==================== imem_loader
<file path="src/rtl/imem_loader.sv">
// Byte-stream instruction memory loader: packs LE 32-bit words, writes them into
// instruction memory with the core held, then releases the core and steps the pc.
module imem_loader #(
  parameter int ADDR_W      = 2,
  parameter int STEP_CYCLES = 1
) (
  input  logic              clk,
  input  logic              reset_n,
  input  logic              start,
  input  logic [7:0]        byte_in,
  input  logic              byte_valid,
  output logic              byte_ready,
  output logic              im_we,
  output logic [ADDR_W-1:0] im_addr,
  output logic [31:0]       im_wdata,
  output logic              core_hold,
  output logic [ADDR_W-1:0] pc_drive,
  output logic              busy,
  output logic              done,
  output logic [ADDR_W:0]   word_count
);
  localparam int SW = (STEP_CYCLES > 1) ? $clog2(STEP_CYCLES) : 1;
  localparam logic [ADDR_W-1:0] LAST_ADDR = ADDR_W'((2**ADDR_W) - 1);
  localparam logic [SW-1:0]     LAST_STEP = SW'(STEP_CYCLES - 1);

  typedef enum logic [1:0] {S_IDLE, S_COLLECT, S_WRITE, S_RUN} state_t;
  state_t r_state, w_next;

  logic [1:0]        r_idx;
  logic [23:0]       r_asm;   // bytes 0..2; byte 3 goes straight into the write word
  logic [31:0]       r_wdata;
  logic [ADDR_W-1:0] r_addr;
  logic [ADDR_W:0]   r_wcnt;
  logic [ADDR_W-1:0] r_pc;
  logic [SW-1:0]     r_step;

  logic w_accept, w_load;
  assign w_accept = (r_state == S_COLLECT) && byte_valid;
  assign w_load   = start && ((r_state == S_IDLE) || (r_state == S_RUN));

  always_ff @(posedge clk or negedge reset_n) begin
    if (!reset_n) r_state <= S_IDLE;
    else          r_state <= w_next;
  end

  always_comb begin
    w_next = r_state;
    case (r_state)
      S_IDLE:    if (start) w_next = S_COLLECT;
      S_COLLECT: if (w_accept && (r_idx == 2'd3)) w_next = S_WRITE;
      S_WRITE:   w_next = (r_addr == LAST_ADDR) ? S_RUN : S_COLLECT;
      S_RUN:     if (start) w_next = S_COLLECT;
      default:   w_next = S_IDLE;
    endcase
  end

  always_ff @(posedge clk or negedge reset_n) begin
    if (!reset_n) begin
      r_idx   <= '0;
      r_asm   <= '0;
      r_wdata <= '0;
      r_addr  <= '0;
      r_wcnt  <= '0;
      r_pc    <= '0;
      r_step  <= '0;
    end else begin
      if (w_load) begin
        r_idx  <= '0;
        r_addr <= '0;
        r_wcnt <= '0;
        r_pc   <= '0;
        r_step <= '0;
      end
      if (w_accept) begin
        for (int i = 0; i < 3; i++)
          if (r_idx == 2'(i)) r_asm[8*i +: 8] <= byte_in;
        if (r_idx == 2'd3) r_wdata <= {byte_in, r_asm};
        r_idx <= r_idx + 2'd1;  // wraps to 0 ready for the next word
      end
      if (r_state == S_WRITE) begin
        r_wcnt <= r_wcnt + (ADDR_W+1)'(1);
        if (r_addr != LAST_ADDR) r_addr <= r_addr + ADDR_W'(1);
        r_pc   <= '0;
        r_step <= '0;
      end
      // Each pc value is held STEP_CYCLES cycles; wraps naturally at DEPTH.
      if ((r_state == S_RUN) && !start) begin
        if (r_step == LAST_STEP) begin
          r_step <= '0;
          r_pc   <= r_pc + ADDR_W'(1);
        end else begin
          r_step <= r_step + SW'(1);
        end
      end
    end
  end

  assign byte_ready = (r_state == S_COLLECT);
  assign im_we      = (r_state == S_WRITE);
  assign im_addr    = r_addr;
  assign im_wdata   = r_wdata;
  assign core_hold  = (r_state != S_RUN);
  assign done       = (r_state == S_RUN);
  assign busy       = (r_state == S_COLLECT) || (r_state == S_WRITE);
  assign pc_drive   = r_pc;
  assign word_count = r_wcnt;
endmodule
</file>
<file path="config.mk">
export PLATFORM = sky130hd
export DESIGN_NAME = imem_loader
export DESIGN_NICKNAME = d
export VERILOG_FILES = /design/src/rtl/imem_loader.sv
export SDC_FILE = /design/constraint.sdc
export NUM_CORES = 1
export LEC_CHECK = 0
export CAP_MARGIN = 5
export CORE_MARGIN = 4
export CORE_UTILIZATION = 35
export CTS_CLUSTER_DIAMETER = 100
export DETAILED_ROUTE_END_ITERATION = 6
export HOLD_SLACK_MARGIN = 0.05
export PLACE_DENSITY = 0.6
export SLEW_MARGIN = 20
export SYNTH_ARGS = -nofsm -noshare
export SYNTH_HDL_FRONTEND = slang
export SYNTH_SLANG_ARGS = --single-unit
</file>
<file path="constraint.sdc">
create_clock -name clk -period 1.9 [get_ports clk]
set_clock_uncertainty 0.2 [all_clocks]
set_input_delay 0.38 -clock clk [delete_from_list [all_inputs] [get_ports clk]]
set_output_delay 0.38 -clock clk [all_outputs]
set_load 0.02 [all_outputs]
</file>
==> flow_summary.yaml <==
# flow metrics
cells_and_area:
  design_area_um2: 3860
  layout_top_cell: "dfrtp_1"
final_timing:
  max_slew_margin: 0.766
  maxSlewViolCount: 0
  fin_setup_tns_ns: 0
  setup_violations: 0
  grt_setup_unrepaired: "true"
worst_setup_path:
  cpMaxStageDelayCell: "clkdlybuf4s50_1"
  path_class: "flop to output pin"
  cp.arrival_ns: 1.28
  critical_path_required_ns: 1.32
  path_depth: 1
  crit_start: "im_wdata[4]"
min_path:
  hold_start: "im_wdata[1]"
  hold_class: "flop to flop"
route:
  drc_errors: 0
  firstDrtPassIters: 4
  wl_met2_mm: 2.53
  drt-wirelength-per-cell_um: 14.7
synth:
  most_common_cell: "dfrtp_1"
  ys_ff: 67
  area_leaders: "dfrtp_1 (58%), mux2_2 (13%), mux2_4 (13%)"
  synth_cell_type_count: 25
  yosys_area_um2: 2880
  seq_area_frac_synth: 0.582
  synth_area_per_cell_um2: 15.4
die:
  dieArea_um2: 9740
  num_rows: 32
placement:
  io_buffers: 55
  dpl_cell_area_um2: 3600
  place_ws_ns: -0.0895
  place_hpwl_mm: 3.59
power:
  switching_share: 0.341
  p_seq_mw: 2.42
  power.share.combinational: 0.426
  pwr_density_cell_nw_per_um2: 1610
clocking:
  cts_buffers: 9
  clk_pin_slew_ns: 0.07
  h-tree-depth: 3
global_route:
  grt_first_pass_wirelength_mm: 8.79
  use_met1: 0.162
  grt_antenna_before_repair: 0
run_status:
  status: "complete, no violations"
## cell families after synthesis
group,after synthesis,synth area share
flip-flops,67,0.582
multiplexers,56,0.250
adder cells (fa/ha/maj),9,0.0391
XOR/XNOR,1,0.00304
AND/OR/NAND/NOR,24,0.0617
AND-OR/OR-AND,17,0.0330
buffers and inverters,13,0.0304
## repair_timing
item | in CTS | in global routing
hold buffers | 1 | 0
setup buffers | 0 | 0
cloned | 0 | 1
pin swaps | 4 | 1
setup endpoints to repair | 39 | 77
endpoints found under the hold margin | 67 | 0
resized | 33 | 23
## flip-flops by register name, summed over array words and instances (netlist names)
signal / flops
im_addr: 2
im_wdata: 32
pc_drive: 2
r_asm: 24
r_idx: 2
r_state: 2
word_count: 3
## cell type report
cell class                      instances  area (µm²)  share of cell area
Sequential cell                        67        1680               0.435
Multi-Input combinational cell        107        1140               0.295
Timing Repair Buffer                   66         696               0.180
Clock buffer                           10         128              0.0331
Tap cell                              102         128              0.0331
Clock inverter                          6        63.8              0.0165
Inverter                                8        30.0             0.00778
Figure 1. Clock wires, drivers and flops (imem_loader).
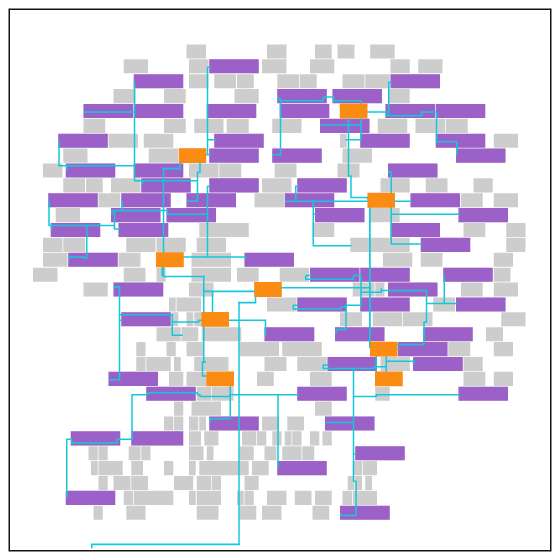
[clock wires] cyan | length: 854 µm
[clock-net drivers] orange | count: 9
[flip-flops] purple | count: 67
routed clock nets: 10
clock latency on the worst-skew pair: 0.33 ns
clock share of power: 0.185
clk pwr: 1.15 mW


==================== fp_div_ctrl
Figure 2. Clock wires, drivers and flops (fp_div_ctrl).
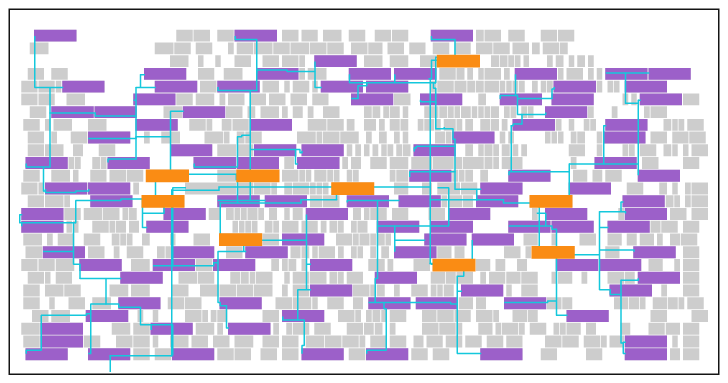
Figure 3. Cells coloured by class (fp_div_ctrl).
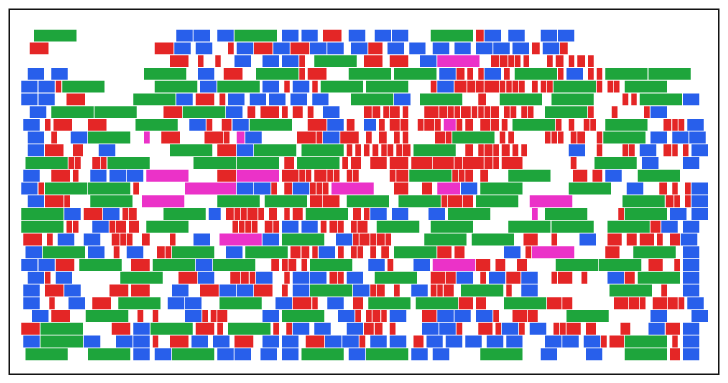
**src/rtl/fp_div_ctrl.sv**
```systemverilog
`default_nettype none
// ============================================================================
// Module   : fp_div_ctrl
// Brief    : Start/done sequencer for the shared iterative IEEE-754 divider,
//            with special-operand bypass and a RUN-state watchdog.
// Revision : 1.0 - initial release
// ============================================================================
module fp_div_ctrl #(
    parameter int ITER    = 48,
    parameter int TIMEOUT = 64
) (
    input  logic        CLK,
    input  logic        RST,
    input  logic        start,
    input  logic [31:0] A_in,
    input  logic [31:0] B_in,
    output logic        busy,
    output logic        done,
    output logic [31:0] result,
    output logic        overflow,
    output logic        underflow,
    output logic        invalid,
    output logic        div_zero,
    output logic        err,
    output logic [31:0] div_A,
    output logic [31:0] div_B,
    output logic        div_rst_n,
    input  logic [31:0] div_result,
    input  logic        div_overflow,
    input  logic        div_underflow,
    input  logic        div_enable
);

    localparam logic [1:0] S_IDLE  = 2'd0;
    localparam logic [1:0] S_CLEAR = 2'd1;
    localparam logic [1:0] S_RUN   = 2'd2;
    localparam logic [1:0] S_DONE  = 2'd3;

    localparam logic [31:0] c_QNAN = 32'h7FC0_0000;

    // Watchdog is wide enough for whichever of TIMEOUT / ITER is larger.
    localparam int c_WD_MAX = (TIMEOUT > ITER) ? TIMEOUT : ITER + 1;
    localparam int c_WD_W   = $clog2(c_WD_MAX + 1);
    localparam logic [c_WD_W-1:0] c_WD_LAST = c_WD_W'(TIMEOUT - 1);

    logic [1:0]        r_state;
    logic [c_WD_W-1:0] r_wd;
    logic              r_done;
    logic [31:0]       r_result;
    logic              r_overflow;
    logic              r_underflow;
    logic              r_invalid;
    logic              r_div_zero;
    logic              r_err;
    logic [31:0]       r_div_a;
    logic [31:0]       r_div_b;
    logic              r_div_rst_n;

    logic        w_a_nan;
    logic        w_a_inf;
    logic        w_a_zero;
    logic        w_b_nan;
    logic        w_b_inf;
    logic        w_b_zero;
    logic        w_sign;
    logic        w_special;
    logic [31:0] w_byp_result;
    logic        w_byp_invalid;
    logic        w_byp_div_zero;

    // Denormals have exp==0 and are treated as zero.
    assign w_a_nan  = (&A_in[30:23]) &  (|A_in[22:0]);
    assign w_a_inf  = (&A_in[30:23]) & ~(|A_in[22:0]);
    assign w_a_zero = ~(|A_in[30:23]);
    assign w_b_nan  = (&B_in[30:23]) &  (|B_in[22:0]);
    assign w_b_inf  = (&B_in[30:23]) & ~(|B_in[22:0]);
    assign w_b_zero = ~(|B_in[30:23]);
    assign w_sign   = A_in[31] ^ B_in[31];

    always_comb begin
        w_special      = 1'b1;
        w_byp_result   = 32'h0000_0000;
        w_byp_invalid  = 1'b0;
        w_byp_div_zero = 1'b0;
        if (w_a_nan | w_b_nan | (w_a_zero & w_b_zero) | (w_a_inf & w_b_inf)) begin
            w_byp_result  = c_QNAN;
            w_byp_invalid = 1'b1;
        end else if (w_a_inf) begin
            w_byp_result = {w_sign, 8'hFF, 23'd0};
        end else if (w_b_zero) begin
            w_byp_result   = {w_sign, 8'hFF, 23'd0};
            w_byp_div_zero = 1'b1;
        end else if (w_a_zero | w_b_inf) begin
            w_byp_result = {w_sign, 31'd0};
        end else begin
            w_special = 1'b0;
        end
    end

    always_ff @(posedge CLK or posedge RST) begin
        if (RST) begin
            r_state     <= S_IDLE;
            r_wd        <= '0;
            r_done      <= 1'b0;
            r_result    <= 32'h0000_0000;
            r_overflow  <= 1'b0;
            r_underflow <= 1'b0;
            r_invalid   <= 1'b0;
            r_div_zero  <= 1'b0;
            r_err       <= 1'b0;
            r_div_a     <= 32'h0000_0000;
            r_div_b     <= 32'h0000_0000;
            r_div_rst_n <= 1'b0;
        end else begin
            r_done      <= 1'b0;
            r_div_rst_n <= 1'b1;
            case (r_state)
                S_IDLE: begin
                    if (start) begin
                        r_div_a <= A_in;
                        r_div_b <= B_in;
                        if (w_special) begin
                            r_state     <= S_DONE;
                            r_done      <= 1'b1;
                            r_result    <= w_byp_result;
                            r_overflow  <= 1'b0;
                            r_underflow <= 1'b0;
                            r_invalid   <= w_byp_invalid;
                            r_div_zero  <= w_byp_div_zero;
                            r_err       <= 1'b0;
                        end else begin
                            r_state     <= S_CLEAR;
                            r_div_rst_n <= 1'b0;
                        end
                    end
                end
                S_CLEAR: begin
                    r_state <= S_RUN;
                    r_wd    <= '0;
                end
                S_RUN: begin
                    r_wd <= r_wd + c_WD_W'(1);
                    // A high div_enable on the first RUN cycle may be left
                    // over from before the divider was restarted.
                    if (div_enable && (r_wd != '0)) begin
                        r_state     <= S_DONE;
                        r_done      <= 1'b1;
                        r_result    <= div_result;
                        r_overflow  <= div_overflow;
                        r_underflow <= div_underflow;
                        r_invalid   <= 1'b0;
                        r_div_zero  <= 1'b0;
                        r_err       <= 1'b0;
                    end else if (r_wd == c_WD_LAST) begin
                        r_state     <= S_DONE;
                        r_done      <= 1'b1;
                        r_result    <= c_QNAN;
                        r_overflow  <= 1'b0;
                        r_underflow <= 1'b0;
                        r_invalid   <= 1'b0;
                        r_div_zero  <= 1'b0;
                        r_err       <= 1'b1;
                    end
                end
                S_DONE: begin
                    r_state <= S_IDLE;
                end
                default: begin
                    r_state <= S_IDLE;
                end
            endcase
        end
    end

    assign busy      = (r_state != S_IDLE);
    assign done      = r_done;
    assign result    = r_result;
    assign overflow  = r_overflow;
    assign underflow = r_underflow;
    assign invalid   = r_invalid;
    assign div_zero  = r_div_zero;
    assign err       = r_err;
    assign div_A     = r_div_a;
    assign div_B     = r_div_b;
    assign div_rst_n = r_div_rst_n;

endmodule
`default_nettype wire

```
**config.mk**
```make
export PLATFORM = sky130hd
export DESIGN_NAME = fp_div_ctrl
export DESIGN_NICKNAME = d
export VERILOG_FILES = /design/src/rtl/fp_div_ctrl.sv
export SDC_FILE = /design/constraint.sdc
export NUM_CORES = 1
export LEC_CHECK = 0
export ABC_AREA = 1
export CORE_ASPECT_RATIO = 0.5
export CORE_MARGIN = 2
export CORE_UTILIZATION = 47
export DETAILED_ROUTE_END_ITERATION = 8
export PLACE_DENSITY = 0.85
export SLEW_MARGIN = 20
export SYNTH_ARGS = -nofsm -noshare
export SYNTH_HDL_FRONTEND = slang
export SYNTH_SLANG_ARGS = --single-unit
```
**constraint.sdc**
```tcl
create_clock -name CLK -period 6.6 [get_ports CLK]
set_input_delay 1.32 -clock CLK [delete_from_list [all_inputs] [get_ports CLK]]
set_output_delay 1.32 -clock CLK [all_outputs]
set_load 0.005 [all_outputs]
```
==> flow_summary.yaml <==
# flow metrics
run_status:
  status: "complete, no violations"
power:
  p_leak_nw: 3.29
  peakVddDrop_uv: 212
  maxPowerGroup: "combinational logic"
  power_frac_seq: 0.371
die:
  fp_util: 0.490
  num_rows: 26
  ios: 206
final_timing:
  fin_ws_ns: 2.86
  grt_setup_unrepaired: "false"
  max_slew_margin: 0.334
  period_minus_slack_ns: 3.74
  fin_crit_sh: 0.567
  tightest_slew_ns: 0.999
  max_freq_ghz: 0.267
  hold_slack_ns: 0.480
cells_and_area:
  lay_top_cells: "clkdlybuf4s50_1 (205), nand2_1 (120), dfrtp_1 (112)"
  final_net_count: 816
worst_setup_path:
  critical_path_required_ns: 6.83
  critPathTopFamily: "simple AND/OR/NAND/NOR gates"
  cp_num_buf_inv: 2
synth:
  ys_ff: 112
  synth_cells: 513
  yosysWarnings: 0
  seq_area_frac_synth: 0.551
  synthTopCellsByCount: "nand2_1 (121), dfrtp_1 (112), mux2_2 (44)"
  yosys_area_um2: 5080
  xor_area_frac: 0.00344
global_route:
  gr-usage-met2: 0.402
  grt-ovfl-total: 0
  use_met1: 0.257
  grt_first_pass_wirelength_mm: 20.5
route:
  wl_met2_mm: 6.58
  drt-total-wl_mm: 12.6
  met3_length_um: 666
  drtIter0Drc: 187
clocking:
  cts_resized: 0
  clock_sinks: 112
  h-tree-depth: 3
placement:
  gp_congestion: 0.831
run:
  maxCapViolations: 0
About Figure 2:
[clock wires] cyan | length: 1260 µm
[clock-net drivers] orange | count: 9
[flip-flops] purple | count: 112
routed clock nets: 10
flops lie: spread over the die
clk pwr: 0.536 mW
clock latency on the worst-skew pair: 0.34 ns
clock share of power: 0.187
Fin Clk Skew: 0.00575 ns

About Figure 3:
[clock drivers and dummy loads] magenta | cells: 15 | share of their area: 4.0%
[remaining logic cells] red | cells: 380 | share of their area: 29%
[remaining buffers and delay cells] blue | cells: 207 | share of their area: 28%
[registers] green | cells: 112 | share of their area: 38%
Placeable Area: 10400 µm²
design area: 7480 µm²
final core occ: 0.721

==> final cells by class <==
cell class,instances,area share
well taps,140,0.0234
multi-input cells,339,0.266
repair buffers,207,0.276
flip-flops and latches,112,0.375
clock inverters,3,0.00569
clock buffers,12,0.0329
inverters,41,0.0209
==> stage by stage <==
step           cells   util
3_5_place_dp     839  0.693
6_report         854  0.721
4_1_cts          854  0.721
5_1_grt          854  0.721
3_3_place_gp     839  0.693
2_1_floorplan    513      -
==> worst paths after layout <==
kind                       slack, ns    endpoint       start  cells after the start
min in group asynchronous       1.46   div_A[30]         RST                      2
setup reg to reg                3.74  result[22]     r_wd[0]                     11
max in group asynchronous       3.98   result[0]         RST                      3
hold / removal                  0.48  result[28]  result[28]                      2
setup / recovery                2.86  result[22]     A_in[7]                     13
hold reg to reg                 0.48  result[28]  result[28]                      2
==> sequential cells by signal, summed over array words and instances (netlist names) <==
| name | count |
|---|---|
| underflow | 1 |
| div_zero | 1 |
| r_state | 2 |
| div_rst_n | 1 |
| div_B | 32 |
| err | 1 |
| done | 1 |
| result | 32 |
| div_A | 32 |
| invalid | 1 |
| r_wd | 7 |
| overflow | 1 |

==================== id_ex_stage_flat
Figure 4. Cells coloured by class (id_ex_stage_flat).
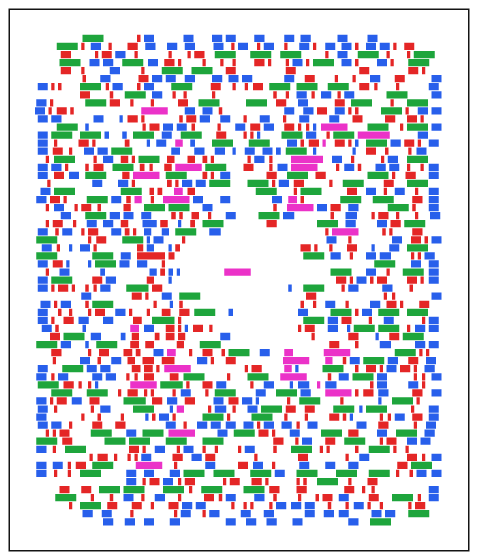
**src/rtl/id_ex_stage_if.sv**
```systemverilog
// ---------------------------------------------------------------------------
// id_ex_stage_if
//   Bundles every non-clock signal between the decode side (IF/ID register,
//   register file, WB bypass, hazard/flush control) and the ID->EX pipeline
//   register.
//
// Handshake semantics (the one place they are written down):
//   id_valid  - the IF/ID register holds a real instruction this cycle.
//   id_stall  - combinational "not ready": while high, IF/ID and PC must hold
//               so the same instruction is presented again next cycle.
//               An instruction is consumed at a posedge where id_stall==0.
//   stall_in  - downstream EX/MEM is not ready; the ID->EX register holds.
//   flush     - kill whatever enters EX at this posedge; beats stall_in.
//
// Parameter: CTRL_W - width of the opaque EX/MEM/WB control bundle.
// Modports : master - decode side / testbench (drives id_*, data*, wb_*,
//                     stall_in, flush; observes id_stall and ex_*)
//            slave  - the id_ex_stage register itself
// ---------------------------------------------------------------------------
interface id_ex_stage_if #(
    parameter int CTRL_W = 8
);
    logic              id_valid;
    logic [31:0]       id_pc;
    logic [4:0]        id_rs;
    logic [4:0]        id_rt;
    logic [4:0]        id_rd;
    logic [31:0]       id_imm;
    logic [CTRL_W-1:0] id_ctrl;
    logic              id_regWrite;
    logic              id_memRead;
    logic [31:0]       data1;
    logic [31:0]       data2;
    logic              wb_regWrite;
    logic [4:0]        wb_writeReg;
    logic [31:0]       wb_writeData;
    logic              stall_in;
    logic              flush;

    logic              id_stall;
    logic              ex_valid;
    logic [31:0]       ex_pc;
    logic [31:0]       ex_imm;
    logic [31:0]       ex_opA;
    logic [31:0]       ex_opB;
    logic [4:0]        ex_rs;
    logic [4:0]        ex_rt;
    logic [4:0]        ex_rd;
    logic [CTRL_W-1:0] ex_ctrl;
    logic              ex_regWrite;
    logic              ex_memRead;

    modport master (
        output id_valid, id_pc, id_rs, id_rt, id_rd, id_imm, id_ctrl,
               id_regWrite, id_memRead, data1, data2,
               wb_regWrite, wb_writeReg, wb_writeData, stall_in, flush,
        input  id_stall, ex_valid, ex_pc, ex_imm, ex_opA, ex_opB,
               ex_rs, ex_rt, ex_rd, ex_ctrl, ex_regWrite, ex_memRead
    );

    modport slave (
        input  id_valid, id_pc, id_rs, id_rt, id_rd, id_imm, id_ctrl,
               id_regWrite, id_memRead, data1, data2,
               wb_regWrite, wb_writeReg, wb_writeData, stall_in, flush,
        output id_stall, ex_valid, ex_pc, ex_imm, ex_opA, ex_opB,
               ex_rs, ex_rt, ex_rd, ex_ctrl, ex_regWrite, ex_memRead
    );
endinterface

```
**src/rtl/id_ex_stage.sv**
```systemverilog
// ---------------------------------------------------------------------------
// id_ex_stage
//   ID->EX pipeline register of a 5-stage MIPS pipeline. Latches the
//   register-file operands and decoded fields every clock, detects load-use
//   hazards (inserting exactly one bubble and holding IF/ID via id_stall),
//   and honours downstream stall_in and flush.
//
// Ports:
//   clk  - single clock, all state changes on posedge
//   rst  - synchronous, active-low reset
//   bus  - id_ex_stage_if.slave: id_* / data1 / data2 / wb_* / stall_in /
//          flush in; id_stall (combinational) and registered ex_* out
//
// Build option: define WB_BYPASS_EN to forward the WB write data into the
//   captured operands (for a regfile that writes on posedge). Without it the
//   wb_* inputs are ignored and operands come from data1/data2 only.
//
// Priority at posedge: reset > flush > stall_in > hazard > capture.
// ---------------------------------------------------------------------------
module id_ex_stage #(
    parameter int CTRL_W = 8
) (
    input  logic          clk,
    input  logic          rst,
    id_ex_stage_if.slave  bus
);
    logic              valid_q;
    logic [31:0]       pc_q;
    logic [31:0]       imm_q;
    logic [31:0]       opa_q;
    logic [31:0]       opb_q;
    logic [4:0]        rs_q;
    logic [4:0]        rt_q;
    logic [4:0]        rd_q;
    logic [CTRL_W-1:0] ctrl_q;
    logic              reg_write_q;
    logic              mem_read_q;

    logic              hazard;
    logic [31:0]       opa_next;
    logic [31:0]       opb_next;

    // A load sitting in EX whose destination is read by the instruction in
    // ID cannot be forwarded in time; $0 never creates a dependency.
    assign hazard = valid_q & mem_read_q & (rt_q != 5'd0) & bus.id_valid &
                    ((rt_q == bus.id_rs) | (rt_q == bus.id_rt));

    assign bus.id_stall = bus.stall_in | hazard;

    // Operand selection. $0 is forced to zero last so it overrides both the
    // regfile data and any (illegal) bypass of register 0.
    always_comb begin
        opa_next = bus.data1;
        opb_next = bus.data2;
`ifdef WB_BYPASS_EN
        if (bus.wb_regWrite && (bus.wb_writeReg != 5'd0) &&
            (bus.wb_writeReg == bus.id_rs)) begin
            opa_next = bus.wb_writeData;
        end
        if (bus.wb_regWrite && (bus.wb_writeReg != 5'd0) &&
            (bus.wb_writeReg == bus.id_rt)) begin
            opb_next = bus.wb_writeData;
        end
`endif
        if (bus.id_rs == 5'd0) begin
            opa_next = '0;
        end
        if (bus.id_rt == 5'd0) begin
            opb_next = '0;
        end
    end

`ifndef WB_BYPASS_EN
    // The regfile writes on negedge, so WB data is already on data1/data2.
    logic unused_wb;
    assign unused_wb = ^{bus.wb_regWrite, bus.wb_writeReg, bus.wb_writeData};
`endif

    always_ff @(posedge clk) begin
        if (!rst) begin
            valid_q     <= 1'b0;
            pc_q        <= '0;
            imm_q       <= '0;
            opa_q       <= '0;
            opb_q       <= '0;
            rs_q        <= '0;
            rt_q        <= '0;
            rd_q        <= '0;
            ctrl_q      <= '0;
            reg_write_q <= 1'b0;
            mem_read_q  <= 1'b0;
        end else if (bus.flush || (!bus.stall_in && hazard)) begin
            // Flush and load-use bubble both kill the EX slot; the data
            // fields are meaningless once valid is low, so they simply hold.
            valid_q     <= 1'b0;
            ctrl_q      <= '0;
            reg_write_q <= 1'b0;
            mem_read_q  <= 1'b0;
        end else if (!bus.stall_in) begin
            valid_q     <= bus.id_valid;
            pc_q        <= bus.id_pc;
            imm_q       <= bus.id_imm;
            opa_q       <= opa_next;
            opb_q       <= opb_next;
            rs_q        <= bus.id_rs;
            rt_q        <= bus.id_rt;
            rd_q        <= bus.id_rd;
            ctrl_q      <= bus.id_valid ? bus.id_ctrl : '0;
            reg_write_q <= bus.id_valid & bus.id_regWrite;
            mem_read_q  <= bus.id_valid & bus.id_memRead;
        end
    end

    assign bus.ex_valid    = valid_q;
    assign bus.ex_pc       = pc_q;
    assign bus.ex_imm      = imm_q;
    assign bus.ex_opA      = opa_q;
    assign bus.ex_opB      = opb_q;
    assign bus.ex_rs       = rs_q;
    assign bus.ex_rt       = rt_q;
    assign bus.ex_rd       = rd_q;
    assign bus.ex_ctrl     = ctrl_q;
    assign bus.ex_regWrite = reg_write_q;
    assign bus.ex_memRead  = mem_read_q;
endmodule

```
**src/flat_wrapper.sv**
```systemverilog
// flat-port wrapper written by rule: the top's interface ports become plain ports
module id_ex_stage_flat 
#(
    parameter int CTRL_W = 8
)
  (clk, rst, bus_id_valid, bus_id_pc, bus_id_rs, bus_id_rt, bus_id_rd, bus_id_imm, bus_id_ctrl, bus_id_regWrite, bus_id_memRead, bus_data1, bus_data2, bus_wb_regWrite, bus_wb_writeReg, bus_wb_writeData, bus_stall_in, bus_flush, bus_id_stall, bus_ex_valid, bus_ex_pc, bus_ex_imm, bus_ex_opA, bus_ex_opB, bus_ex_rs, bus_ex_rt, bus_ex_rd, bus_ex_ctrl, bus_ex_regWrite, bus_ex_memRead);
  id_ex_stage_if #(.CTRL_W(CTRL_W)) bus_i ();
  input  logic clk;
  input  logic rst;
  input wire logic [$bits(bus_i.id_valid)-1:0] bus_id_valid;
  input wire logic [$bits(bus_i.id_pc)-1:0] bus_id_pc;
  input wire logic [$bits(bus_i.id_rs)-1:0] bus_id_rs;
  input wire logic [$bits(bus_i.id_rt)-1:0] bus_id_rt;
  input wire logic [$bits(bus_i.id_rd)-1:0] bus_id_rd;
  input wire logic [$bits(bus_i.id_imm)-1:0] bus_id_imm;
  input wire logic [$bits(bus_i.id_ctrl)-1:0] bus_id_ctrl;
  input wire logic [$bits(bus_i.id_regWrite)-1:0] bus_id_regWrite;
  input wire logic [$bits(bus_i.id_memRead)-1:0] bus_id_memRead;
  input wire logic [$bits(bus_i.data1)-1:0] bus_data1;
  input wire logic [$bits(bus_i.data2)-1:0] bus_data2;
  input wire logic [$bits(bus_i.wb_regWrite)-1:0] bus_wb_regWrite;
  input wire logic [$bits(bus_i.wb_writeReg)-1:0] bus_wb_writeReg;
  input wire logic [$bits(bus_i.wb_writeData)-1:0] bus_wb_writeData;
  input wire logic [$bits(bus_i.stall_in)-1:0] bus_stall_in;
  input wire logic [$bits(bus_i.flush)-1:0] bus_flush;
  output wire logic [$bits(bus_i.id_stall)-1:0] bus_id_stall;
  output wire logic [$bits(bus_i.ex_valid)-1:0] bus_ex_valid;
  output wire logic [$bits(bus_i.ex_pc)-1:0] bus_ex_pc;
  output wire logic [$bits(bus_i.ex_imm)-1:0] bus_ex_imm;
  output wire logic [$bits(bus_i.ex_opA)-1:0] bus_ex_opA;
  output wire logic [$bits(bus_i.ex_opB)-1:0] bus_ex_opB;
  output wire logic [$bits(bus_i.ex_rs)-1:0] bus_ex_rs;
  output wire logic [$bits(bus_i.ex_rt)-1:0] bus_ex_rt;
  output wire logic [$bits(bus_i.ex_rd)-1:0] bus_ex_rd;
  output wire logic [$bits(bus_i.ex_ctrl)-1:0] bus_ex_ctrl;
  output wire logic [$bits(bus_i.ex_regWrite)-1:0] bus_ex_regWrite;
  output wire logic [$bits(bus_i.ex_memRead)-1:0] bus_ex_memRead;
  assign bus_i.id_valid = bus_id_valid;
  assign bus_i.id_pc = bus_id_pc;
  assign bus_i.id_rs = bus_id_rs;
  assign bus_i.id_rt = bus_id_rt;
  assign bus_i.id_rd = bus_id_rd;
  assign bus_i.id_imm = bus_id_imm;
  assign bus_i.id_ctrl = bus_id_ctrl;
  assign bus_i.id_regWrite = bus_id_regWrite;
  assign bus_i.id_memRead = bus_id_memRead;
  assign bus_i.data1 = bus_data1;
  assign bus_i.data2 = bus_data2;
  assign bus_i.wb_regWrite = bus_wb_regWrite;
  assign bus_i.wb_writeReg = bus_wb_writeReg;
  assign bus_i.wb_writeData = bus_wb_writeData;
  assign bus_i.stall_in = bus_stall_in;
  assign bus_i.flush = bus_flush;
  assign bus_id_stall = bus_i.id_stall;
  assign bus_ex_valid = bus_i.ex_valid;
  assign bus_ex_pc = bus_i.ex_pc;
  assign bus_ex_imm = bus_i.ex_imm;
  assign bus_ex_opA = bus_i.ex_opA;
  assign bus_ex_opB = bus_i.ex_opB;
  assign bus_ex_rs = bus_i.ex_rs;
  assign bus_ex_rt = bus_i.ex_rt;
  assign bus_ex_rd = bus_i.ex_rd;
  assign bus_ex_ctrl = bus_i.ex_ctrl;
  assign bus_ex_regWrite = bus_i.ex_regWrite;
  assign bus_ex_memRead = bus_i.ex_memRead;
  id_ex_stage #(.CTRL_W(CTRL_W)) u_core (.clk(clk), .rst(rst), .bus(bus_i));
endmodule
```
**config.mk**
```make
export PLATFORM = sky130hd
export DESIGN_NAME = id_ex_stage_flat
export DESIGN_NICKNAME = d
export VERILOG_FILES = /design/src/rtl/id_ex_stage_if.sv /design/src/rtl/id_ex_stage.sv /design/src/flat_wrapper.sv
export SDC_FILE = /design/constraint.sdc
export NUM_CORES = 1
export LEC_CHECK = 0
export CAP_MARGIN = 20
export CELL_PAD_IN_SITES_DETAIL_PLACEMENT = 1
export CELL_PAD_IN_SITES_GLOBAL_PLACEMENT = 1
export CORE_ASPECT_RATIO = 1.2
export CORE_MARGIN = 8
export CORE_UTILIZATION = 27
export CTS_CLUSTER_DIAMETER = 80
export DETAILED_ROUTE_END_ITERATION = 8
export GPL_TIMING_DRIVEN = 0
export PLACE_DENSITY_LB_ADDON = 0.1
export SYNTH_ARGS = -nofsm -noshare
export SYNTH_HDL_FRONTEND = slang
export SYNTH_SLANG_ARGS = --single-unit
```
**constraint.sdc**
```tcl
create_clock -name clk -period 2.4 [get_ports clk]
set_input_delay 0.24 -clock clk [delete_from_list [all_inputs] [get_ports clk]]
set_output_delay 0.24 -clock clk [all_outputs]
set_load 0.005 [all_outputs]
```
==> flow_summary.yaml <==
# flow metrics
synth:
  ys_ff: 154
  synth_cells: 694
  syn_area_um2: 6220
route:
  drt-total-wl_mm: 24.1
  met1_length_mm: 9.83
  wl_met2_mm: 12.0
  vias: 5904
clocking:
  root_buffer: "clkbuf_16"
  cts_resized: 11
worst_setup_path:
  crit_path_start_kind: "flop"
  critical_path_required_ns: 2.16
  endpoint_kind: "output pin"
  critPathTopFamily: "simple AND/OR/NAND/NOR gates"
  cp_max_fo: 5
  r2r.worst_path.cells: 8
final_timing:
  maxSlewViolCount: 0
  period_minus_slack_ns: 2.34
  fin_ws_ns: 0.0608
  hold_viol: 0
  max_slew_margin: 0.435
die:
  die_h_um: 182
  fp.dieW_um: 155
placement:
  gp_congestion: 0.716
  io_buffers: 311
cells_and_area:
  layout_top_cell: "clkdlybuf4s50_1"
  design_area_um2: 10300
  final_net_count: 1223
global_route:
  busiest_layer: "met2"
run_status:
  status: "complete, no violations"
min_path:
  hold_start: "rst"
power:
  p_leak_nw: 4.48
Notes on Figure 4 above:
[remaining buffers and delay cells] blue | cells: 366 | share of their area: 34%
[registers] green | cells: 154 | share of their area: 31%
[clock drivers and dummy loads] magenta | cells: 31 | share of their area: 5.8%
[remaining logic cells] red | cells: 488 | share of their area: 29%
final core occ: 0.451
FP Rows: 61
Placeable Area: 22900 µm²
Seq area share: 0.299

-- cell families (layout without fill, tap and decap cells) --
family                 Yosys count  in the layout  share of synthesized area
AND-OR/OR-AND                   28             28                     0.0298
AND/OR/NAND/NOR                307            307                      0.188
other                            0              1                          0
buffers and inverters           52            397                     0.0426
XOR/XNOR                        10             10                     0.0141
flip-flops                     154            154                      0.495
multiplexers                   143            143                      0.230
-- where the power goes --
group | switching, mW | internal (mW)
Combinational | 0.398 | 0.595
Clock | 1.16 | 1.54
Sequential | 0.0681 | 2.68
Total | 1.62 | 4.82
-- cell usage after synthesis, drive strengths merged --
cell	number	area, µm²
nand2	297	1110
dfxtp	154	3080
mux2i	143	1430
clkbuf	36	135
buf	16	130
a21oi	11	55.1
o211ai	10	75.1
xor2	10	87.6
nor2	3	11.3
or4	3	22.5
nor3	2	10.0
o21a	2	15.0
o21ai	2	10.0
a22oi	1	7.51
nand2b	1	6.26
nor2b	1	6.26
o2111ai	1	15.0
o21bai	1	7.51
-- final cells by class --
type	count	area, µm²
sequential	154	3090
antenna	1	2.50
fill	2662	12600
clock buffer	19	433
timing repair buffer	314	3130
buffer	52	279
multi-input combinational	488	2900
tap	283	354
clock inverter	12	141

==================== pixel_proc
Figure 5. Cell sizes after repair (pixel_proc).
The bar under the picture is 50 µm long.
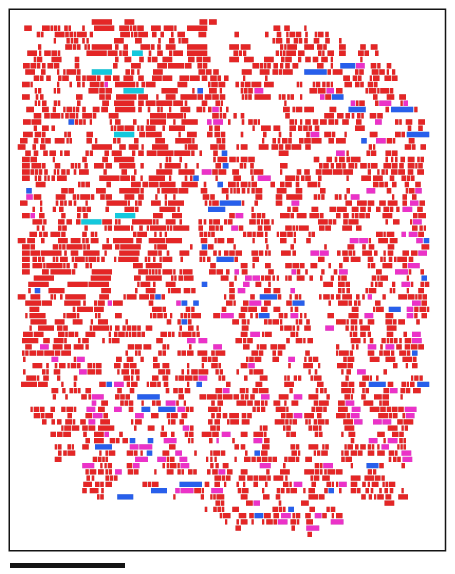
File: src/rtl/pixel_proc.sv
// Two-stage RGB colour classifier: stage 1 extracts max/delta/dominant channel, stage 2 computes hue and class.
// Define PIXEL_PROC_CFG_PORT_EN to take the five hue windows from the classifier_config port instead of parameters.
module pixel_proc #(
    parameter int unsigned VAL_MIN = 64,
    parameter int unsigned SAT_MIN = 96,
    parameter int unsigned RED_LO  = 330,
    parameter int unsigned RED_HI  = 30,
    parameter int unsigned YEL_LO  = 50,
    parameter int unsigned YEL_HI  = 70,
    parameter int unsigned GRN_LO  = 90,
    parameter int unsigned GRN_HI  = 170,
    parameter int unsigned BLU_LO  = 200,
    parameter int unsigned BLU_HI  = 250,
    parameter int unsigned PNK_LO  = 270,
    parameter int unsigned PNK_HI  = 320
) (
    input  logic        clk,
    input  logic        rst,
    input  logic [23:0] pixel_in,
`ifdef PIXEL_PROC_CFG_PORT_EN
    input  logic [89:0] classifier_config,
`endif
    output logic [2:0]  pixel_classification
);

    typedef enum logic [1:0] {DOM_R, DOM_G, DOM_B} dom_e;

    localparam logic [7:0]  VAL_K = 8'(VAL_MIN);
    localparam logic [15:0] SAT_K = 16'(SAT_MIN);

    logic [7:0]        r_c, g_c, b_c, min_c;
    logic [7:0]        max_d, max_q, delta_d, delta_q;
    logic signed [8:0] diff_d, diff_q;
    dom_e              dom_d, dom_q;
    logic [2:0]        class_d, class_q;

    assign r_c = pixel_in[23:16];
    assign g_c = pixel_in[15:8];
    assign b_c = pixel_in[7:0];

    // Stage 1: ties resolve R > G > B; diff is the numerator of the hue term
    always_comb begin
        dom_d  = DOM_R;
        max_d  = r_c;
        diff_d = $signed({1'b0, g_c}) - $signed({1'b0, b_c});
        if (r_c >= g_c && r_c >= b_c) begin
            dom_d  = DOM_R;
            max_d  = r_c;
            diff_d = $signed({1'b0, g_c}) - $signed({1'b0, b_c});
        end else if (g_c >= b_c) begin
            dom_d  = DOM_G;
            max_d  = g_c;
            diff_d = $signed({1'b0, b_c}) - $signed({1'b0, r_c});
        end else begin
            dom_d  = DOM_B;
            max_d  = b_c;
            diff_d = $signed({1'b0, r_c}) - $signed({1'b0, g_c});
        end
        if (r_c <= g_c && r_c <= b_c)
            min_c = r_c;
        else if (g_c <= b_c)
            min_c = g_c;
        else
            min_c = b_c;
        delta_d = max_d - min_c;
    end

    logic [8:0] lo_w [5];
    logic [8:0] hi_w [5];

    always_comb begin
`ifdef PIXEL_PROC_CFG_PORT_EN
        for (int k = 0; k < 5; k++) begin
            lo_w[k] = classifier_config[89 - 18*k -: 9];
            hi_w[k] = classifier_config[80 - 18*k -: 9];
        end
`else
        lo_w[0] = 9'(RED_LO);  hi_w[0] = 9'(RED_HI);
        lo_w[1] = 9'(YEL_LO);  hi_w[1] = 9'(YEL_HI);
        lo_w[2] = 9'(GRN_LO);  hi_w[2] = 9'(GRN_HI);
        lo_w[3] = 9'(BLU_LO);  hi_w[3] = 9'(BLU_HI);
        lo_w[4] = 9'(PNK_LO);  hi_w[4] = 9'(PNK_HI);
`endif
    end

    function automatic logic in_win(input logic [15:0] h, input logic [8:0] lo, input logic [8:0] hi);
        logic [15:0] lo16, hi16;
        lo16 = {7'd0, lo};
        hi16 = {7'd0, hi};
        if (lo <= hi)
            return (h >= lo16) && (h <= hi16);
        else
            return (h >= lo16) || (h <= hi16);
    endfunction

    logic signed [15:0] dext, num, den, quo, base, h_s;
    logic [15:0]        hue, sat_lhs, sat_rhs;

    // Stage 2: signed division truncates toward zero, matching the hue definition
    always_comb begin
        dext = {{7{diff_q[8]}}, diff_q};
        num  = dext * 16'sd60;
        den  = (delta_q == 8'd0) ? 16'sd1 : $signed({8'd0, delta_q});
        quo  = num / den;
        case (dom_q)
            DOM_G:   base = 16'sd120;
            DOM_B:   base = 16'sd240;
            default: base = 16'sd0;
        endcase
        h_s = quo + base;
        if (h_s < 16'sd0)
            h_s = h_s + 16'sd360;
        if (h_s >= 16'sd360)
            h_s = h_s - 16'sd360;
        hue = (delta_q == 8'd0) ? 16'd0 : $unsigned(h_s);

        sat_lhs = {8'd0, delta_q} * 16'd255;
        sat_rhs = {8'd0, max_q} * SAT_K;

        class_d = 3'd0;
        for (int k = 4; k >= 0; k--) begin
            if (in_win(hue, lo_w[k], hi_w[k]))
                class_d = 3'(k + 1);
        end
        if (delta_q == 8'd0 || max_q < VAL_K || sat_lhs < sat_rhs)
            class_d = 3'd0;
    end

    always_ff @(posedge clk or posedge rst) begin
        if (rst) begin
            max_q   <= '0;
            delta_q <= '0;
            diff_q  <= '0;
            dom_q   <= DOM_R;
            class_q <= '0;
        end else begin
            max_q   <= max_d;
            delta_q <= delta_d;
            diff_q  <= diff_d;
            dom_q   <= dom_d;
            class_q <= class_d;
        end
    end

    assign pixel_classification = class_q;

endmodule

File: config.mk
export PLATFORM = sky130hd
export DESIGN_NAME = pixel_proc
export DESIGN_NICKNAME = d
export VERILOG_FILES = /design/src/rtl/pixel_proc.sv
export SDC_FILE = /design/constraint.sdc
export NUM_CORES = 1
export LEC_CHECK = 0
export CAP_MARGIN = 0
export CELL_PAD_IN_SITES_DETAIL_PLACEMENT = 0
export CELL_PAD_IN_SITES_GLOBAL_PLACEMENT = 2
export CORE_ASPECT_RATIO = 1.25
export CORE_MARGIN = 3
export CORE_UTILIZATION = 40
export CTS_CLUSTER_SIZE = 20
export DETAILED_ROUTE_END_ITERATION = 10
export PLACE_DENSITY_LB_ADDON = 0.3
export SETUP_SLACK_MARGIN = 0.3
export SLEW_MARGIN = 0
export SYNTH_ARGS = -nofsm -noshare
export SYNTH_HDL_FRONTEND = slang
export SYNTH_SLANG_ARGS = --single-unit
File: constraint.sdc
create_clock -name clk -period 63.5 [get_ports clk]
set_input_delay 9.525 -clock clk [delete_from_list [all_inputs] [get_ports clk]]
set_output_delay 9.525 -clock clk [all_outputs]
set_load 0.03 [all_outputs]
==> flow_summary.yaml <==
# flow metrics
run_status:
  status: "complete, no violations"
cells_and_area:
  layout_top_cell: "ha_1"
synth:
  synth_area_per_cell_um2: 7.47
  top_cell_area_share: 0.167
  ys_ff: 30
  yosysWarnings: 0
  syn_area_um2: 16800
  syn-num-nets: 2543
min_path:
  hold_start: "max_q[6]"
worst_setup_path:
  critPathTopFamily: "AND-OR/OR-AND gates"
  reg2reg_from: "diff_q[0]"
  max_stage_delay_ns: 0.81
  crit_end: "pixel_classification[2]"
  cp_max_fo: 24
global_route:
  grt-ovfl-total: 0
  gr-usage-met3: 0.00940
clocking:
  h-tree-depth: 2
  max-clock-path-buffers: 2
die:
  num_rows: 83
  ios: 29
  dieArea_um2: 44500
  die_h_um: 235
route:
  firstDrtPassIters: 5
  wl_met2_mm: 28.2
final_timing:
  hold_viol: 0
## Picture notes: Figure 5
[x6 and larger] cyan | cells: 6 | share: 0.27% | most used: clkbuf_16
[x1 and smaller] red | cells: 2058 | share: 92% | most used: ha_1
[x3 and x4] blue | cells: 50 | share: 2.2% | most used: buf_4
[x2] magenta | cells: 132 | share: 5.9% | most used: mux2_2
design area: 17800 µm²
number of non-clock buffers: 54
area delta synth->final: 6.34%

[cell families (layout without fill, tap and decap cells)]
| kind of cell | Yosys count | count (layout) | share of synthesized area |
|---|---|---|---|
| AND/OR/NAND/NOR | 776 | 776 | 0.237 |
| AND-OR/OR-AND | 676 | 676 | 0.290 |
| adder cells (fa/ha/maj) | 272 | 272 | 0.224 |
| buffers and inverters | 221 | 221 | 0.0514 |
| XOR/XNOR | 193 | 193 | 0.102 |
| multiplexers | 78 | 78 | 0.0511 |
| flip-flops | 30 | 30 | 0.0447 |
[cell type report]
cell class                      count  area [µm²]  share of cell area
Sequential cell                    30         751              0.0421
Clock buffer                        7         143             0.00799
Tap cell                          552         691              0.0387
Inverter                          159         597              0.0334
Clock inverter                      1        5.00            0.000280
Multi-Input combinational cell   1995       15200               0.851
Timing Repair Buffer               54         475              0.0266
[through the flow]
step	cell area [µm²]	std cells	setup slack, ns
2_1_floorplan	16800	2246	19.20
3_3_place_gp	17700	2790	13.36
3_5_place_dp	17700	2790	12.46
4_1_cts	17800	2798	12.18
5_1_grt	17800	2798	7.30
6_report	17800	2798	12.12

==================== result_capture
Figure 6. Where the registers sit (result_capture).
The bar under the picture is 100 µm long. Other sequential cells in the stronger grey, the rest of the logic in the fainter grey.
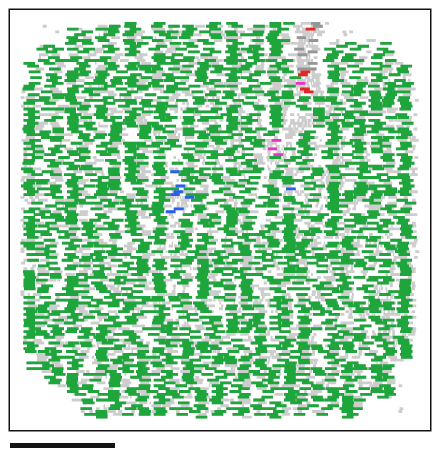
File: config.mk
export PLATFORM = sky130hd
export DESIGN_NAME = result_capture
export DESIGN_NICKNAME = d
export VERILOG_FILES = /design/src/rtl/systolic_pkg.sv /design/src/rtl/result_capture_mem.sv /design/src/rtl/result_capture.sv
export SDC_FILE = /design/constraint.sdc
export NUM_CORES = 2
export LEC_CHECK = 0
export CORE_MARGIN = 10
export CORE_UTILIZATION = 55
export DETAILED_ROUTE_END_ITERATION = 10
export PLACE_DENSITY_LB_ADDON = 0.05
export SYNTH_ARGS = -nofsm -noshare
export SYNTH_HDL_FRONTEND = slang
export SYNTH_HIERARCHICAL = 1
export SYNTH_SLANG_ARGS = --single-unit
File: constraint.sdc
create_clock -name clk -period 15.5 [get_ports clk]
set_clock_uncertainty 0.15 [all_clocks]
set_input_delay 4.65 -clock clk [delete_from_list [all_inputs] [get_ports clk]]
set_output_delay 4.65 -clock clk [all_outputs]
set_load 0.02 [all_outputs]
File: src/rtl/systolic_pkg.sv
// Shared definitions for the systolic-array sources and sinks: capture FSM
// states, default geometry shared with the ROM sources, and an index-width
// helper used to size lane and row counters.
package systolic_pkg;

    localparam int DEFAULT_DATA_WIDTH = 8;
    localparam int DEFAULT_SIZE       = 16;
    localparam int DEFAULT_ROWS       = 16;

    typedef enum logic [1:0] {
        ST_IDLE    = 2'd0,
        ST_CAPTURE = 2'd1,
        ST_DRAIN   = 2'd2,
        ST_DONE    = 2'd3
    } capture_state_t;

    // Width of an index able to address n items; never narrower than one bit.
    function automatic int idx_width(input int n);
        if (n > 1) begin
            return $clog2(n);
        end else begin
            return 1;
        end
    endfunction

endpackage

File: src/rtl/result_capture_mem.sv
// Row buffer for result_capture: ROWS packed rows, one synchronous write port
// and a combinational row/lane read mux. Contents are intentionally not reset.
module result_capture_mem
    import systolic_pkg::*;
#(
    parameter int DATA_WIDTH = DEFAULT_DATA_WIDTH,
    parameter int SIZE       = DEFAULT_SIZE,
    parameter int ROWS       = DEFAULT_ROWS,
    parameter int RW         = idx_width(ROWS),
    parameter int CW         = idx_width(SIZE)
) (
    input  logic                       clk,
    input  logic                       we,
    input  logic [RW-1:0]              waddr,
    input  logic [DATA_WIDTH*SIZE-1:0] wdata,
    input  logic [RW-1:0]              rrow,
    input  logic [CW-1:0]              rlane,
    output logic [DATA_WIDTH-1:0]      rdata
);

    logic [DATA_WIDTH*SIZE-1:0] mem_r [ROWS];

    // Store an accepted row at the write pointer.
    always_ff @(posedge clk) begin
        if (we) begin
            mem_r[waddr] <= wdata;
        end
    end

    assign rdata = mem_r[rrow][DATA_WIDTH*rlane +: DATA_WIDTH];

endmodule

File: src/rtl/result_capture.sv
// result_capture: buffers ROWS packed row vectors coming out of the systolic
// array, then drains them element by element (row-major, lane 0 first) over a
// valid/ready stream.
// Optional build macro RESULT_CAPTURE_WRAP_EN: capture becomes a circular
// buffer, a flush pulse starts the drain, and the drain begins at the oldest row.
module result_capture
    import systolic_pkg::*;
#(
    parameter int DATA_WIDTH = DEFAULT_DATA_WIDTH,
    parameter int SIZE       = DEFAULT_SIZE,
    parameter int ROWS       = DEFAULT_ROWS
) (
    input  logic                       clk,
    input  logic                       reset,
    input  logic                       start,
`ifdef RESULT_CAPTURE_WRAP_EN
    input  logic                       flush,
`endif
    input  logic                       in_valid,
    output logic                       in_ready,
    input  logic [DATA_WIDTH*SIZE-1:0] data_in,
    output logic                       rd_valid,
    input  logic                       rd_ready,
    output logic [DATA_WIDTH-1:0]      rd_data,
    output logic                       rd_last,
    output logic                       done,
    output logic                       overflow
);

    localparam int RW = idx_width(ROWS);
    localparam int CW = idx_width(SIZE);

    localparam logic [RW:0]   WR_ONE     = (RW+1)'(1);
    localparam logic [RW:0]   WR_ROWS    = (RW+1)'(ROWS);
    localparam logic [RW:0]   WR_LAST    = (RW+1)'(ROWS-1);
    localparam logic [RW-1:0] RD_ONE     = RW'(1);
    localparam logic [RW-1:0] RD_LAST    = RW'(ROWS-1);
    localparam logic [CW-1:0] COL_ONE    = CW'(1);
    localparam logic [CW-1:0] COL_LAST   = CW'(SIZE-1);
    localparam logic [RW+1:0] SUM_ROWS   = (RW+2)'(ROWS);

    capture_state_t          state_r;
    capture_state_t          state_nxt_s;

    logic [RW:0]             wr_row_r;
    logic [RW-1:0]           rd_row_r;
    logic [CW-1:0]           rd_col_r;
    logic                    rd_valid_r;
    logic [DATA_WIDTH-1:0]   rd_data_r;
    logic                    rd_last_r;
    logic                    done_r;
    logic                    overflow_r;

    logic                    in_ready_s;
    logic                    accept_s;
    logic                    frame_full_s;
    logic                    flush_s;
    logic                    load_s;
    logic                    last_hs_s;
    logic [RW+1:0]           row_sum_s;
    logic [RW-1:0]           phys_row_s;
    logic [DATA_WIDTH-1:0]   elem_s;

    // Capture-side handshake decode; the circular build never back-pressures.
    always_comb begin
        in_ready_s   = 1'b0;
        frame_full_s = 1'b0;
        flush_s      = 1'b0;
`ifdef RESULT_CAPTURE_WRAP_EN
        in_ready_s   = (state_r == ST_CAPTURE);
        flush_s      = flush && (state_r == ST_CAPTURE) && !start;
        accept_s     = in_valid && in_ready_s && !start;
`else
        in_ready_s   = (state_r == ST_CAPTURE) && (wr_row_r < WR_ROWS);
        accept_s     = in_valid && in_ready_s && !start;
        frame_full_s = accept_s && (wr_row_r == WR_LAST);
`endif
    end

    // Drain-side decode: load a new element when the output register is
    // empty or is being consumed, and finish on the last handshake.
    always_comb begin
        load_s    = 1'b0;
        last_hs_s = 1'b0;
        if ((state_r == ST_DRAIN) && !start) begin
            load_s    = !rd_valid_r || (rd_ready && !rd_last_r);
            last_hs_s = rd_valid_r && rd_ready && rd_last_r;
        end else begin
            load_s    = 1'b0;
            last_hs_s = 1'b0;
        end
    end

    // Physical row = (oldest row + logical drain row) mod ROWS. Without
    // wrapping, wr_row sits at ROWS during the drain so this reduces to rd_row.
    always_comb begin
        row_sum_s = (RW+2)'(wr_row_r) + (RW+2)'(rd_row_r);
        if (row_sum_s >= SUM_ROWS) begin
            phys_row_s = RW'(row_sum_s - SUM_ROWS);
        end else begin
            phys_row_s = RW'(row_sum_s);
        end
    end

    result_capture_mem #(
        .DATA_WIDTH (DATA_WIDTH),
        .SIZE       (SIZE),
        .ROWS       (ROWS),
        .RW         (RW),
        .CW         (CW)
    ) u_mem (
        .clk   (clk),
        .we    (accept_s),
        .waddr (wr_row_r[RW-1:0]),
        .wdata (data_in),
        .rrow  (phys_row_s),
        .rlane (rd_col_r),
        .rdata (elem_s)
    );

    // Next-state logic; start always re-arms a fresh frame.
    always_comb begin
        state_nxt_s = state_r;
        if (start) begin
            state_nxt_s = ST_CAPTURE;
        end else begin
            case (state_r)
                ST_IDLE: begin
                    state_nxt_s = ST_IDLE;
                end
                ST_CAPTURE: begin
                    if (frame_full_s || flush_s) begin
                        state_nxt_s = ST_DRAIN;
                    end else begin
                        state_nxt_s = ST_CAPTURE;
                    end
                end
                ST_DRAIN: begin
                    if (last_hs_s) begin
                        state_nxt_s = ST_DONE;
                    end else begin
                        state_nxt_s = ST_DRAIN;
                    end
                end
                ST_DONE: begin
                    state_nxt_s = ST_DONE;
                end
                default: begin
                    state_nxt_s = ST_IDLE;
                end
            endcase
        end
    end

    // FSM state register.
    always_ff @(posedge clk or posedge reset) begin
        if (reset) begin
            state_r <= ST_IDLE;
        end else begin
            state_r <= state_nxt_s;
        end
    end

    // Write row pointer: counts accepted rows, wrapping in the circular build.
    always_ff @(posedge clk or posedge reset) begin
        if (reset) begin
            wr_row_r <= {(RW+1){1'b0}};
        end else if (start) begin
            wr_row_r <= {(RW+1){1'b0}};
        end else if (accept_s) begin
`ifdef RESULT_CAPTURE_WRAP_EN
            if (wr_row_r == WR_LAST) begin
                wr_row_r <= {(RW+1){1'b0}};
            end else begin
                wr_row_r <= wr_row_r + WR_ONE;
            end
`else
            wr_row_r <= wr_row_r + WR_ONE;
`endif
        end
    end

    // Drain counters and the registered output element.
    always_ff @(posedge clk or posedge reset) begin
        if (reset) begin
            rd_row_r   <= {RW{1'b0}};
            rd_col_r   <= {CW{1'b0}};
            rd_valid_r <= 1'b0;
            rd_data_r  <= {DATA_WIDTH{1'b0}};
            rd_last_r  <= 1'b0;
        end else if (start) begin
            rd_row_r   <= {RW{1'b0}};
            rd_col_r   <= {CW{1'b0}};
            rd_valid_r <= 1'b0;
            rd_data_r  <= {DATA_WIDTH{1'b0}};
            rd_last_r  <= 1'b0;
        end else if (load_s) begin
            rd_valid_r <= 1'b1;
            rd_data_r  <= elem_s;
            rd_last_r  <= (rd_row_r == RD_LAST) && (rd_col_r == COL_LAST);
            if (rd_col_r == COL_LAST) begin
                rd_col_r <= {CW{1'b0}};
                rd_row_r <= rd_row_r + RD_ONE;
            end else begin
                rd_col_r <= rd_col_r + COL_ONE;
            end
        end else if (last_hs_s) begin
            rd_valid_r <= 1'b0;
            rd_last_r  <= 1'b0;
        end
    end

    // Status flags: done follows the DONE state, overflow is sticky until start.
    always_ff @(posedge clk or posedge reset) begin
        if (reset) begin
            done_r     <= 1'b0;
            overflow_r <= 1'b0;
        end else if (start) begin
            done_r     <= 1'b0;
            overflow_r <= 1'b0;
        end else begin
            done_r <= (state_nxt_s == ST_DONE);
            if ((state_r == ST_CAPTURE) && in_valid && !in_ready_s) begin
                overflow_r <= 1'b1;
            end
        end
    end

    assign in_ready = in_ready_s;
    assign rd_valid = rd_valid_r;
    assign rd_data  = rd_data_r;
    assign rd_last  = rd_last_r;
    assign done     = done_r;
    assign overflow = overflow_r;

endmodule

==> flow_summary.yaml <==
# flow metrics
cells_and_area:
  lay_top_cells: "edfxtp_1 (2048), mux4_2 (449), clkbuf_16 (208)"
  largest_reg_flops: 2048
  fin_cells: 5853
  nFillCells: 9859
power:
  maxPowerGroup: "registers"
  pwr_density_cell_nw_per_um2: 131
  power_frac_seq: 0.529
global_route:
  gr-usage-met3: 0.0433
  gr-usage-met2: 0.383
  grtUsageTotal: 0.237
final_timing:
  fin_crit_sh: 0.548
route:
  drc_errors: 0
  highest_layer: "met5"
  met1_length_mm: 78.1
  firstDrtPassIters: 5
  vias_per_cell: 6.49
placement:
  io_buffers: 145
  gp_congestion: 0.798
synth:
  synthArstFlopShare: 0.0130
  ys_ff: 2075
worst_setup_path:
  reg2reg_to: "rd_data[6]"
  r2r_slack_ns: 9.08
  max_stage_delay_ns: 0.78
  crit_end: "u_mem/mem_r[13][74]"
  crit_path_start_kind: "primary input"
  cpMaxStageDelayCell: "clkdlybuf4s50_1"
clocking:
  root_buffer: "clkbuf_16"
  post_cts_buffers: 0
  cts_buffers: 203
die:
  ios: 146
  fp.dieW_um: 400
run_status:
  status: "complete, no violations"
Notes on Figure 6 above:
[u_mem/mem_r] green | placed flops: 2048 | where: spread over the die
[wr_row_r] red | placed flops: 5
[rd_data] blue | placed flops: 8 | where: centre
[rd_col_r] magenta | placed flops: 4
final core occ: 0.625
Register Area: 62200 µm²
Seq area share: 0.692
Seq. pwr: 6.22 mW

==> worst reg2reg max path: stages, from the launching register on <==
cell and delay, ns:
dfrtp_1 0.60, ha_4 0.81, buf_12 0.54, buf_4 0.82, buf_4 0.72, mux4_2 0.63
a22o_1 0.27, o21ai_0 0.24, o21ai_0 0.25, nor4_1 0.90, nor4_1 0.16, nand2_1 0.09
o21ai_0 0.09
==> synthesized netlist by cell type, drive strengths merged, types with 37 or more instances <==
cell type / count
a21oi: 44
a221oi: 37
a22oi: 70
buf: 120
clkbuf: 75
edfxtp: 2048
mux2i: 183
mux4: 449
nand2: 63
nor2: 42
o221ai: 50
o22ai: 42
==> kinds of logic after synthesis <==
kind of cell | share of synthesized area
AND/OR/NAND/NOR | 0.0149
multiplexers | 0.152
XOR/XNOR | 0.000771
adder cells (fa/ha/maj) | 0.00135
buffers and inverters | 0.0155
AND-OR/OR-AND | 0.0344
flip-flops | 0.781
==> final cells by class <==
type	count	area, µm²	area share
tap	1903	2380	0.0265
timing repair buffer	230	2280	0.0254
sequential	2075	62200	0.692
antenna	4	10.0	0.000111
multi-input combinational	1258	16400	0.182
clock inverter	114	1140	0.0127
inverter	11	48.8	0.000543
clock buffer	258	5410	0.0603

==================== uart_packet_rx
Figure 7. Where the registers sit (uart_packet_rx).
The bar under the picture is 20 µm long. Other sequential cells in the stronger grey, the rest of the logic in the fainter grey.
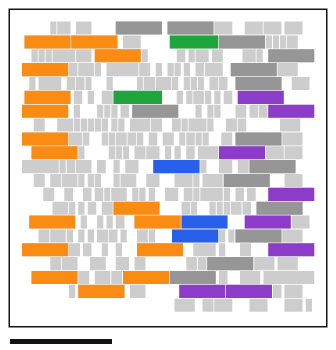
Figure 8. Clock wires, drivers and flops (uart_packet_rx).
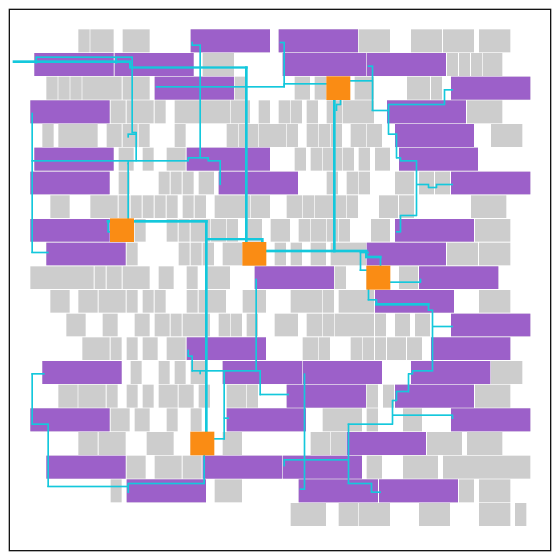
<file path="src/rtl/uart_packet_rx.sv">
// 8N1 UART receiver feeding a one-byte holding register with a 4-phase ready/ack handshake.
// Define UART_PACKET_RX_PARITY_EN to add an even-parity bit between data and stop.
module uart_packet_rx #(
    parameter int CLKS_PER_BIT = 868,
    parameter int SYNC_STAGES  = 2
) (
    input  logic       clk,
    input  logic       rst,
    input  logic       rx,
    input  logic       packet_ack,
    output logic       packet_ready,
    output logic [7:0] uart_packet,
    output logic       framing_error,
    output logic       overrun,
    output logic       parity_error
);

    // Handshake: packet_ready stays high with uart_packet stable until packet_ack is
    // sampled high; a new byte loads only when packet_ready and packet_ack are both low.
    typedef enum logic [2:0] {
        IDLE   = 3'd0,
        START  = 3'd1,
        DATA   = 3'd2,
        PARITY = 3'd3,
        STOP   = 3'd4,
        BREAK  = 3'd5
    } state_t;

    localparam logic [15:0] HALF_LAST = 16'(CLKS_PER_BIT / 2 - 1);
    localparam logic [15:0] BIT_LAST  = 16'(CLKS_PER_BIT - 1);

    state_t                 state;
    state_t                 state_nxt;
    logic [SYNC_STAGES-1:0] sync_q;
    logic                   rx_s;
    logic [15:0]            timer;
    logic [2:0]             bit_idx;
    logic [7:0]             shift;
    logic                   half_done;
    logic                   bit_done;
    logic                   timer_clr;
    logic                   data_sample;
    logic                   stop_sample;
    logic                   par_ok;

    // Synchroniser resets to the idle-line level so reset never looks like a start edge.
    always_ff @(posedge clk or posedge rst) begin
        if (rst) begin
            sync_q <= '1;
        end else begin
            sync_q <= {sync_q[SYNC_STAGES-2:0], rx};
        end
    end

    assign rx_s      = sync_q[SYNC_STAGES-1];
    assign half_done = (timer == HALF_LAST);
    assign bit_done  = (timer == BIT_LAST);

    always_ff @(posedge clk or posedge rst) begin
        if (rst) begin
            state <= IDLE;
        end else begin
            state <= state_nxt;
        end
    end

    always_comb begin
        state_nxt = state;
        case (state)
            IDLE:   if (!rx_s) state_nxt = START;
            START:  if (half_done) state_nxt = rx_s ? IDLE : DATA;
            DATA: begin
                if (bit_done && bit_idx == 3'd7) begin
`ifdef UART_PACKET_RX_PARITY_EN
                    state_nxt = PARITY;
`else
                    state_nxt = STOP;
`endif
                end
            end
            PARITY: if (bit_done) state_nxt = STOP;
            // A good stop bit returns to IDLE at mid-bit so the next start edge is caught.
            STOP:   if (bit_done) state_nxt = rx_s ? IDLE : BREAK;
            BREAK:  if (rx_s) state_nxt = IDLE;
            default: state_nxt = IDLE;
        endcase
    end

    always_comb begin
        timer_clr   = (state_nxt != state);
        data_sample = 1'b0;
        stop_sample = 1'b0;
        case (state)
            DATA: begin
                data_sample = bit_done;
                if (bit_done) timer_clr = 1'b1;
            end
            STOP:    stop_sample = bit_done;
            default: ;
        endcase
    end

    always_ff @(posedge clk or posedge rst) begin
        if (rst) begin
            timer   <= '0;
            bit_idx <= '0;
            shift   <= '0;
        end else begin
            timer <= timer_clr ? 16'd0 : timer + 16'd1;
            if (state == START) begin
                bit_idx <= 3'd0;
            end
            if (data_sample) begin
                shift[bit_idx] <= rx_s;
                bit_idx        <= bit_idx + 3'd1;
            end
        end
    end

`ifdef UART_PACKET_RX_PARITY_EN
    logic par_bit;

    always_ff @(posedge clk or posedge rst) begin
        if (rst) begin
            par_bit <= 1'b0;
        end else if (state == PARITY && bit_done) begin
            par_bit <= rx_s;
        end
    end

    // Even parity: data bits and parity bit together hold an even number of ones.
    assign par_ok = ~(^shift ^ par_bit);

    always_ff @(posedge clk or posedge rst) begin
        if (rst) begin
            parity_error <= 1'b0;
        end else begin
            parity_error <= stop_sample && !par_ok;
        end
    end
`else
    assign par_ok       = 1'b1;
    assign parity_error = 1'b0;
`endif

    // A stop sample in the same cycle the loader's ack drains the register still sees it full.
    always_ff @(posedge clk or posedge rst) begin
        if (rst) begin
            packet_ready  <= 1'b0;
            uart_packet   <= '0;
            framing_error <= 1'b0;
            overrun       <= 1'b0;
        end else begin
            framing_error <= 1'b0;
            if (packet_ready && packet_ack) begin
                packet_ready <= 1'b0;
            end
            if (stop_sample) begin
                if (!rx_s) begin
                    framing_error <= 1'b1;
                end else if (par_ok) begin
                    if (!packet_ready && !packet_ack) begin
                        uart_packet  <= shift;
                        packet_ready <= 1'b1;
                    end else begin
                        overrun <= 1'b1;
                    end
                end
            end
        end
    end

endmodule

</file>
<file path="config.mk">
export PLATFORM = sky130hd
export DESIGN_NAME = uart_packet_rx
export DESIGN_NICKNAME = d
export VERILOG_FILES = /design/src/rtl/uart_packet_rx.sv
export SDC_FILE = /design/constraint.sdc
export NUM_CORES = 1
export LEC_CHECK = 0
export ABC_AREA = 1
export CAP_MARGIN = 25
export CORE_MARGIN = 2
export CORE_UTILIZATION = 65
export CTS_BUF_LIST = sky130_fd_sc_hd__clkbuf_4
export DETAILED_ROUTE_END_ITERATION = 7
export GPL_TIMING_DRIVEN = 0
export PLACE_DENSITY = 0.84
export SLEW_MARGIN = 20
export SYNTH_ARGS = -nofsm -noshare
export SYNTH_HDL_FRONTEND = slang
export SYNTH_SLANG_ARGS = --single-unit
</file>
<file path="constraint.sdc">
create_clock -name clk -period 3.6 [get_ports clk]
set_clock_uncertainty 0.05 [all_clocks]
set_input_delay 0.36 -clock clk [delete_from_list [all_inputs] [get_ports clk]]
set_output_delay 0.36 -clock clk [all_outputs]
set_load 0.02 [all_outputs]
</file>
==> flow_summary.yaml <==
# flow metrics
worst_setup_path:
  max_stage_delay_ns: 0.44
  path_depth: 10
  reg2reg_from: "bit_idx[0]"
  path_class: "flop to flop"
  r2r.worst_path.cells: 10
  cp_num_buf_inv: 1
  cpMostUsedCell: "nand2_1"
final_timing:
  hold_viol: 0
  maxSlewViolCount: 0
  setup_violations: 0
clocking:
  cts_resized: 0
  root_buffer: "clkbuf_4"
  max-clock-path-buffers: 2
  h-tree-depth: 2
run_status:
  status: "complete, no violations"
synth:
  mux_share: 0.0412
  synthArstFlopShare: 1.00
  edf_count: 0
  top_area_cell: "dfrtp_1"
  synth_cells: 238
  xor_area_frac: 0.0560
  compound_area_frac: 0.0635
  top_logic_kind: "simple AND/OR/NAND/NOR gates"
  simple_gate_share: 0.261
  yosysWarnings: 0
  seq_area_frac_synth: 0.493
route:
  drtIter0Drc: 48
  firstDrtPassIters: 4
  vias_per_cell: 5.26
cells_and_area:
  final-comb-area_um2: 976
  nFillCells: 247
  logic_gates: 165
  final_net_count: 268
  inv_count: 27
  fin_cells: 307
  clock_buffers: 5
  sh_comb_area: 0.396
placement:
  place_ws_ns: 1.67
die:
  fp.dieW_um: 62.0
  core_um2: 3280
  die_h_um: 62.0
global_route:
  grt_max_degree: 23
  grt_first_pass_wirelength_mm: 6.51
run:
  maxCapViolations: 0
power:
  pwr_density_cell_nw_per_um2: 297
## Picture notes: Figure 7
[sync_q] green | placed flops: 2
[uart_packet] purple | placed flops: 8
[timer] orange | placed flops: 16
[bit_idx] blue | placed flops: 3
not coloured: 14
Seq. pwr: 0.487 mW
Register Area: 1080 µm²
final core occ: 0.751

## Picture notes: Figure 8
[clock wires] cyan | length: 460 µm
[flip-flops] purple | count: 43
[clock-net drivers] orange | count: 5
routed clock nets: 6
clock latency on the worst-skew pair: 0.36 ns
clk pwr: 0.224 mW
clock share of power: 0.305

[where the power goes]
group | leakage, nW | total (mW) | internal [mW] | switching (mW)
clock network | 0.0347 | 0.224 | 0.0728 | 0.151
registers | 0.577 | 0.487 | 0.486 | 0.00141
logic | 0.595 | 0.0226 | 0.00838 | 0.0142
[placed cells by master (no fill, tap or decap)]
master,n
nor3_1,4
nand3b_1,2
xor2_1,10
nand4_1,4
clkinv_2,3
clkbuf_2,1
nand3_4,1
nor2_4,3
buf_4,1
inv_2,3
nand3_1,14
dfstp_2,2
clkbuf_4,5
a31oi_1,8
xnor2_1,4
buf_12,1
nand2_2,5
o21bai_1,2
nor2_2,14
dfrtp_1,41
conb_1,1
nor2_1,35
a21oi_1,10
buf_16,1
clkdlybuf4s50_1,14
a21oi_2,1
mux2_1,8
nand3_2,2
inv_1,24
o21ai_0,3
nand2_1,29
nor3_2,1
ha_1,4
[state kept, by name, indices dropped and copies added (netlist names), 2 cells and up]
name	flops
bit_idx	3
state	3
timer	16
sync_q	2
shift	8
uart_packet	8
[routing by layer]
layer  share of wire  global-route usage  wire length (µm)
met2            0.52               0.403              2030
met5               0                   0                 0
met3           0.026              0.0559               103
met4           0.022               0.140                87
met1            0.43               0.263              1680

==================== seg7_scan_driver
## src/rtl/seg7_pkg.sv

```systemverilog
// Shared constants and register layouts for the multiplexed 7-segment scan driver.
package seg7_pkg;

  // Active-low segment codes, bit order {g,f,e,d,c,b,a}
  localparam logic [6:0] SEG_0     = 7'b1000000;
  localparam logic [6:0] SEG_1     = 7'b1111001;
  localparam logic [6:0] SEG_2     = 7'b0100100;
  localparam logic [6:0] SEG_3     = 7'b0110000;
  localparam logic [6:0] SEG_4     = 7'b0011001;
  localparam logic [6:0] SEG_5     = 7'b0010010;
  localparam logic [6:0] SEG_6     = 7'b0000010;
  localparam logic [6:0] SEG_7     = 7'b1111000;
  localparam logic [6:0] SEG_8     = 7'b0000000;
  localparam logic [6:0] SEG_9     = 7'b0010000;
  localparam logic [6:0] SEG_DASH  = 7'b0111111;
  localparam logic [6:0] SEG_BLANK = 7'b1111111;

  localparam logic ADDR_CTRL = 1'b0;
  localparam logic ADDR_DP   = 1'b1;

  typedef struct packed {
    logic       lzs;
    logic       blank;
    logic [3:0] bright;
  } ctrl_t;

  typedef struct packed {
    logic       blink_en;
    logic [3:0] dp_mask;
  } dp_cfg_t;

  localparam ctrl_t   CTRL_RESET = 6'b10_1111;
  localparam dp_cfg_t DP_RESET   = 5'b1_0100;

  function automatic int digit_cycles(input int clk_hz, input int refresh_hz);
    return clk_hz / (4 * refresh_hz);
  endfunction

endpackage

```

## src/rtl/bcd_to_seg7.sv

```systemverilog
// Combinational BCD digit to active-low 7-segment decoder; anything above 9 shows a dash.
module bcd_to_seg7
  import seg7_pkg::*;
(
  input  logic [3:0] value,
  output logic [6:0] seg
);

  always_comb begin
    case (value)
      4'd0:    seg = SEG_0;
      4'd1:    seg = SEG_1;
      4'd2:    seg = SEG_2;
      4'd3:    seg = SEG_3;
      4'd4:    seg = SEG_4;
      4'd5:    seg = SEG_5;
      4'd6:    seg = SEG_6;
      4'd7:    seg = SEG_7;
      4'd8:    seg = SEG_8;
      4'd9:    seg = SEG_9;
      default: seg = SEG_DASH;
    endcase
  end

endmodule

```

## src/rtl/seg7_scan_driver.sv

```systemverilog
// Scans the HH:MM snapshot across a 4-digit common-anode display with guard time,
// brightness PWM, blanking, leading-zero suppression and a blinking colon.
module seg7_scan_driver
  import seg7_pkg::*;
#(
  parameter int CLK_HZ       = 50000000,
  parameter int REFRESH_HZ   = 1000,
  parameter int GUARD_CYCLES = 16
) (
  input  logic       clk,
  input  logic       rst,
  input  logic [1:0] hour1,
  input  logic [3:0] hour0,
  input  logic [2:0] min1,
  input  logic [3:0] min0,
  input  logic       sel,
  input  logic       address,
  input  logic [5:0] data_in,
  input  logic       write_en,
  output logic [5:0] data_out,
  output logic [3:0] an,
  output logic [6:0] seg,
  output logic       dp
);

  localparam int DIGIT_CYCLES = digit_cycles(CLK_HZ, REFRESH_HZ);
  localparam int SLOT_W       = (DIGIT_CYCLES > 1) ? $clog2(DIGIT_CYCLES) : 1;
  localparam int HALF_FRAMES  = (REFRESH_HZ / 2 > 0) ? REFRESH_HZ / 2 : 1;
  localparam int FRAME_W      = (HALF_FRAMES > 1) ? $clog2(HALF_FRAMES) : 1;

  localparam logic [SLOT_W-1:0]  SLOT_LAST  = SLOT_W'(DIGIT_CYCLES - 1);
  localparam logic [SLOT_W-1:0]  GUARD      = SLOT_W'(GUARD_CYCLES);
  localparam logic [FRAME_W-1:0] FRAME_LAST = FRAME_W'(HALF_FRAMES - 1);

  ctrl_t              ctrl;
  dp_cfg_t            dp_cfg;
  logic [SLOT_W-1:0]  slot;
  logic [1:0]         idx;
  logic [3:0]         pwm;
  logic [FRAME_W-1:0] frame_cnt;
  logic               phase;
  logic [1:0]         snap_hour1;
  logic [3:0]         snap_hour0;
  logic [2:0]         snap_min1;
  logic [3:0]         snap_min0;
  logic               slot_wrap;
  logic               frame_wrap;
  logic [3:0]         digit;
  logic [6:0]         seg_code;
  logic               active;

  assign slot_wrap  = (slot == SLOT_LAST);
  assign frame_wrap = slot_wrap && (idx == 2'd3);

  always_ff @(posedge clk) begin
    if (rst) begin
      ctrl   <= CTRL_RESET;
      dp_cfg <= DP_RESET;
    end else if (sel && write_en) begin
      if (address == ADDR_CTRL) ctrl <= ctrl_t'(data_in);
      else                      dp_cfg <= dp_cfg_t'(data_in[4:0]);
    end
  end

  always_comb begin
    data_out = '0;
    if (sel) data_out = (address == ADDR_CTRL) ? ctrl : {1'b0, dp_cfg};
  end

  always_ff @(posedge clk) begin
    if (rst) begin
      slot <= '0;
      idx  <= '0;
      pwm  <= '0;
    end else begin
      pwm  <= pwm + 4'd1;
      slot <= slot_wrap ? '0 : slot + 1'b1;
      if (slot_wrap) idx <= idx + 2'd1;
    end
  end

  // Blink phase flips once per half second of frames.
  always_ff @(posedge clk) begin
    if (rst) begin
      frame_cnt <= '0;
      phase     <= 1'b1;
    end else if (frame_wrap) begin
      if (frame_cnt == FRAME_LAST) begin
        frame_cnt <= '0;
        phase     <= ~phase;
      end else begin
        frame_cnt <= frame_cnt + 1'b1;
      end
    end
  end

  // Digits are latched only at frame boundaries so a frame never mixes two times.
  always_ff @(posedge clk) begin
    if (rst) begin
      snap_hour1 <= '0;
      snap_hour0 <= '0;
      snap_min1  <= '0;
      snap_min0  <= '0;
    end else if (frame_wrap) begin
      snap_hour1 <= hour1;
      snap_hour0 <= hour0;
      snap_min1  <= min1;
      snap_min0  <= min0;
    end
  end

  always_comb begin
    case (idx)
      2'd0:    digit = snap_min0;
      2'd1:    digit = {1'b0, snap_min1};
      2'd2:    digit = snap_hour0;
      default: digit = {2'b00, snap_hour1};
    endcase
  end

  bcd_to_seg7 u_decoder (
    .value (digit),
    .seg   (seg_code)
  );

  assign active = !ctrl.blank && (slot >= GUARD) && (pwm <= ctrl.bright) &&
                  !((idx == 2'd3) && ctrl.lzs && (snap_hour1 == 2'd0));

  always_ff @(posedge clk) begin
    if (rst) begin
      an  <= 4'hF;
      seg <= SEG_BLANK;
      dp  <= 1'b1;
    end else begin
      an  <= active ? ~(4'b0001 << idx) : 4'hF;
      seg <= seg_code;
      dp  <= ~(dp_cfg.dp_mask[idx] && (!dp_cfg.blink_en || phase) && active);
    end
  end

endmodule
```

## config.mk

```make
export PLATFORM = sky130hd
export DESIGN_NAME = seg7_scan_driver
export DESIGN_NICKNAME = d
export VERILOG_FILES = /design/src/rtl/seg7_pkg.sv /design/src/rtl/bcd_to_seg7.sv /design/src/rtl/seg7_scan_driver.sv
export SDC_FILE = /design/constraint.sdc
export NUM_CORES = 1
export LEC_CHECK = 0
export CAP_MARGIN = 30
export CORE_ASPECT_RATIO = 1.1
export CORE_MARGIN = 2
export CORE_UTILIZATION = 54
export DETAILED_ROUTE_END_ITERATION = 6
export PLACE_DENSITY = 0.83
export SYNTH_ARGS = -nofsm -noshare
export SYNTH_HDL_FRONTEND = slang
export SYNTH_SLANG_ARGS = --single-unit
```

## constraint.sdc

```tcl
create_clock -name clk -period 2.8 [get_ports clk]
set_input_delay 0.84 -clock clk [delete_from_list [all_inputs] [get_ports clk]]
set_output_delay 0.84 -clock clk [all_outputs]
set_load 0.02 [all_outputs]
```

==> flow_summary.yaml <==
# flow metrics
run_status:
  status: "complete, no violations"
global_route:
  grt_first_pass_wirelength_mm: 11.2
  gr-usage-met3: 0.0541
  grt-ovfl-total: 0
  grtUsageTotal: 0.215
  gr-usage-met2: 0.372
synth:
  adder_share: 0.0726
  simple_gate_share: 0.250
  ys_ff: 66
clocking:
  root_buffer: "clkbuf_8"
  h-tree-depth: 3
  cts_resized: 7
power:
  peakVddDrop_uv: 316
  pwr_density_cell_nw_per_um2: 507
final_timing:
  max_freq_ghz: 0.368
route:
  drc_errors: 0
placement:
  io_buffers: 41
worst_setup_path:
  critical_path_required_ns: 1.96
  critPathTopFamily: "buffers and inverters"
flip-flops by register name (all words and copies together) (netlist names):
name / count
frame_cnt: 9
dp: 1
phase: 1
seg: 7
an: 4
dp_cfg: 5
pwm: 4
snap_min1: 3
slot: 14
snap_hour1: 2
ctrl: 6
snap_min0: 4
idx: 2
snap_hour0: 4
path summary, 6_finish.rpt:
check                      from             to  slack, ns  cells after the start
setup reg to reg         idx[0]         seg[3]       0.40                      9
setup / recovery            sel    data_out[2]       0.09                      3
hold / removal    snap_hour0[0]  snap_hour0[0]       0.46                      2
hold reg to reg   snap_hour0[0]  snap_hour0[0]       0.46                      2
cell type report:
class,count,share of cell area
clock buffer,14,0.0429
clock inverter,2,0.00923
inverter,18,0.0178
multi-input combinational,261,0.435
sequential,66,0.348
tap,75,0.0247
timing repair buffer,47,0.122
metrics by stage:
step | power, mW | TNS (ns)
2_1_floorplan | 1.07 | 0
3_3_place_gp | 1.14 | -2.12
3_5_place_dp | 1.14 | -2.44
4_1_cts | 1.94 | 0
5_1_grt | 2.01 | 0
6_report | 1.92 | 0
where the power goes:
group	internal (mW)	switching, mW
clock network	0.460	0.345
registers	0.958	0.0148
logic	0.0765	0.0672
total	1.49	0.427
Figure 9. Where the registers sit (seg7_scan_driver).
The bar under the picture is 20 µm long. Other sequential cells in the stronger grey, the rest of the logic in the fainter grey.
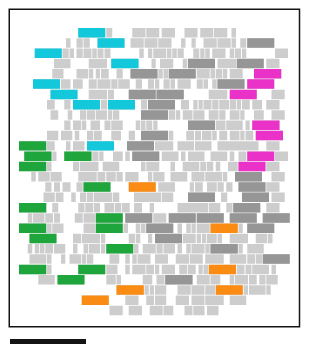
[frame_cnt] cyan | placed flops: 9
[seg] magenta | placed flops: 7
[slot] green | placed flops: 14
[ctrl] orange | placed flops: 6
Register Area: 1320 µm²
final core occ: 0.694
Seq. pwr: 0.973 mW
Seq area share: 0.348

Figure 10. Cell sizes after repair (seg7_scan_driver).
The bar under the picture is 20 µm long.
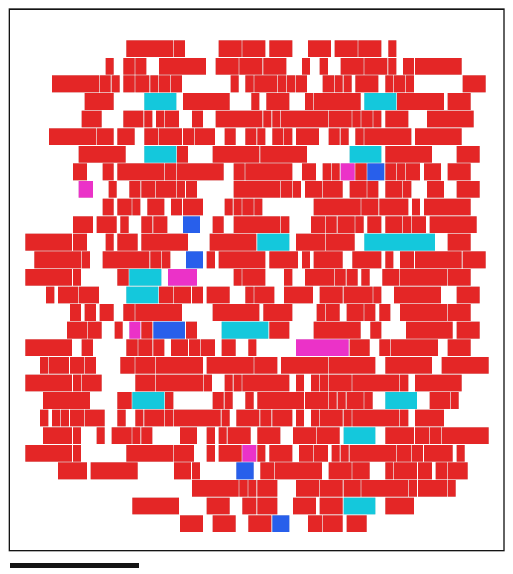
[x1 and smaller] red | cells: 383 | share: 94% | most used: dfxtp_1
[x6 and larger] cyan | cells: 13 | share: 3.2% | most used: clkbuf_8
[x3 and x4] blue | cells: 6 | share: 1.5% | most used: buf_4
[x2] magenta | cells: 6 | share: 1.5% | most used: or2_2
area delta synth->final: 22.3%
number of non-clock buffers: 47
final setup margin: 0.0852 ns


==================== karatsuba_mult_pipe
### src/rtl/karatsuba_mult_pipe.sv
// Three-stage pipelined Karatsuba multiplier with per-op signed/unsigned mode and a sideband tag.
// Handshake on both sides; the whole pipeline stalls together under output backpressure.
module karatsuba_mult_pipe #(
  parameter int DATA_WIDTH = 32,
  parameter int TAG_WIDTH  = 4
) (
  input  logic                    clk,
  input  logic                    rst_n,
  input  logic                    in_valid,
  output logic                    in_ready,
  input  logic                    in_signed,
  input  logic [DATA_WIDTH-1:0]   dat1,
  input  logic [DATA_WIDTH-1:0]   dat2,
  input  logic [TAG_WIDTH-1:0]    in_tag,
  output logic                    out_valid,
  input  logic                    out_ready,
  output logic [2*DATA_WIDTH-1:0] product,
  output logic [TAG_WIDTH-1:0]    out_tag
);

  localparam int W = DATA_WIDTH;
  localparam int H = DATA_WIDTH / 2;

  // Magnitude of a two's-complement operand; the most negative value maps to 2^(W-1) as unsigned.
  function automatic logic [W-1:0] abs_mag(input logic [W-1:0] v, input logic is_signed);
    logic signed [W-1:0] sv;
    sv = v;
    if (is_signed && sv < 0) abs_mag = -sv;
    else                     abs_mag = v;
  endfunction

  function automatic logic [2*W-1:0] apply_sign(input logic [2*W-1:0] mag, input logic neg);
    logic signed [2*W-1:0] sm;
    sm = mag;
    apply_sign = neg ? -sm : sm;
  endfunction

  logic adv, take;
  logic [W-1:0] mag1, mag2;
  logic         neg_in;

  logic             vld_p1, vld_p2;
  logic [H-1:0]     a_p1, b_p1, c_p1, d_p1;
  logic [H:0]       sab_p1, scd_p1;
  logic             neg_p1, neg_p2;
  logic [TAG_WIDTH-1:0] tag_p1, tag_p2;
  logic [W-1:0]     p_hi_p2, p_lo_p2;
  logic [W+1:0]     p_mid_p2;
  logic [W:0]       mid_s3;
  logic [2*W:0]     mag_s3;

  assign adv      = !out_valid || out_ready;
  assign in_ready = adv;
  assign take     = in_valid && adv;

  assign mag1   = abs_mag(dat1, in_signed);
  assign mag2   = abs_mag(dat2, in_signed);
  assign neg_in = in_signed && (dat1[W-1] ^ dat2[W-1]);

  // Stage S1 -> S2 -> S3 control and output registers
  always_ff @(posedge clk or negedge rst_n) begin
    if (!rst_n) begin
      vld_p1    <= 1'b0;
      vld_p2    <= 1'b0;
      out_valid <= 1'b0;
      product   <= '0;
      out_tag   <= '0;
    end else if (adv) begin
      vld_p1    <= take;
      vld_p2    <= vld_p1;
      out_valid <= vld_p2;
      if (vld_p2) begin
        product <= apply_sign((2*W)'(mag_s3), neg_p2);
        out_tag <= tag_p2;
      end
    end
  end

  // Stage S1: operand split and pre-add sums (carry kept)
  always_ff @(posedge clk) begin
    if (take) begin
      a_p1   <= mag1[W-1:H];
      b_p1   <= mag1[H-1:0];
      c_p1   <= mag2[W-1:H];
      d_p1   <= mag2[H-1:0];
      sab_p1 <= {1'b0, mag1[W-1:H]} + {1'b0, mag1[H-1:0]};
      scd_p1 <= {1'b0, mag2[W-1:H]} + {1'b0, mag2[H-1:0]};
      neg_p1 <= neg_in;
      tag_p1 <= in_tag;
    end
  end

  // Stage S2: the three half-width products
  always_ff @(posedge clk) begin
    if (adv && vld_p1) begin
      p_hi_p2  <= {{H{1'b0}}, a_p1} * {{H{1'b0}}, c_p1};
      p_lo_p2  <= {{H{1'b0}}, b_p1} * {{H{1'b0}}, d_p1};
      p_mid_p2 <= {{(H+1){1'b0}}, sab_p1} * {{(H+1){1'b0}}, scd_p1};
      neg_p2   <= neg_p1;
      tag_p2   <= tag_p1;
    end
  end

  // Stage S3: recombination; mid = ad + bc is never negative
  assign mid_s3 = (W+1)'(p_mid_p2 - {2'b00, p_hi_p2} - {2'b00, p_lo_p2});
  assign mag_s3 = ({{(W+1){1'b0}}, p_hi_p2} << W)
                + ({{W{1'b0}}, mid_s3} << H)
                + {{(W+1){1'b0}}, p_lo_p2};

endmodule

### config.mk
export PLATFORM = sky130hd
export DESIGN_NAME = karatsuba_mult_pipe
export DESIGN_NICKNAME = d
export VERILOG_FILES = /design/src/rtl/karatsuba_mult_pipe.sv
export SDC_FILE = /design/constraint.sdc
export NUM_CORES = 2
export LEC_CHECK = 0
export CAP_MARGIN = 0
export CORE_MARGIN = 10
export CORE_UTILIZATION = 45
export CTS_CLUSTER_DIAMETER = 60
export DETAILED_ROUTE_END_ITERATION = 8
export GPL_TIMING_DRIVEN = 0
export SLEW_MARGIN = 15
export SYNTH_ARGS = -nofsm -noshare
export SYNTH_HDL_FRONTEND = slang
export SYNTH_SLANG_ARGS = --single-unit
### constraint.sdc
create_clock -name clk -period 8.4 [get_ports clk]
set_input_delay 1.68 -clock clk [delete_from_list [all_inputs] [get_ports clk]]
set_output_delay 1.68 -clock clk [all_outputs]
set_load 0.01 [all_outputs]
Figure 11. Cells coloured by class (karatsuba_mult_pipe).
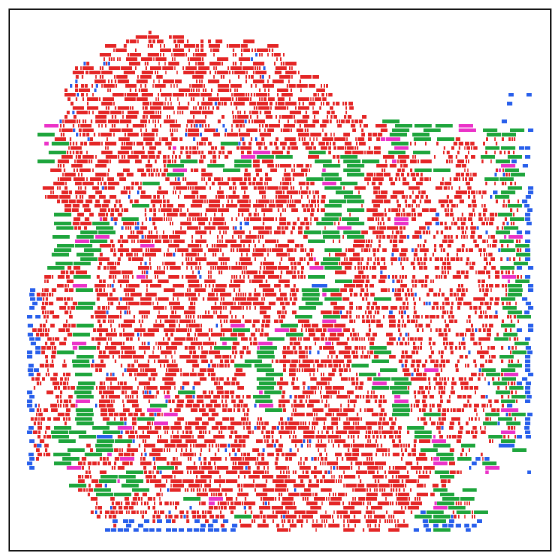
[clock drivers and dummy loads] magenta | cells: 73 | share of their area: 2.9%
[remaining logic cells] red | cells: 4267 | share of their area: 75%
[registers] green | cells: 276 | share of their area: 17%
[remaining buffers and delay cells] blue | cells: 304 | share of their area: 4.6%
design area: 47900 µm²
final core occ: 0.502
Placeable Area: 95400 µm²
FP Rows: 113
Seq area share: 0.166

Figure 12. Where the registers sit (karatsuba_mult_pipe).
The bar under the picture is 100 µm long. Other sequential cells in the stronger grey, the rest of the logic in the fainter grey.
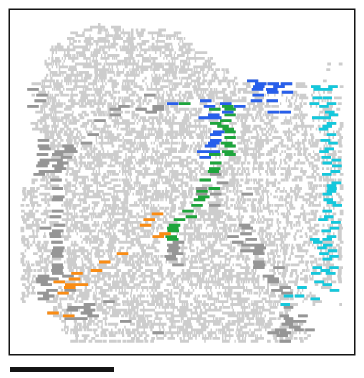
[p_lo_p2] blue | placed flops: 32
[scd_p1] orange | placed flops: 17 | where: lower left
[product] cyan | placed flops: 64
[p_mid_p2] green | placed flops: 33 | where: centre
Register Area: 7930 µm²

==> flow_summary.yaml <==
# flow metrics
worst_setup_path:
  critPathTopFamily: "adder cells"
  crit_path_start_kind: "flop"
  cp_num_buf_inv: 6
  r2r_slack_ns: 0.40
  max_stage_delay_ns: 0.76
cells_and_area:
  nFillCells: 9139
  lay_top_cells: "inv_1 (824), nand2_1 (705), fa_1 (646)"
  diodes: 0
global_route:
  grtUsageTotal: 0.235
  grt_pass1_vias: 33729
final_timing:
  fin_skew_ns: 0.0238
  tightest_slew_ns: 1.00
  hold_viol: 0
  max_freq_ghz: 0.125
  hold_slack_ns: 0.417
  setup_violations: 0
synth:
  edf_count: 205
  syn_area_um2: 43400
  top_logic_kind: "adder cells"
  most_common_cell: "inv_1"
  area_leaders: "fa_1 (30%), edfxtp_1 (14%), ha_1 (12%)"
  mux_share: 0.00245
  adder_share: 0.418
  synth_stat.cells: 4702
clocking:
  cts_buffers: 40
  max-clock-path-buffers: 3
  insertion_delay_ns: 0.60
  cts_tree: "built"
  clock_sinks: 276
placement:
  io_buffers: 142
  place_ws_ns: 0.427
  gp_congestion: 0.936
run_status:
  status: "complete, no violations"
die:
  die_h_um: 331
run:
  warnings: 30
route:
  drt-total-wl_mm: 127
-- final cells by class --
cell class / instances / area share
flip-flops and latches: 276 / 0.166
multi-input cells: 3442 / 0.664
repair buffers: 145 / 0.0314
plain buffers: 159 / 0.0130
clock inverters: 27 / 0.00598
inverters: 825 / 0.0647
well taps: 1265 / 0.0330
clock buffers: 46 / 0.0223
-- per-stage QoR --
| step | setup TNS [ns] | util | std cells |
|---|---|---|---|
| after CTS | 0 | 0.502 | 6185 |
| after floorplan | 0 | - | 4702 |
| after global placement | 0 | 0.487 | 6109 |
| final | 0 | 0.502 | 6185 |
| after global routing | -0.00512 | 0.502 | 6185 |
| after detailed placement | 0 | 0.488 | 6112 |
-- registers in the layout (all words and copies together) (netlist names), 16 cells and up --
signal and cells:
scd_p1 17, p_mid_p2 33, p_hi_p2 32, c_p1 16, a_p1 16, b_p1 16
d_p1 16, sab_p1 17, product 64, p_lo_p2 32
-- layer usage --
layer	up-vias	wire length [µm]	global-route usage
met1	16228	56300	0.323
li1	15440	-	-
met5	-	0	0
met2	1046	54800	0.357
met3	180	10500	0.0552
met4	0	5100	0.0871

==================== rv_multicycle_ctrl
**src/rtl/rv_multicycle_ctrl.sv**
```systemverilog
// rv_multicycle_ctrl
// ------------------
// Multicycle control FSM for an RV32I core. It decodes the opcode/funct3
// held in the instruction register. From the current state it drives the
// datapath mux selects, the ALU-decoder op class and the write enables.
// All outputs are Moore outputs of the current state. The exceptions are
// ir_write and pc_update: these also depend on the current-cycle memory
// ready (FETCH) or branch flags (BRANCH). No output is registered.
//
// Memory handshake: mem_req is held high for the whole of an access state
// (FETCH, MEMREAD, MEMWRITE). The access completes in the cycle where
// mem_req and mem_ready are both high, and the FSM then leaves the state.
// While mem_ready is low, every output stays stable, including adr_src and
// mem_write. When MEM_WAIT=0, mem_ready is ignored and every access
// completes in one cycle.
//
// Ports
//   clk, reset          clock, synchronous active-high reset (-> FETCH)
//   opcode, funct3      instruction fields from IR
//   zero/lt/ltu_flag    ALU comparison flags for branches
//   mem_ready           memory completes the current access this cycle
//   mem_req, adr_src    memory request, address select (0 PC, 1 ALUOut)
//   ir_write, mem_write IR/OldPC load, store strobe
//   reg_write           register file write
//   pc_update, branch   PC write enable, in-branch indicator
//   alu_src_a/b, alu_op ALU operand selects and op class
//   result_src          writeback select
//   illegal             trap indicator
//   fsm_state           current state encoding (debug/checker visibility)
module rv_multicycle_ctrl #(
  parameter bit MEM_WAIT        = 1'b1,
  parameter bit TRAP_ON_ILLEGAL = 1'b1,
  parameter bit BRANCH_FULL     = 1'b1
) (
  input  logic       clk,
  input  logic       reset,
  input  logic [6:0] opcode,
  input  logic [2:0] funct3,
  input  logic       zero_flag,
  input  logic       lt_flag,
  input  logic       ltu_flag,
  input  logic       mem_ready,
  output logic       mem_req,
  output logic       adr_src,
  output logic       ir_write,
  output logic       mem_write,
  output logic       reg_write,
  output logic       pc_update,
  output logic       branch,
  output logic [1:0] alu_src_a,
  output logic [1:0] alu_src_b,
  output logic [2:0] alu_op,
  output logic [1:0] result_src,
  output logic       illegal,
  output logic [3:0] fsm_state
);

  typedef enum logic [3:0] {
    S_FETCH    = 4'd0,
    S_DECODE   = 4'd1,
    S_EXEC_R   = 4'd2,
    S_EXEC_I   = 4'd3,
    S_JAL      = 4'd4,
    S_JALR     = 4'd5,
    S_JALR_PC  = 4'd6,
    S_LUI      = 4'd7,
    S_MEMADR   = 4'd8,
    S_MEMREAD  = 4'd9,
    S_MEMWB    = 4'd10,
    S_MEMWRITE = 4'd11,
    S_BRANCH   = 4'd12,
    S_ALUWB    = 4'd13,
    S_TRAP     = 4'd14
  } state_t;

  localparam logic [6:0] OP_R      = 7'b0110011;
  localparam logic [6:0] OP_I      = 7'b0010011;
  localparam logic [6:0] OP_LOAD   = 7'b0000011;
  localparam logic [6:0] OP_STORE  = 7'b0100011;
  localparam logic [6:0] OP_BRANCH = 7'b1100011;
  localparam logic [6:0] OP_JAL    = 7'b1101111;
  localparam logic [6:0] OP_JALR   = 7'b1100111;
  localparam logic [6:0] OP_LUI    = 7'b0110111;
  localparam logic [6:0] OP_AUIPC  = 7'b0010111;

  state_t state;
  state_t state_next;
  logic   rdy;
  logic   taken;
  logic   branch_legal;

  always_ff @(posedge clk) begin
    if (reset) state <= S_FETCH;
    else       state <= state_next;
  end

  assign rdy       = MEM_WAIT ? mem_ready : 1'b1;
  assign fsm_state = state;

  // funct3 010/011 are not branches. The reduced variant supports BEQ only.
  assign branch_legal = (funct3 != 3'b010) && (funct3 != 3'b011) &&
                        (BRANCH_FULL || (funct3 == 3'b000));

  always_comb begin
    taken = 1'b0;
    case (funct3)
      3'b000:  taken = zero_flag;
      3'b001:  taken = !zero_flag;
      3'b100:  taken = lt_flag;
      3'b101:  taken = !lt_flag;
      3'b110:  taken = ltu_flag;
      3'b111:  taken = !ltu_flag;
      default: taken = 1'b0;
    endcase
  end

  always_comb begin
    state_next = state;
    mem_req    = 1'b0;
    adr_src    = 1'b0;
    ir_write   = 1'b0;
    mem_write  = 1'b0;
    reg_write  = 1'b0;
    pc_update  = 1'b0;
    branch     = 1'b0;
    alu_src_a  = 2'b00;
    alu_src_b  = 2'b00;
    alu_op     = 3'b000;
    result_src = 2'b00;
    illegal    = 1'b0;
    case (state)
      S_FETCH: begin
        // PC+4 is computed alongside the fetch, so the PC advances together
        // with the IR load.
        mem_req    = 1'b1;
        alu_src_b  = 2'b10;
        result_src = 2'b10;
        ir_write   = rdy;
        pc_update  = rdy;
        if (rdy) state_next = S_DECODE;
      end
      S_DECODE: begin
        // Precompute OldPC+imm, which is the branch/JAL target.
        alu_src_a = 2'b01;
        alu_src_b = 2'b01;
        case (opcode)
          OP_R:                state_next = S_EXEC_R;
          OP_I:                state_next = S_EXEC_I;
          OP_LOAD, OP_STORE:   state_next = S_MEMADR;
          OP_JAL:              state_next = S_JAL;
          OP_JALR:             state_next = S_JALR;
          OP_LUI:              state_next = S_LUI;
          OP_AUIPC:            state_next = S_ALUWB;
          OP_BRANCH: begin
            if (branch_legal)         state_next = S_BRANCH;
            else if (TRAP_ON_ILLEGAL) state_next = S_TRAP;
            else                      state_next = S_FETCH;
          end
          default: begin
            if (TRAP_ON_ILLEGAL) state_next = S_TRAP;
            else                 state_next = S_FETCH;
          end
        endcase
      end
      S_EXEC_R: begin
        alu_src_a  = 2'b10;
        alu_op     = 3'b010;
        state_next = S_ALUWB;
      end
      S_EXEC_I: begin
        alu_src_a  = 2'b10;
        alu_src_b  = 2'b01;
        alu_op     = 3'b011;
        state_next = S_ALUWB;
      end
      S_LUI: begin
        alu_src_a  = 2'b11;
        alu_src_b  = 2'b01;
        state_next = S_ALUWB;
      end
      S_JAL: begin
        // The PC takes the target held in ALUOut. OldPC+4 is computed for rd.
        alu_src_a  = 2'b01;
        alu_src_b  = 2'b10;
        pc_update  = 1'b1;
        state_next = S_ALUWB;
      end
      S_JALR: begin
        alu_src_a  = 2'b10;
        alu_src_b  = 2'b01;
        state_next = S_JALR_PC;
      end
      S_JALR_PC: begin
        alu_src_a  = 2'b01;
        alu_src_b  = 2'b10;
        pc_update  = 1'b1;
        state_next = S_ALUWB;
      end
      S_MEMADR: begin
        alu_src_a  = 2'b10;
        alu_src_b  = 2'b01;
        state_next = (opcode == OP_STORE) ? S_MEMWRITE : S_MEMREAD;
      end
      S_MEMREAD: begin
        mem_req = 1'b1;
        adr_src = 1'b1;
        if (rdy) state_next = S_MEMWB;
      end
      S_MEMWRITE: begin
        mem_req   = 1'b1;
        adr_src   = 1'b1;
        mem_write = 1'b1;
        if (rdy) state_next = S_FETCH;
      end
      S_MEMWB: begin
        result_src = 2'b01;
        reg_write  = 1'b1;
        state_next = S_FETCH;
      end
      S_ALUWB: begin
        reg_write  = 1'b1;
        state_next = S_FETCH;
      end
      S_BRANCH: begin
        alu_src_a  = 2'b10;
        alu_op     = 3'b001;
        branch     = 1'b1;
        pc_update  = taken;
        state_next = S_FETCH;
      end
      S_TRAP: begin
        illegal    = 1'b1;
        state_next = S_TRAP;
      end
      default: state_next = S_FETCH;
    endcase
  end

endmodule
```
**config.mk**
```make
export PLATFORM = sky130hd
export DESIGN_NAME = rv_multicycle_ctrl
export DESIGN_NICKNAME = d
export VERILOG_FILES = /design/src/rtl/rv_multicycle_ctrl.sv
export SDC_FILE = /design/constraint.sdc
export NUM_CORES = 1
export LEC_CHECK = 0
export CAP_MARGIN = 25
export CORE_UTILIZATION = 39
export CTS_CLUSTER_SIZE = 16
export DETAILED_ROUTE_END_ITERATION = 12
export GPL_TIMING_DRIVEN = 0
export PLACE_DENSITY = 0.79
export SLEW_MARGIN = 25
export SYNTH_ARGS = -nofsm -noshare
export SYNTH_HDL_FRONTEND = slang
export SYNTH_SLANG_ARGS = --single-unit
```
**constraint.sdc**
```tcl
create_clock -name clk -period 2.05 [get_ports clk]
set_input_delay 0.41 -clock clk [delete_from_list [all_inputs] [get_ports clk]]
set_output_delay 0.41 -clock clk [all_outputs]
set_load 0.01 [all_outputs]
```
==> flow_summary.yaml <==
# flow metrics
route:
  firstDrtPassIters: 8
  drtAntennaViolNets: 0
  drt-total-wl_mm: 2.39
  drc_errors: 1
worst_setup_path:
  reg2reg_from: "fsm_state[3]"
  cpMostUsedCell: "buf_4"
  path_class: "flop to output pin"
  path_depth: 6
  crit_chain: "buf_6, buf_4, nor4_4, buf_4, or2_2, dlygate4sd2_1"
cells_and_area:
  flops: 4
  inv_count: 4
clocking:
  clk_pin_slew_ns: 0.04
run:
  warnings: 27
final_timing:
  hold_viol: 0
  max_freq_ghz: 0.505
  period_minus_slack_ns: 1.98
run_status:
  status: "finished with violations"
  violations: "DRC"
synth:
  area_leaders: "dfxtp_1 (11%), nor2_1 (6.9%), a21oi_1 (6.4%)"
  top_cell_area_share: 0.113
  most_common_cell: "nor2_1"
  yosysWarnings: 0
placement:
  place_inst: 169
  dpl_cell_area_um2: 1090
global_route:
  grtUsageTotal: 0.260
  grt-ovfl-total: 0
  grt_max_degree: 11
die:
  fp.dieW_um: 44.5
min_path:
  min_to: "fsm_state[2]"
where the power goes:
part | switching, mW | internal, mW
logic | 0.640 | 0.639
registers | 0.0555 | 0.120
clock network | 0.0325 | 0.0655
layer usage:
| metal | vias to the layer above | share of wire | GRT usage |
|---|---|---|---|
| li1 | 477 | - | - |
| met1 | 454 | 0.41 | 0.322 |
| met2 | 49 | 0.51 | 0.459 |
| met3 | 6 | 0.060 | 0.0204 |
| met4 | 0 | 0.017 | 0.109 |
| met5 | - | 0 | 0 |
cells in the final DEF, fill, tap and decap left out, types with 3 or more instances in the layout:
master / count
o22ai_1: 3
dlygate4sd2_1: 13
o21ai_0: 6
nand2b_1: 6
a21oi_1: 9
xor2_1: 3
clkbuf_4: 4
dlymetal6s2s_1: 7
o21ai_1: 3
nor2b_1: 4
a211oi_1: 3
clkdlybuf4s50_1: 13
nor2_1: 12
buf_4: 7
nand2_1: 8
buf_6: 3
cells by family after synthesis:
kind of cell,synth area share
compound gates,0.344
mux,0.0142
flops,0.113
buf+inv,0.0940
xor+xnor,0.0621
other cells,0.00531
simple gates,0.367
Figure 13. Clock wires, drivers and flops (rv_multicycle_ctrl).
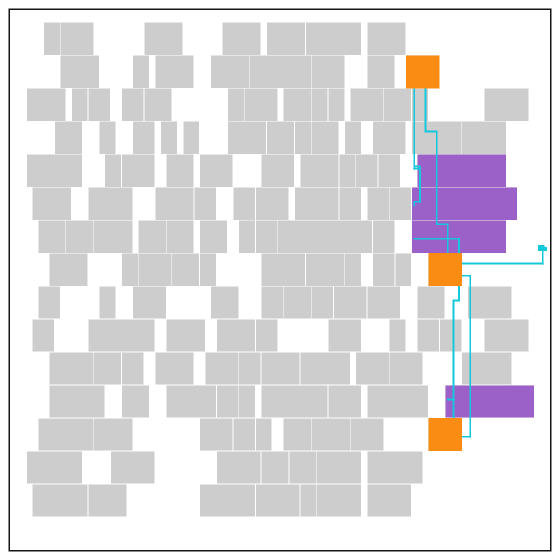
[flip-flops] purple | count: 4
[clock-net drivers] orange | count: 3
[clock wires] cyan | length: 80.7 µm
routed clock nets: 4
Fin Clk Skew: 0.00239 ns
clock latency on the worst-skew pair: 0.24 ns

Figure 14. Nets reached from selected ports (rv_multicycle_ctrl).
The bar under the picture is 10 µm long.
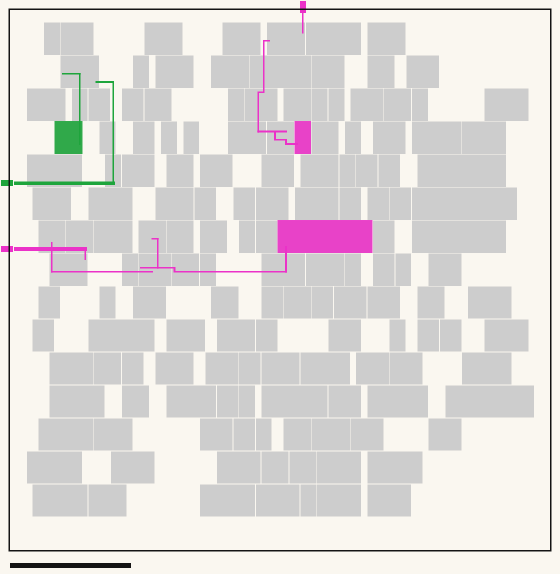
[mem_write] green | bits: 1 | direction: output | end cells: 1 | wire: 24.9 µm
[result_src] magenta | bits: 2 | direction: output | end cells: 2 | wire: 50.5 µm
PortBufs: 35
Ports: 37


==================== pending_priority_encoder
Figure 15. Cell sizes after repair (pending_priority_encoder).
The bar under the picture is 10 µm long.
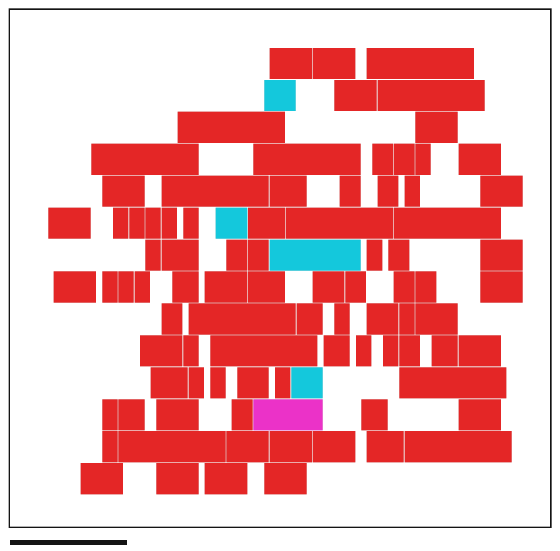
Figure 16. Where the registers sit (pending_priority_encoder).
The bar under the picture is 10 µm long. Other sequential cells in the stronger grey, the rest of the logic in the fainter grey.
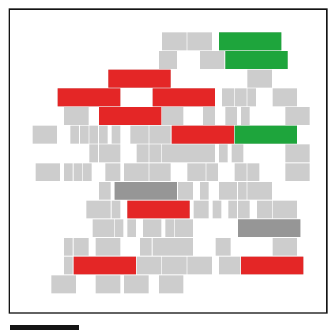
Figure 17. Cells coloured by class (pending_priority_encoder).
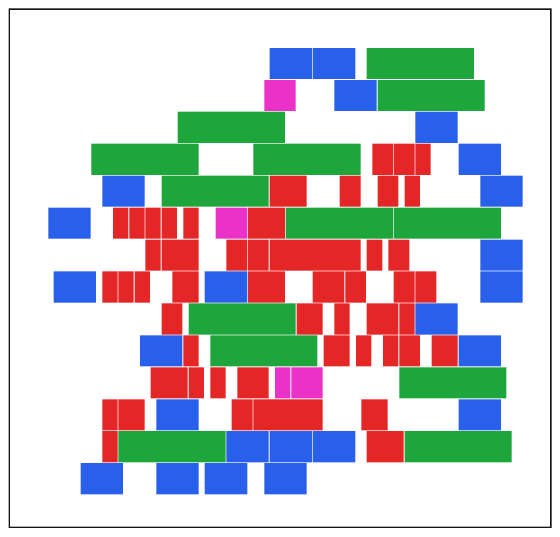
**config.mk**
```make
export PLATFORM = sky130hd
export DESIGN_NAME = pending_priority_encoder
export DESIGN_NICKNAME = d
export VERILOG_FILES = /design/src/rtl/pending_priority_encoder.sv
export SDC_FILE = /design/constraint.sdc
export NUM_CORES = 1
export LEC_CHECK = 0
export CAP_MARGIN = 5
export CORE_AREA = 2 2 44 42
export DETAILED_ROUTE_END_ITERATION = 10
export DIE_AREA = 0 0 46 44
export PLACE_DENSITY = 0.76
export RECOVER_POWER = 50
export REMOVE_ABC_BUFFERS = 1
export SLEW_MARGIN = 15
export SYNTH_ARGS = -nofsm -noshare
export SYNTH_HDL_FRONTEND = slang
export SYNTH_SLANG_ARGS = --single-unit
```
**constraint.sdc**
```tcl
create_clock -name clk -period 3.1 [get_ports clk]
set_input_delay 0.465 -clock clk [delete_from_list [all_inputs] [get_ports clk]]
set_output_delay 0.465 -clock clk [all_outputs]
set_load 0.03 [all_outputs]
```
**src/rtl/pending_priority_encoder.sv**
```systemverilog
`default_nettype none
// ============================================================================
// Module      : pending_priority_encoder
// Description : Registered request-accumulating priority encoder. Request
//               bits are merged into a pending register and their indices are
//               issued one per valid/ready handshake, highest index first
//               (fixed) or with a rotating pointer (round-robin).
// Revision    : 1.0 - initial release
// ----------------------------------------------------------------------------
// Ports:
//   clk        in   1     rising-edge clock
//   rst_n      in   1     asynchronous active-low reset
//   req_in     in   N     request bits, one per line
//   req_valid  in   1     merge req_in into pending at the clock edge
//   out_idx    out  IDXW  index offered to the consumer
//   out_valid  out  1     out_idx is valid
//   out_ready  in   1     consumer accepts out_idx on out_valid && out_ready
//   pending    out  N     registered pending bit-vector
//   overflow   out  1     one-cycle pulse: a request hit an already-pending bit
// ============================================================================
module pending_priority_encoder #(
    parameter int N           = 8,
    parameter int IDXW        = $clog2(N),
    parameter bit ROUND_ROBIN = 1'b0
) (
    input  logic            clk,
    input  logic            rst_n,
    input  logic [N-1:0]    req_in,
    input  logic            req_valid,
    output logic [IDXW-1:0] out_idx,
    output logic            out_valid,
    input  logic            out_ready,
    output logic [N-1:0]    pending,
    output logic            overflow
);

    // Output stage states
    localparam logic [0:0] c_ST_EMPTY = 1'b0;
    localparam logic [0:0] c_ST_HOLD  = 1'b1;

    localparam logic [IDXW-1:0] c_IDX_LAST = IDXW'(N - 1);
    localparam logic [N-1:0]    c_ONE      = {{(N-1){1'b0}}, 1'b1};

    logic [0:0]      r_state;
    logic [N-1:0]    r_pending;
    logic [IDXW-1:0] r_out_idx;
    logic            r_overflow;

    logic            w_load;
    logic [N-1:0]    w_rr_mask;
    logic [N-1:0]    w_masked;
    logic [IDXW-1:0] w_sel;
    logic [N-1:0]    w_clear;
    logic [N-1:0]    w_req;
    logic [N-1:0]    w_pending_next;
    logic            w_overflow_next;

    // Highest set index of a vector; ascending scan so the last hit wins.
    function automatic logic [IDXW-1:0] f_highest(input logic [N-1:0] vec);
        logic [IDXW-1:0] idx;
        idx = '0;
        for (int i = 0; i < N; i++) begin
            if (vec[i]) begin
                idx = IDXW'(i);
            end
        end
        return idx;
    endfunction

    generate
        if (ROUND_ROBIN) begin : g_rr
            logic [IDXW-1:0] r_ptr;

            // Lines at or below the pointer are eligible first.
            always_comb begin
                w_rr_mask = '0;
                for (int i = 0; i < N; i++) begin
                    w_rr_mask[i] = (IDXW'(i) <= r_ptr);
                end
            end

            always_ff @(posedge clk or negedge rst_n) begin
                if (!rst_n) begin
                    r_ptr <= c_IDX_LAST;
                end else if (w_load) begin
                    r_ptr <= (w_sel == '0) ? c_IDX_LAST : (w_sel - 1'b1);
                end
            end
        end else begin : g_fixed
            assign w_rr_mask = '1;
        end
    endgenerate

    // An empty masked set means nothing at or below the pointer: wrap to the
    // highest pending line overall. With a full mask this is plain MSB-first.
    assign w_masked = r_pending & w_rr_mask;
    assign w_sel    = (|w_masked) ? f_highest(w_masked) : f_highest(r_pending);

    assign w_load   = ((r_state == c_ST_EMPTY) || out_ready) && (|r_pending);
    assign w_clear  = w_load ? (c_ONE << w_sel) : '0;
    assign w_req    = req_valid ? req_in : '0;

    // Set is applied after clear, so a re-request of the issued line survives.
    assign w_pending_next  = (r_pending & ~w_clear) | w_req;
    assign w_overflow_next = |(w_req & r_pending & ~w_clear);

    always_ff @(posedge clk or negedge rst_n) begin
        if (!rst_n) begin
            r_state    <= c_ST_EMPTY;
            r_pending  <= '0;
            r_out_idx  <= '0;
            r_overflow <= 1'b0;
        end else begin
            r_pending  <= w_pending_next;
            r_overflow <= w_overflow_next;
            if (w_load) begin
                r_out_idx <= w_sel;
                r_state   <= c_ST_HOLD;
            end else if ((r_state == c_ST_HOLD) && out_ready) begin
                // Accepted with nothing left: drop valid, keep last index.
                r_state <= c_ST_EMPTY;
            end
        end
    end

    assign out_valid = (r_state == c_ST_HOLD);
    assign out_idx   = r_out_idx;
    assign pending   = r_pending;
    assign overflow  = r_overflow;

endmodule
`default_nettype wire

```
==> flow_summary.yaml <==
# flow metrics
worst_setup_path:
  r2r.worst_path.cells: 4
  path_depth: 1
  cp_max_fo: 9
  endpoint_kind: "output pin"
  cp_num_buf_inv: 1
cells_and_area:
  diodes: 0
  drive_above_1_share: 0.0543
  lay_top_cells: "clkdlybuf4s50_1 (22), nand2_1 (13), dfrtp_1 (13)"
min_path:
  hold_class: "flop to flop"
  min_to: "out_idx[2]"
synth:
  simple_gate_share: 0.211
  top_logic_kind: "AND-OR/OR-AND gates"
  synth_area_per_cell_um2: 9.54
  area_leaders: "dfrtp_1 (51%), nand2_1 (7.6%), a22o_1 (4.1%)"
  synth-main-ff-cell: "dfrtp_1"
  syn_area_um2: 639
  compound_area_frac: 0.219
power:
  clkPwrFrac: 0.253
  switching_share: 0.325
  switching_power_mw: 0.136
placement:
  io_buffers: 24
  place_hpwl_mm: 1.15
  gp_congestion: 0.805
route:
  drt-wirelength-per-cell_um: 14.4
  drtIter0Drc: 17
  vias: 604
  firstDrtPassIters: 4
final_timing:
  hold_slack_ns: 0.515
  grt_setup_unrepaired: "false"
  maxSlewViolCount: 0
  fin_crit_sh: 0.655
  fin_setup_tns_ns: 0
global_route:
  grt_pass1_vias: 574
  grt-ovfl-total: 0
  grt_max_degree: 14
  grt_antenna_before_repair: 0
  grtUsageTotal: 0.181
run_status:
  status: "complete, no violations"
clocking:
  post_cts_buffers: 0
  clk_pin_slew_ns: 0.07
  insertion_delay_ns: 0.28
run:
  maxCapViolations: 0
die:
  fp.dieW_um: 46
About Figure 15:
[x2] magenta | cells: 1 | share: 1.1% | most used: o41ai_2
[x3 and x4] cyan | cells: 4 | share: 4.3% | most used: clkbuf_4
[x1 and smaller] red | cells: 87 | share: 95% | most used: clkdlybuf4s50_1
number of non-clock buffers: 24
area delta synth->final: 41.7%

About Figure 16:
[pending] red | placed flops: 8
[out_idx] green | placed flops: 3
not coloured: 2
Register Area: 325 µm²
final core occ: 0.575
Seq. pwr: 0.204 mW

About Figure 17:
[registers] green | cells: 13 | share of their area: 37%
[clock drivers and dummy loads] magenta | cells: 4 | share of their area: 3.0%
[remaining logic cells] red | cells: 51 | share of their area: 33%
[remaining buffers and delay cells] blue | cells: 24 | share of their area: 27%
Seq area share: 0.359
Placeable Area: 1580 µm²
FP Rows: 14
design area: 906 µm²

==> per-layer routing <==
layer / vias to the layer above / track usage / share of wire
met5: - / 0 / 0
met4: 0 / 0.137 / 0.034
met2: 20 / 0.275 / 0.48
met3: 7 / 0.0292 / 0.045
met1: 288 / 0.224 / 0.44
li1: 289 / - / -
==> per-stage QoR <==
step / area [µm²] / setup slack, ns / total power, mW / util
floorplan: 619 / 1.54 / 0.259 / -
global route: 906 / 1.03 / 0.440 / 0.575
finish: 906 / 1.07 / 0.420 / 0.575
detailed placement: 880 / 1.06 / 0.317 / 0.558
global placement: 880 / 1.10 / 0.313 / 0.558
CTS: 906 / 1.08 / 0.422 / 0.575
==> registers in the layout, indices dropped and copies added (netlist names) <==
signal     count
out_idx        3
out_valid      1
overflow       1
pending        8
==> final cells by class <==
class	instances	area (µm²)
inverters	5	18.8
well taps	16	20.0
repair buffers	24	240
clock buffers	4	26.3
fillers	139	671
flip-flops and latches	13	325
multi-input cells	46	275
==> power by group through the flow <==
stage               clock, mW  sequential [mW]  combinational, mW
CTS                     0.108            0.204              0.110
global placement            0            0.205              0.108
finish                  0.106            0.204              0.109
detailed placement          0            0.208              0.110
floorplan                   0            0.231             0.0282
global route            0.115            0.207              0.118

==================== sub_serial_reg
Figure 18. Clock wiring as the flow saved it (sub_serial_reg).
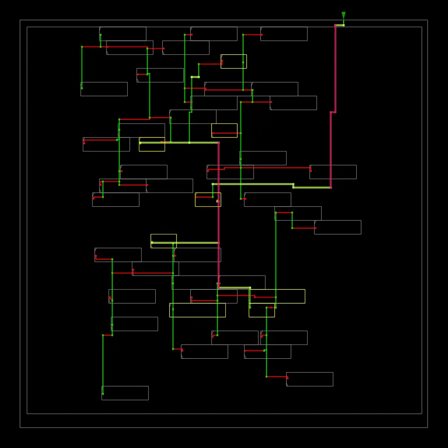
Figure 19. Clock wires, drivers and flops (sub_serial_reg).
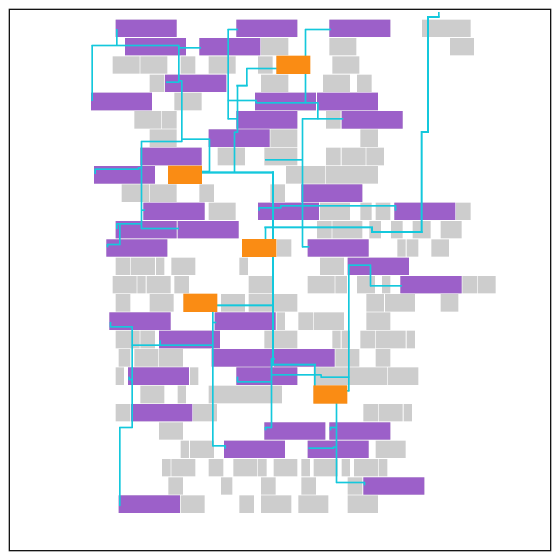
**config.mk**
```make
export PLATFORM = sky130hd
export DESIGN_NAME = sub_serial_reg
export DESIGN_NICKNAME = d
export VERILOG_FILES = /design/src/rtl/sub_serial_reg.sv
export SDC_FILE = /design/constraint.sdc
export NUM_CORES = 1
export LEC_CHECK = 0
export CAP_MARGIN = 20
export CORE_UTILIZATION = 32
export DETAILED_ROUTE_END_ITERATION = 7
export DONT_BUFFER_PORTS = 1
export PLACE_DENSITY_LB_ADDON = 0.3
export SLEW_MARGIN = 20
export SYNTH_ARGS = -nofsm -noshare
export SYNTH_HDL_FRONTEND = slang
export SYNTH_SLANG_ARGS = --single-unit
```
**constraint.sdc**
```tcl
create_clock -name iClk -period 1.7 [get_ports iClk]
set_input_delay 0.34 -clock iClk [delete_from_list [all_inputs] [get_ports iClk]]
set_output_delay 0.34 -clock iClk [all_outputs]
set_load 0.005 [all_outputs]
```
**src/rtl/sub_serial_reg.sv**
```systemverilog
// Bit-serial registered subtractor: computes iData0 - iData1 one bit per enabled
// cycle, LSB first, and presents a BITWIDTH+1-bit two's-complement difference.
module sub_serial_reg #(
    parameter int BITWIDTH = 8
) (
    input  logic                iClk,
    input  logic                iRstN,
    input  logic                iEn,
    input  logic                iClr,
    input  logic                iStart,
    input  logic [BITWIDTH-1:0] iData0,
    input  logic [BITWIDTH-1:0] iData1,
    output logic [BITWIDTH:0]   oData,
    output logic                oBusy,
    output logic                oDone
);

    localparam int CNT_W = $clog2(BITWIDTH);
    localparam logic [CNT_W-1:0] LAST_BIT = CNT_W'(BITWIDTH - 1);

    typedef enum logic [1:0] {
        ST_IDLE = 2'd0,
        ST_RUN  = 2'd1,
        ST_DONE = 2'd2
    } state_t;

    state_t               r_state;
    logic [BITWIDTH-1:0]  r_a;
    logic [BITWIDTH-1:0]  r_b;
    logic [BITWIDTH-2:0]  r_d;
    logic                 r_borrow;
    logic [CNT_W-1:0]     r_cnt;
    logic [BITWIDTH:0]    r_data;

    state_t               w_state_nxt;
    logic [BITWIDTH-1:0]  w_a_nxt;
    logic [BITWIDTH-1:0]  w_b_nxt;
    logic [BITWIDTH-2:0]  w_d_nxt;
    logic                 w_borrow_nxt;
    logic [CNT_W-1:0]     w_cnt_nxt;
    logic [BITWIDTH:0]    w_data_nxt;

    logic                 w_bit;
    logic                 w_borrow_bit;
    logic [BITWIDTH-1:0]  w_d_full;

    // Full-subtractor cell for the current bit position.
    assign w_bit        = r_a[0] ^ r_b[0] ^ r_borrow;
    assign w_borrow_bit = (~r_a[0] & r_b[0]) | (~(r_a[0] ^ r_b[0]) & r_borrow);

    // D holds only the W-1 bits produced so far; the final bit is joined
    // directly into the result on the completion edge.
    assign w_d_full = {w_bit, r_d};

    always_comb begin
        // NOTE: every variable gets its hold value first so no path through the
        // case leaves it unassigned, which would otherwise infer a latch.
        w_state_nxt  = r_state;
        w_a_nxt      = r_a;
        w_b_nxt      = r_b;
        w_d_nxt      = r_d;
        w_borrow_nxt = r_borrow;
        w_cnt_nxt    = r_cnt;
        w_data_nxt   = r_data;

        unique case (r_state)
            ST_IDLE, ST_DONE: begin
                if (iStart) begin
                    w_a_nxt      = iData0;
                    w_b_nxt      = iData1;
                    w_borrow_nxt = 1'b0;
                    w_cnt_nxt    = '0;
                    w_state_nxt  = ST_RUN;
                end else begin
                    w_state_nxt  = ST_IDLE;
                end
            end

            ST_RUN: begin
                w_a_nxt      = {1'b0, r_a[BITWIDTH-1:1]};
                w_b_nxt      = {1'b0, r_b[BITWIDTH-1:1]};
                w_d_nxt      = w_d_full[BITWIDTH-1:1];
                w_borrow_nxt = w_borrow_bit;
                w_cnt_nxt    = r_cnt + CNT_W'(1);
                if (r_cnt == LAST_BIT) begin
                    w_data_nxt  = {w_borrow_bit, w_d_full};
                    w_state_nxt = ST_DONE;
                end
            end

            default: begin
                w_state_nxt = ST_IDLE;
            end
        endcase
    end

    // NOTE: sequential state uses non-blocking assignments so every flop samples
    // the pre-edge values, independent of statement order.
    always_ff @(posedge iClk or negedge iRstN) begin
        if (!iRstN) begin
            r_state  <= ST_IDLE;
            r_a      <= '0;
            r_b      <= '0;
            r_d      <= '0;
            r_borrow <= 1'b0;
            r_cnt    <= '0;
            r_data   <= '0;
        end else if (iClr) begin
            r_state  <= ST_IDLE;
            r_a      <= '0;
            r_b      <= '0;
            r_d      <= '0;
            r_borrow <= 1'b0;
            r_cnt    <= '0;
            r_data   <= '0;
        end else if (iEn) begin
            r_state  <= w_state_nxt;
            r_a      <= w_a_nxt;
            r_b      <= w_b_nxt;
            r_d      <= w_d_nxt;
            r_borrow <= w_borrow_nxt;
            r_cnt    <= w_cnt_nxt;
            r_data   <= w_data_nxt;
        end
    end

    // Status flags decode the state flops directly; no input reaches an output.
    assign oData = r_data;
    assign oBusy = (r_state == ST_RUN);
    assign oDone = (r_state == ST_DONE);

endmodule

```
==> flow_summary.yaml <==
# flow metrics
synth:
  simple_gate_share: 0.148
  compound_area_frac: 0.0932
  top_logic_kind: "multiplexers"
  top_cell_area_share: 0.485
  ys_ff: 38
  synthArstFlopShare: 1.00
  syn_area_um2: 1960
worst_setup_path:
  crit_chain: "ha_1, ha_1, a31oi_4, buf_4, mux2_2"
  cp_max_fo: 5
  critPathTopFamily: "adder cells"
  crit_path_start_kind: "flop"
  path_depth: 5
clocking:
  cts_tree: "built"
  max-clock-path-buffers: 2
  h-tree-depth: 2
  cts_resized: 0
die:
  die_h_um: 80.3
  num_rows: 28
  fp_util: 0.331
final_timing:
  tightest_slew_ns: 0.534
  grt_setup_unrepaired: "false"
  max_slew_margin: 0.642
  hold_slack_ns: 0.125
  period_minus_slack_ns: 1.63
cells_and_area:
  fin_util: 0.374
  drive_above_1_share: 0.284
  ff_latch_area_um2: 951
  final_net_count: 192
  lay_top_cells: "dfrtp_1 (38), mux2_2 (17), inv_1 (16), mux2i_1 (16), a31oi_1 (14)"
  final-comb-area_um2: 870
run:
  maxCapViolations: 0
global_route:
  grt-ovfl-total: 0
  grt_max_degree: 39
  grt_antenna_before_repair: 0
run_status:
  status: "complete, no violations"
route:
  drc_errors: 0
  met1_length_mm: 1.70
  wl_met2_mm: 1.82
  met3_length_um: 253
  firstDrtPassIters: 4
power:
  pwr_density_cell_nw_per_um2: 991
min_path:
  hold_class: "primary input to flop"
About Figure 18:
clock buf count: 6
CTS Buf Count: 5
Fin Clk Skew: 0.00721 ns

About Figure 19:
[flip-flops] purple | count: 38
[clock wires] cyan | length: 505 µm
[clock-net drivers] orange | count: 5
routed clock nets: 6
clock latency on the worst-skew pair: 0.29 ns
clk pwr: 0.947 mW
clock share of power: 0.432

-- repair_timing --
item | 4_1_cts | 5_1_grt
setup endpoints to repair | 0 | 9
hold buffers | 2 | 0
buffers inserted | 0 | 2
hold endpoints to repair | 38 | 0
-- power breakdown --
part	switching, mW	internal, mW
Sequential	0.0385	0.972
Clock	0.321	0.626
Combinational	0.120	0.116
Total	0.479	1.71
-- area by class of cell --
cell class | count | share of cell area
Tap cell | 75 | 0.0424
Multi-Input combinational cell | 96 | 0.393
Timing Repair Buffer | 9 | 0.0373
Clock inverter | 2 | 0.0271
Inverter | 18 | 0.0328
Sequential cell | 38 | 0.430
Clock buffer | 6 | 0.0373
-- sequential cells by signal (all words and copies together) (netlist names) --
name	flops
oData	9
r_a	8
r_b	8
r_d	7
r_cnt	3
r_state	2
r_borrow	1
-- worst min-delay path by stage --
| stage | end | depth (start not counted) | slack, ns |
|---|---|---|---|
| global route | r_state[0] | 1 | 0.1 |
| global placement | oData[0] | 0 | 0.05 |
| floorplan | oData[0] | 0 | 0.04 |
| CTS | r_state[1] | 1 | 0.09 |
| detailed placement | oData[1] | 0 | 0.05 |
| finish | r_state[1] | 1 | 0.12 |


==> gallery <==
Cell sizes after repair.
picture 1
The bar under the picture is 10 µm long.
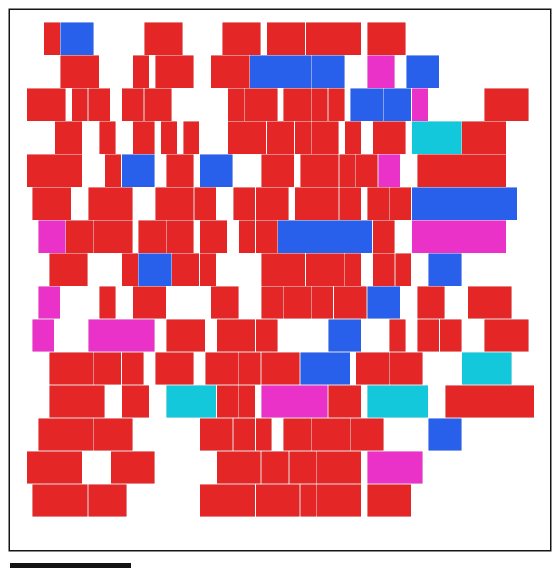
picture 2
The bar under the picture is 50 µm long.
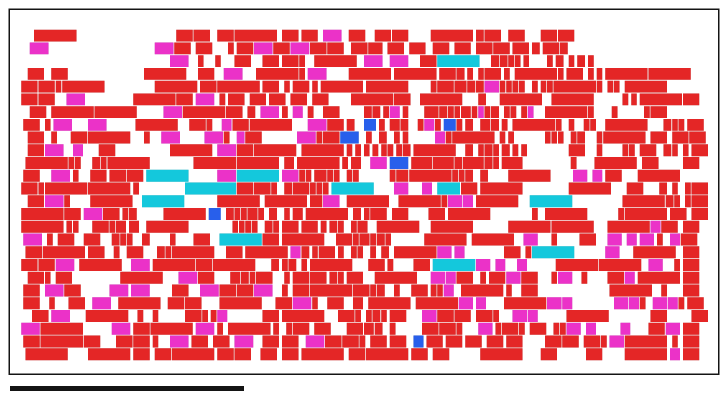
picture 3
The bar under the picture is 50 µm long.
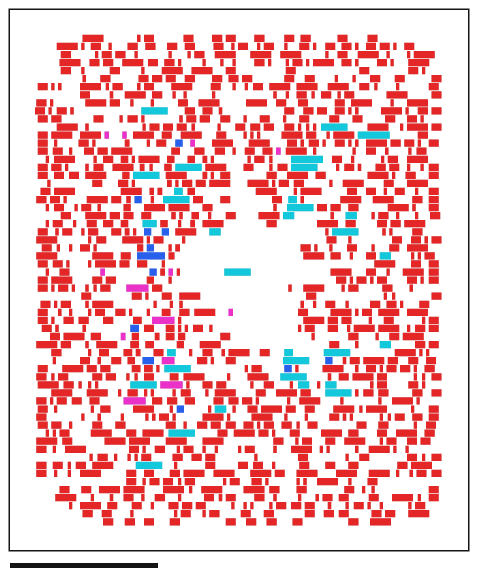
picture 4
The bar under the picture is 20 µm long.
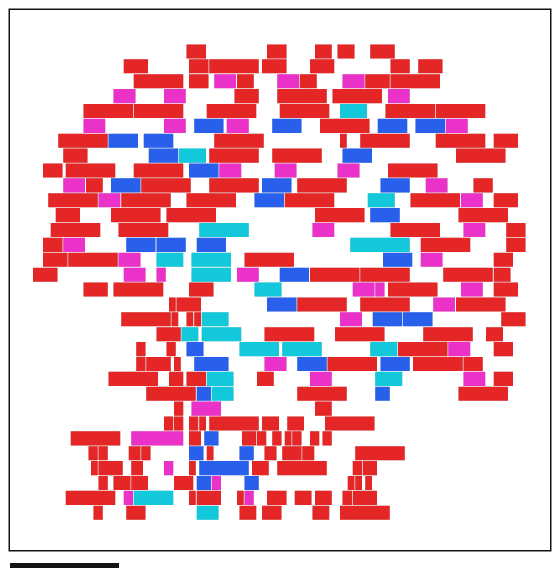
picture 5
The bar under the picture is 100 µm long.
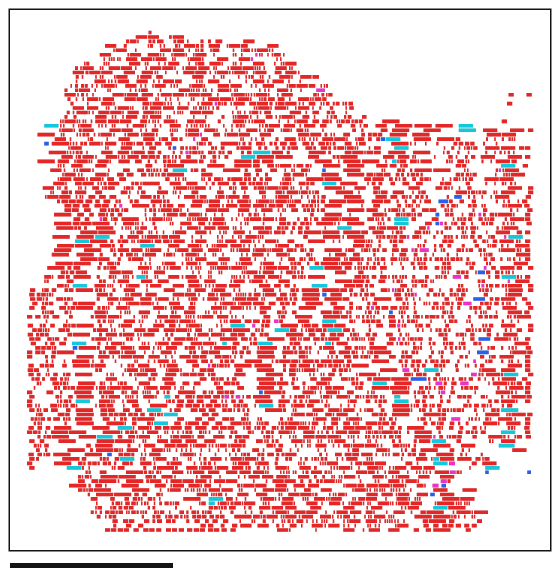
picture 6
The bar under the picture is 20 µm long.
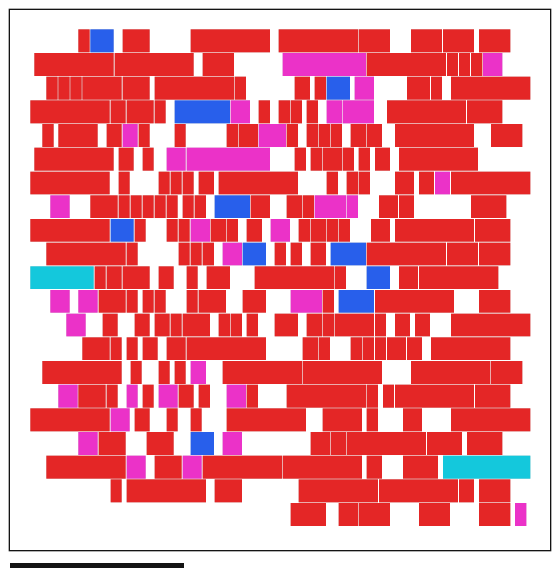
The one with the most cells is picture 5.
| picture | from |
|---|---|
| picture 4 | imem_loader |
| picture 3 | id_ex_stage_flat |
| picture 1 | rv_multicycle_ctrl |
| picture 5 | karatsuba_mult_pipe |
| picture 2 | fp_div_ctrl |
| picture 6 | uart_packet_rx |


==> gallery <==
Clock wires, drivers and flops.
Plate I
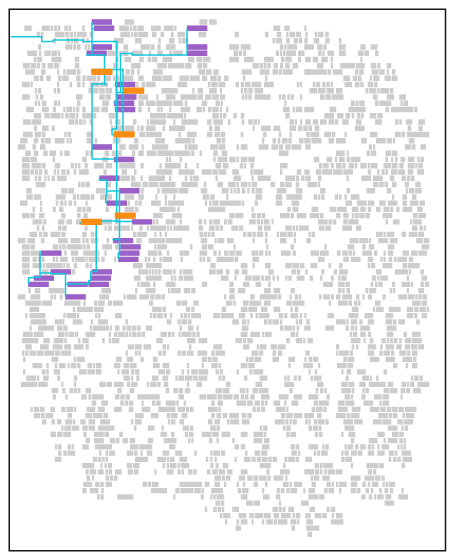
Plate II
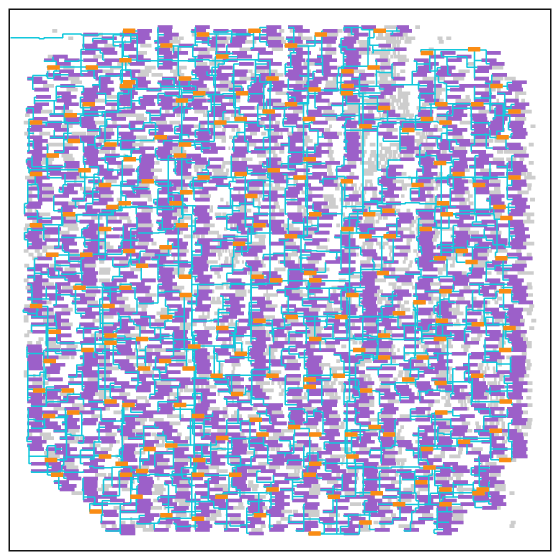
Plate III
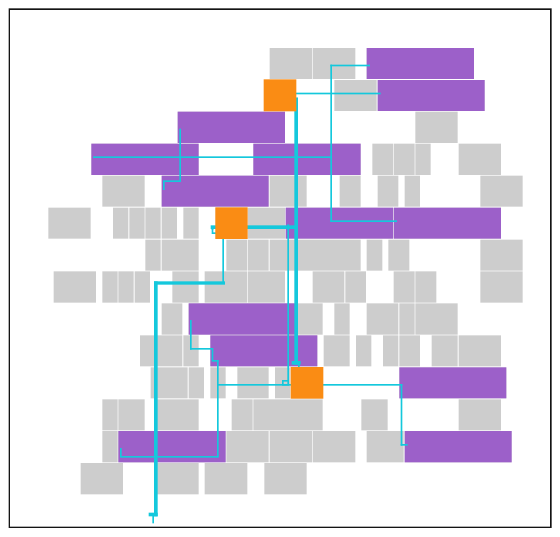
Plate IV
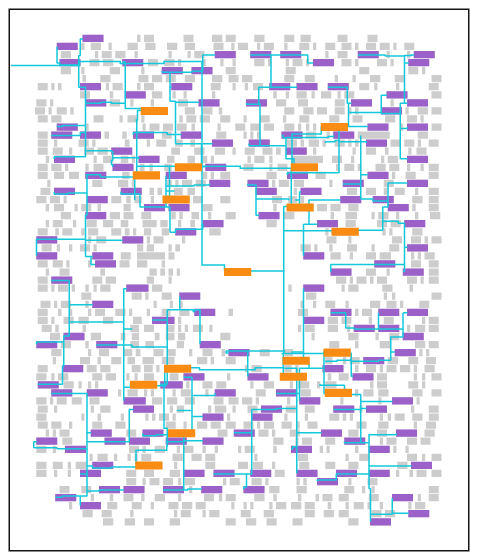
Plate V
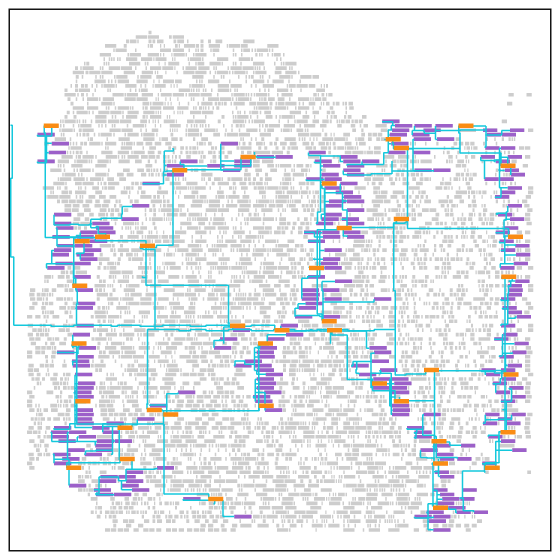
Plate VI
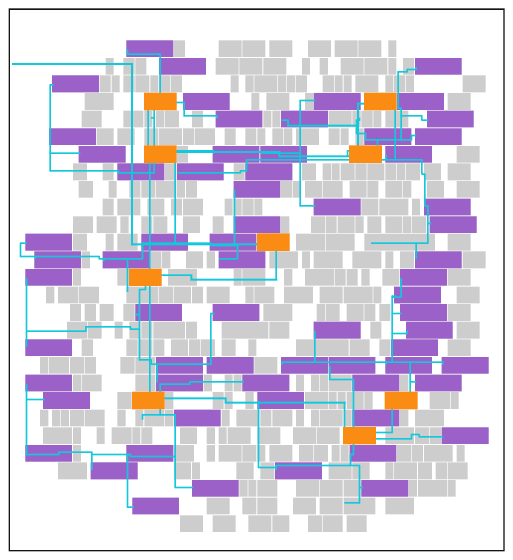
| from | picture |
|---|---|
| pending_priority_encoder | Plate III |
| pixel_proc | Plate I |
| result_capture | Plate II |
| seg7_scan_driver | Plate VI |
| karatsuba_mult_pipe | Plate V |
| id_ex_stage_flat | Plate IV |
- most sequential cells: Plate II
- fewest sequential cells: Plate III

Power figures rest on the tool's default switching activity, not on a simulated workload.
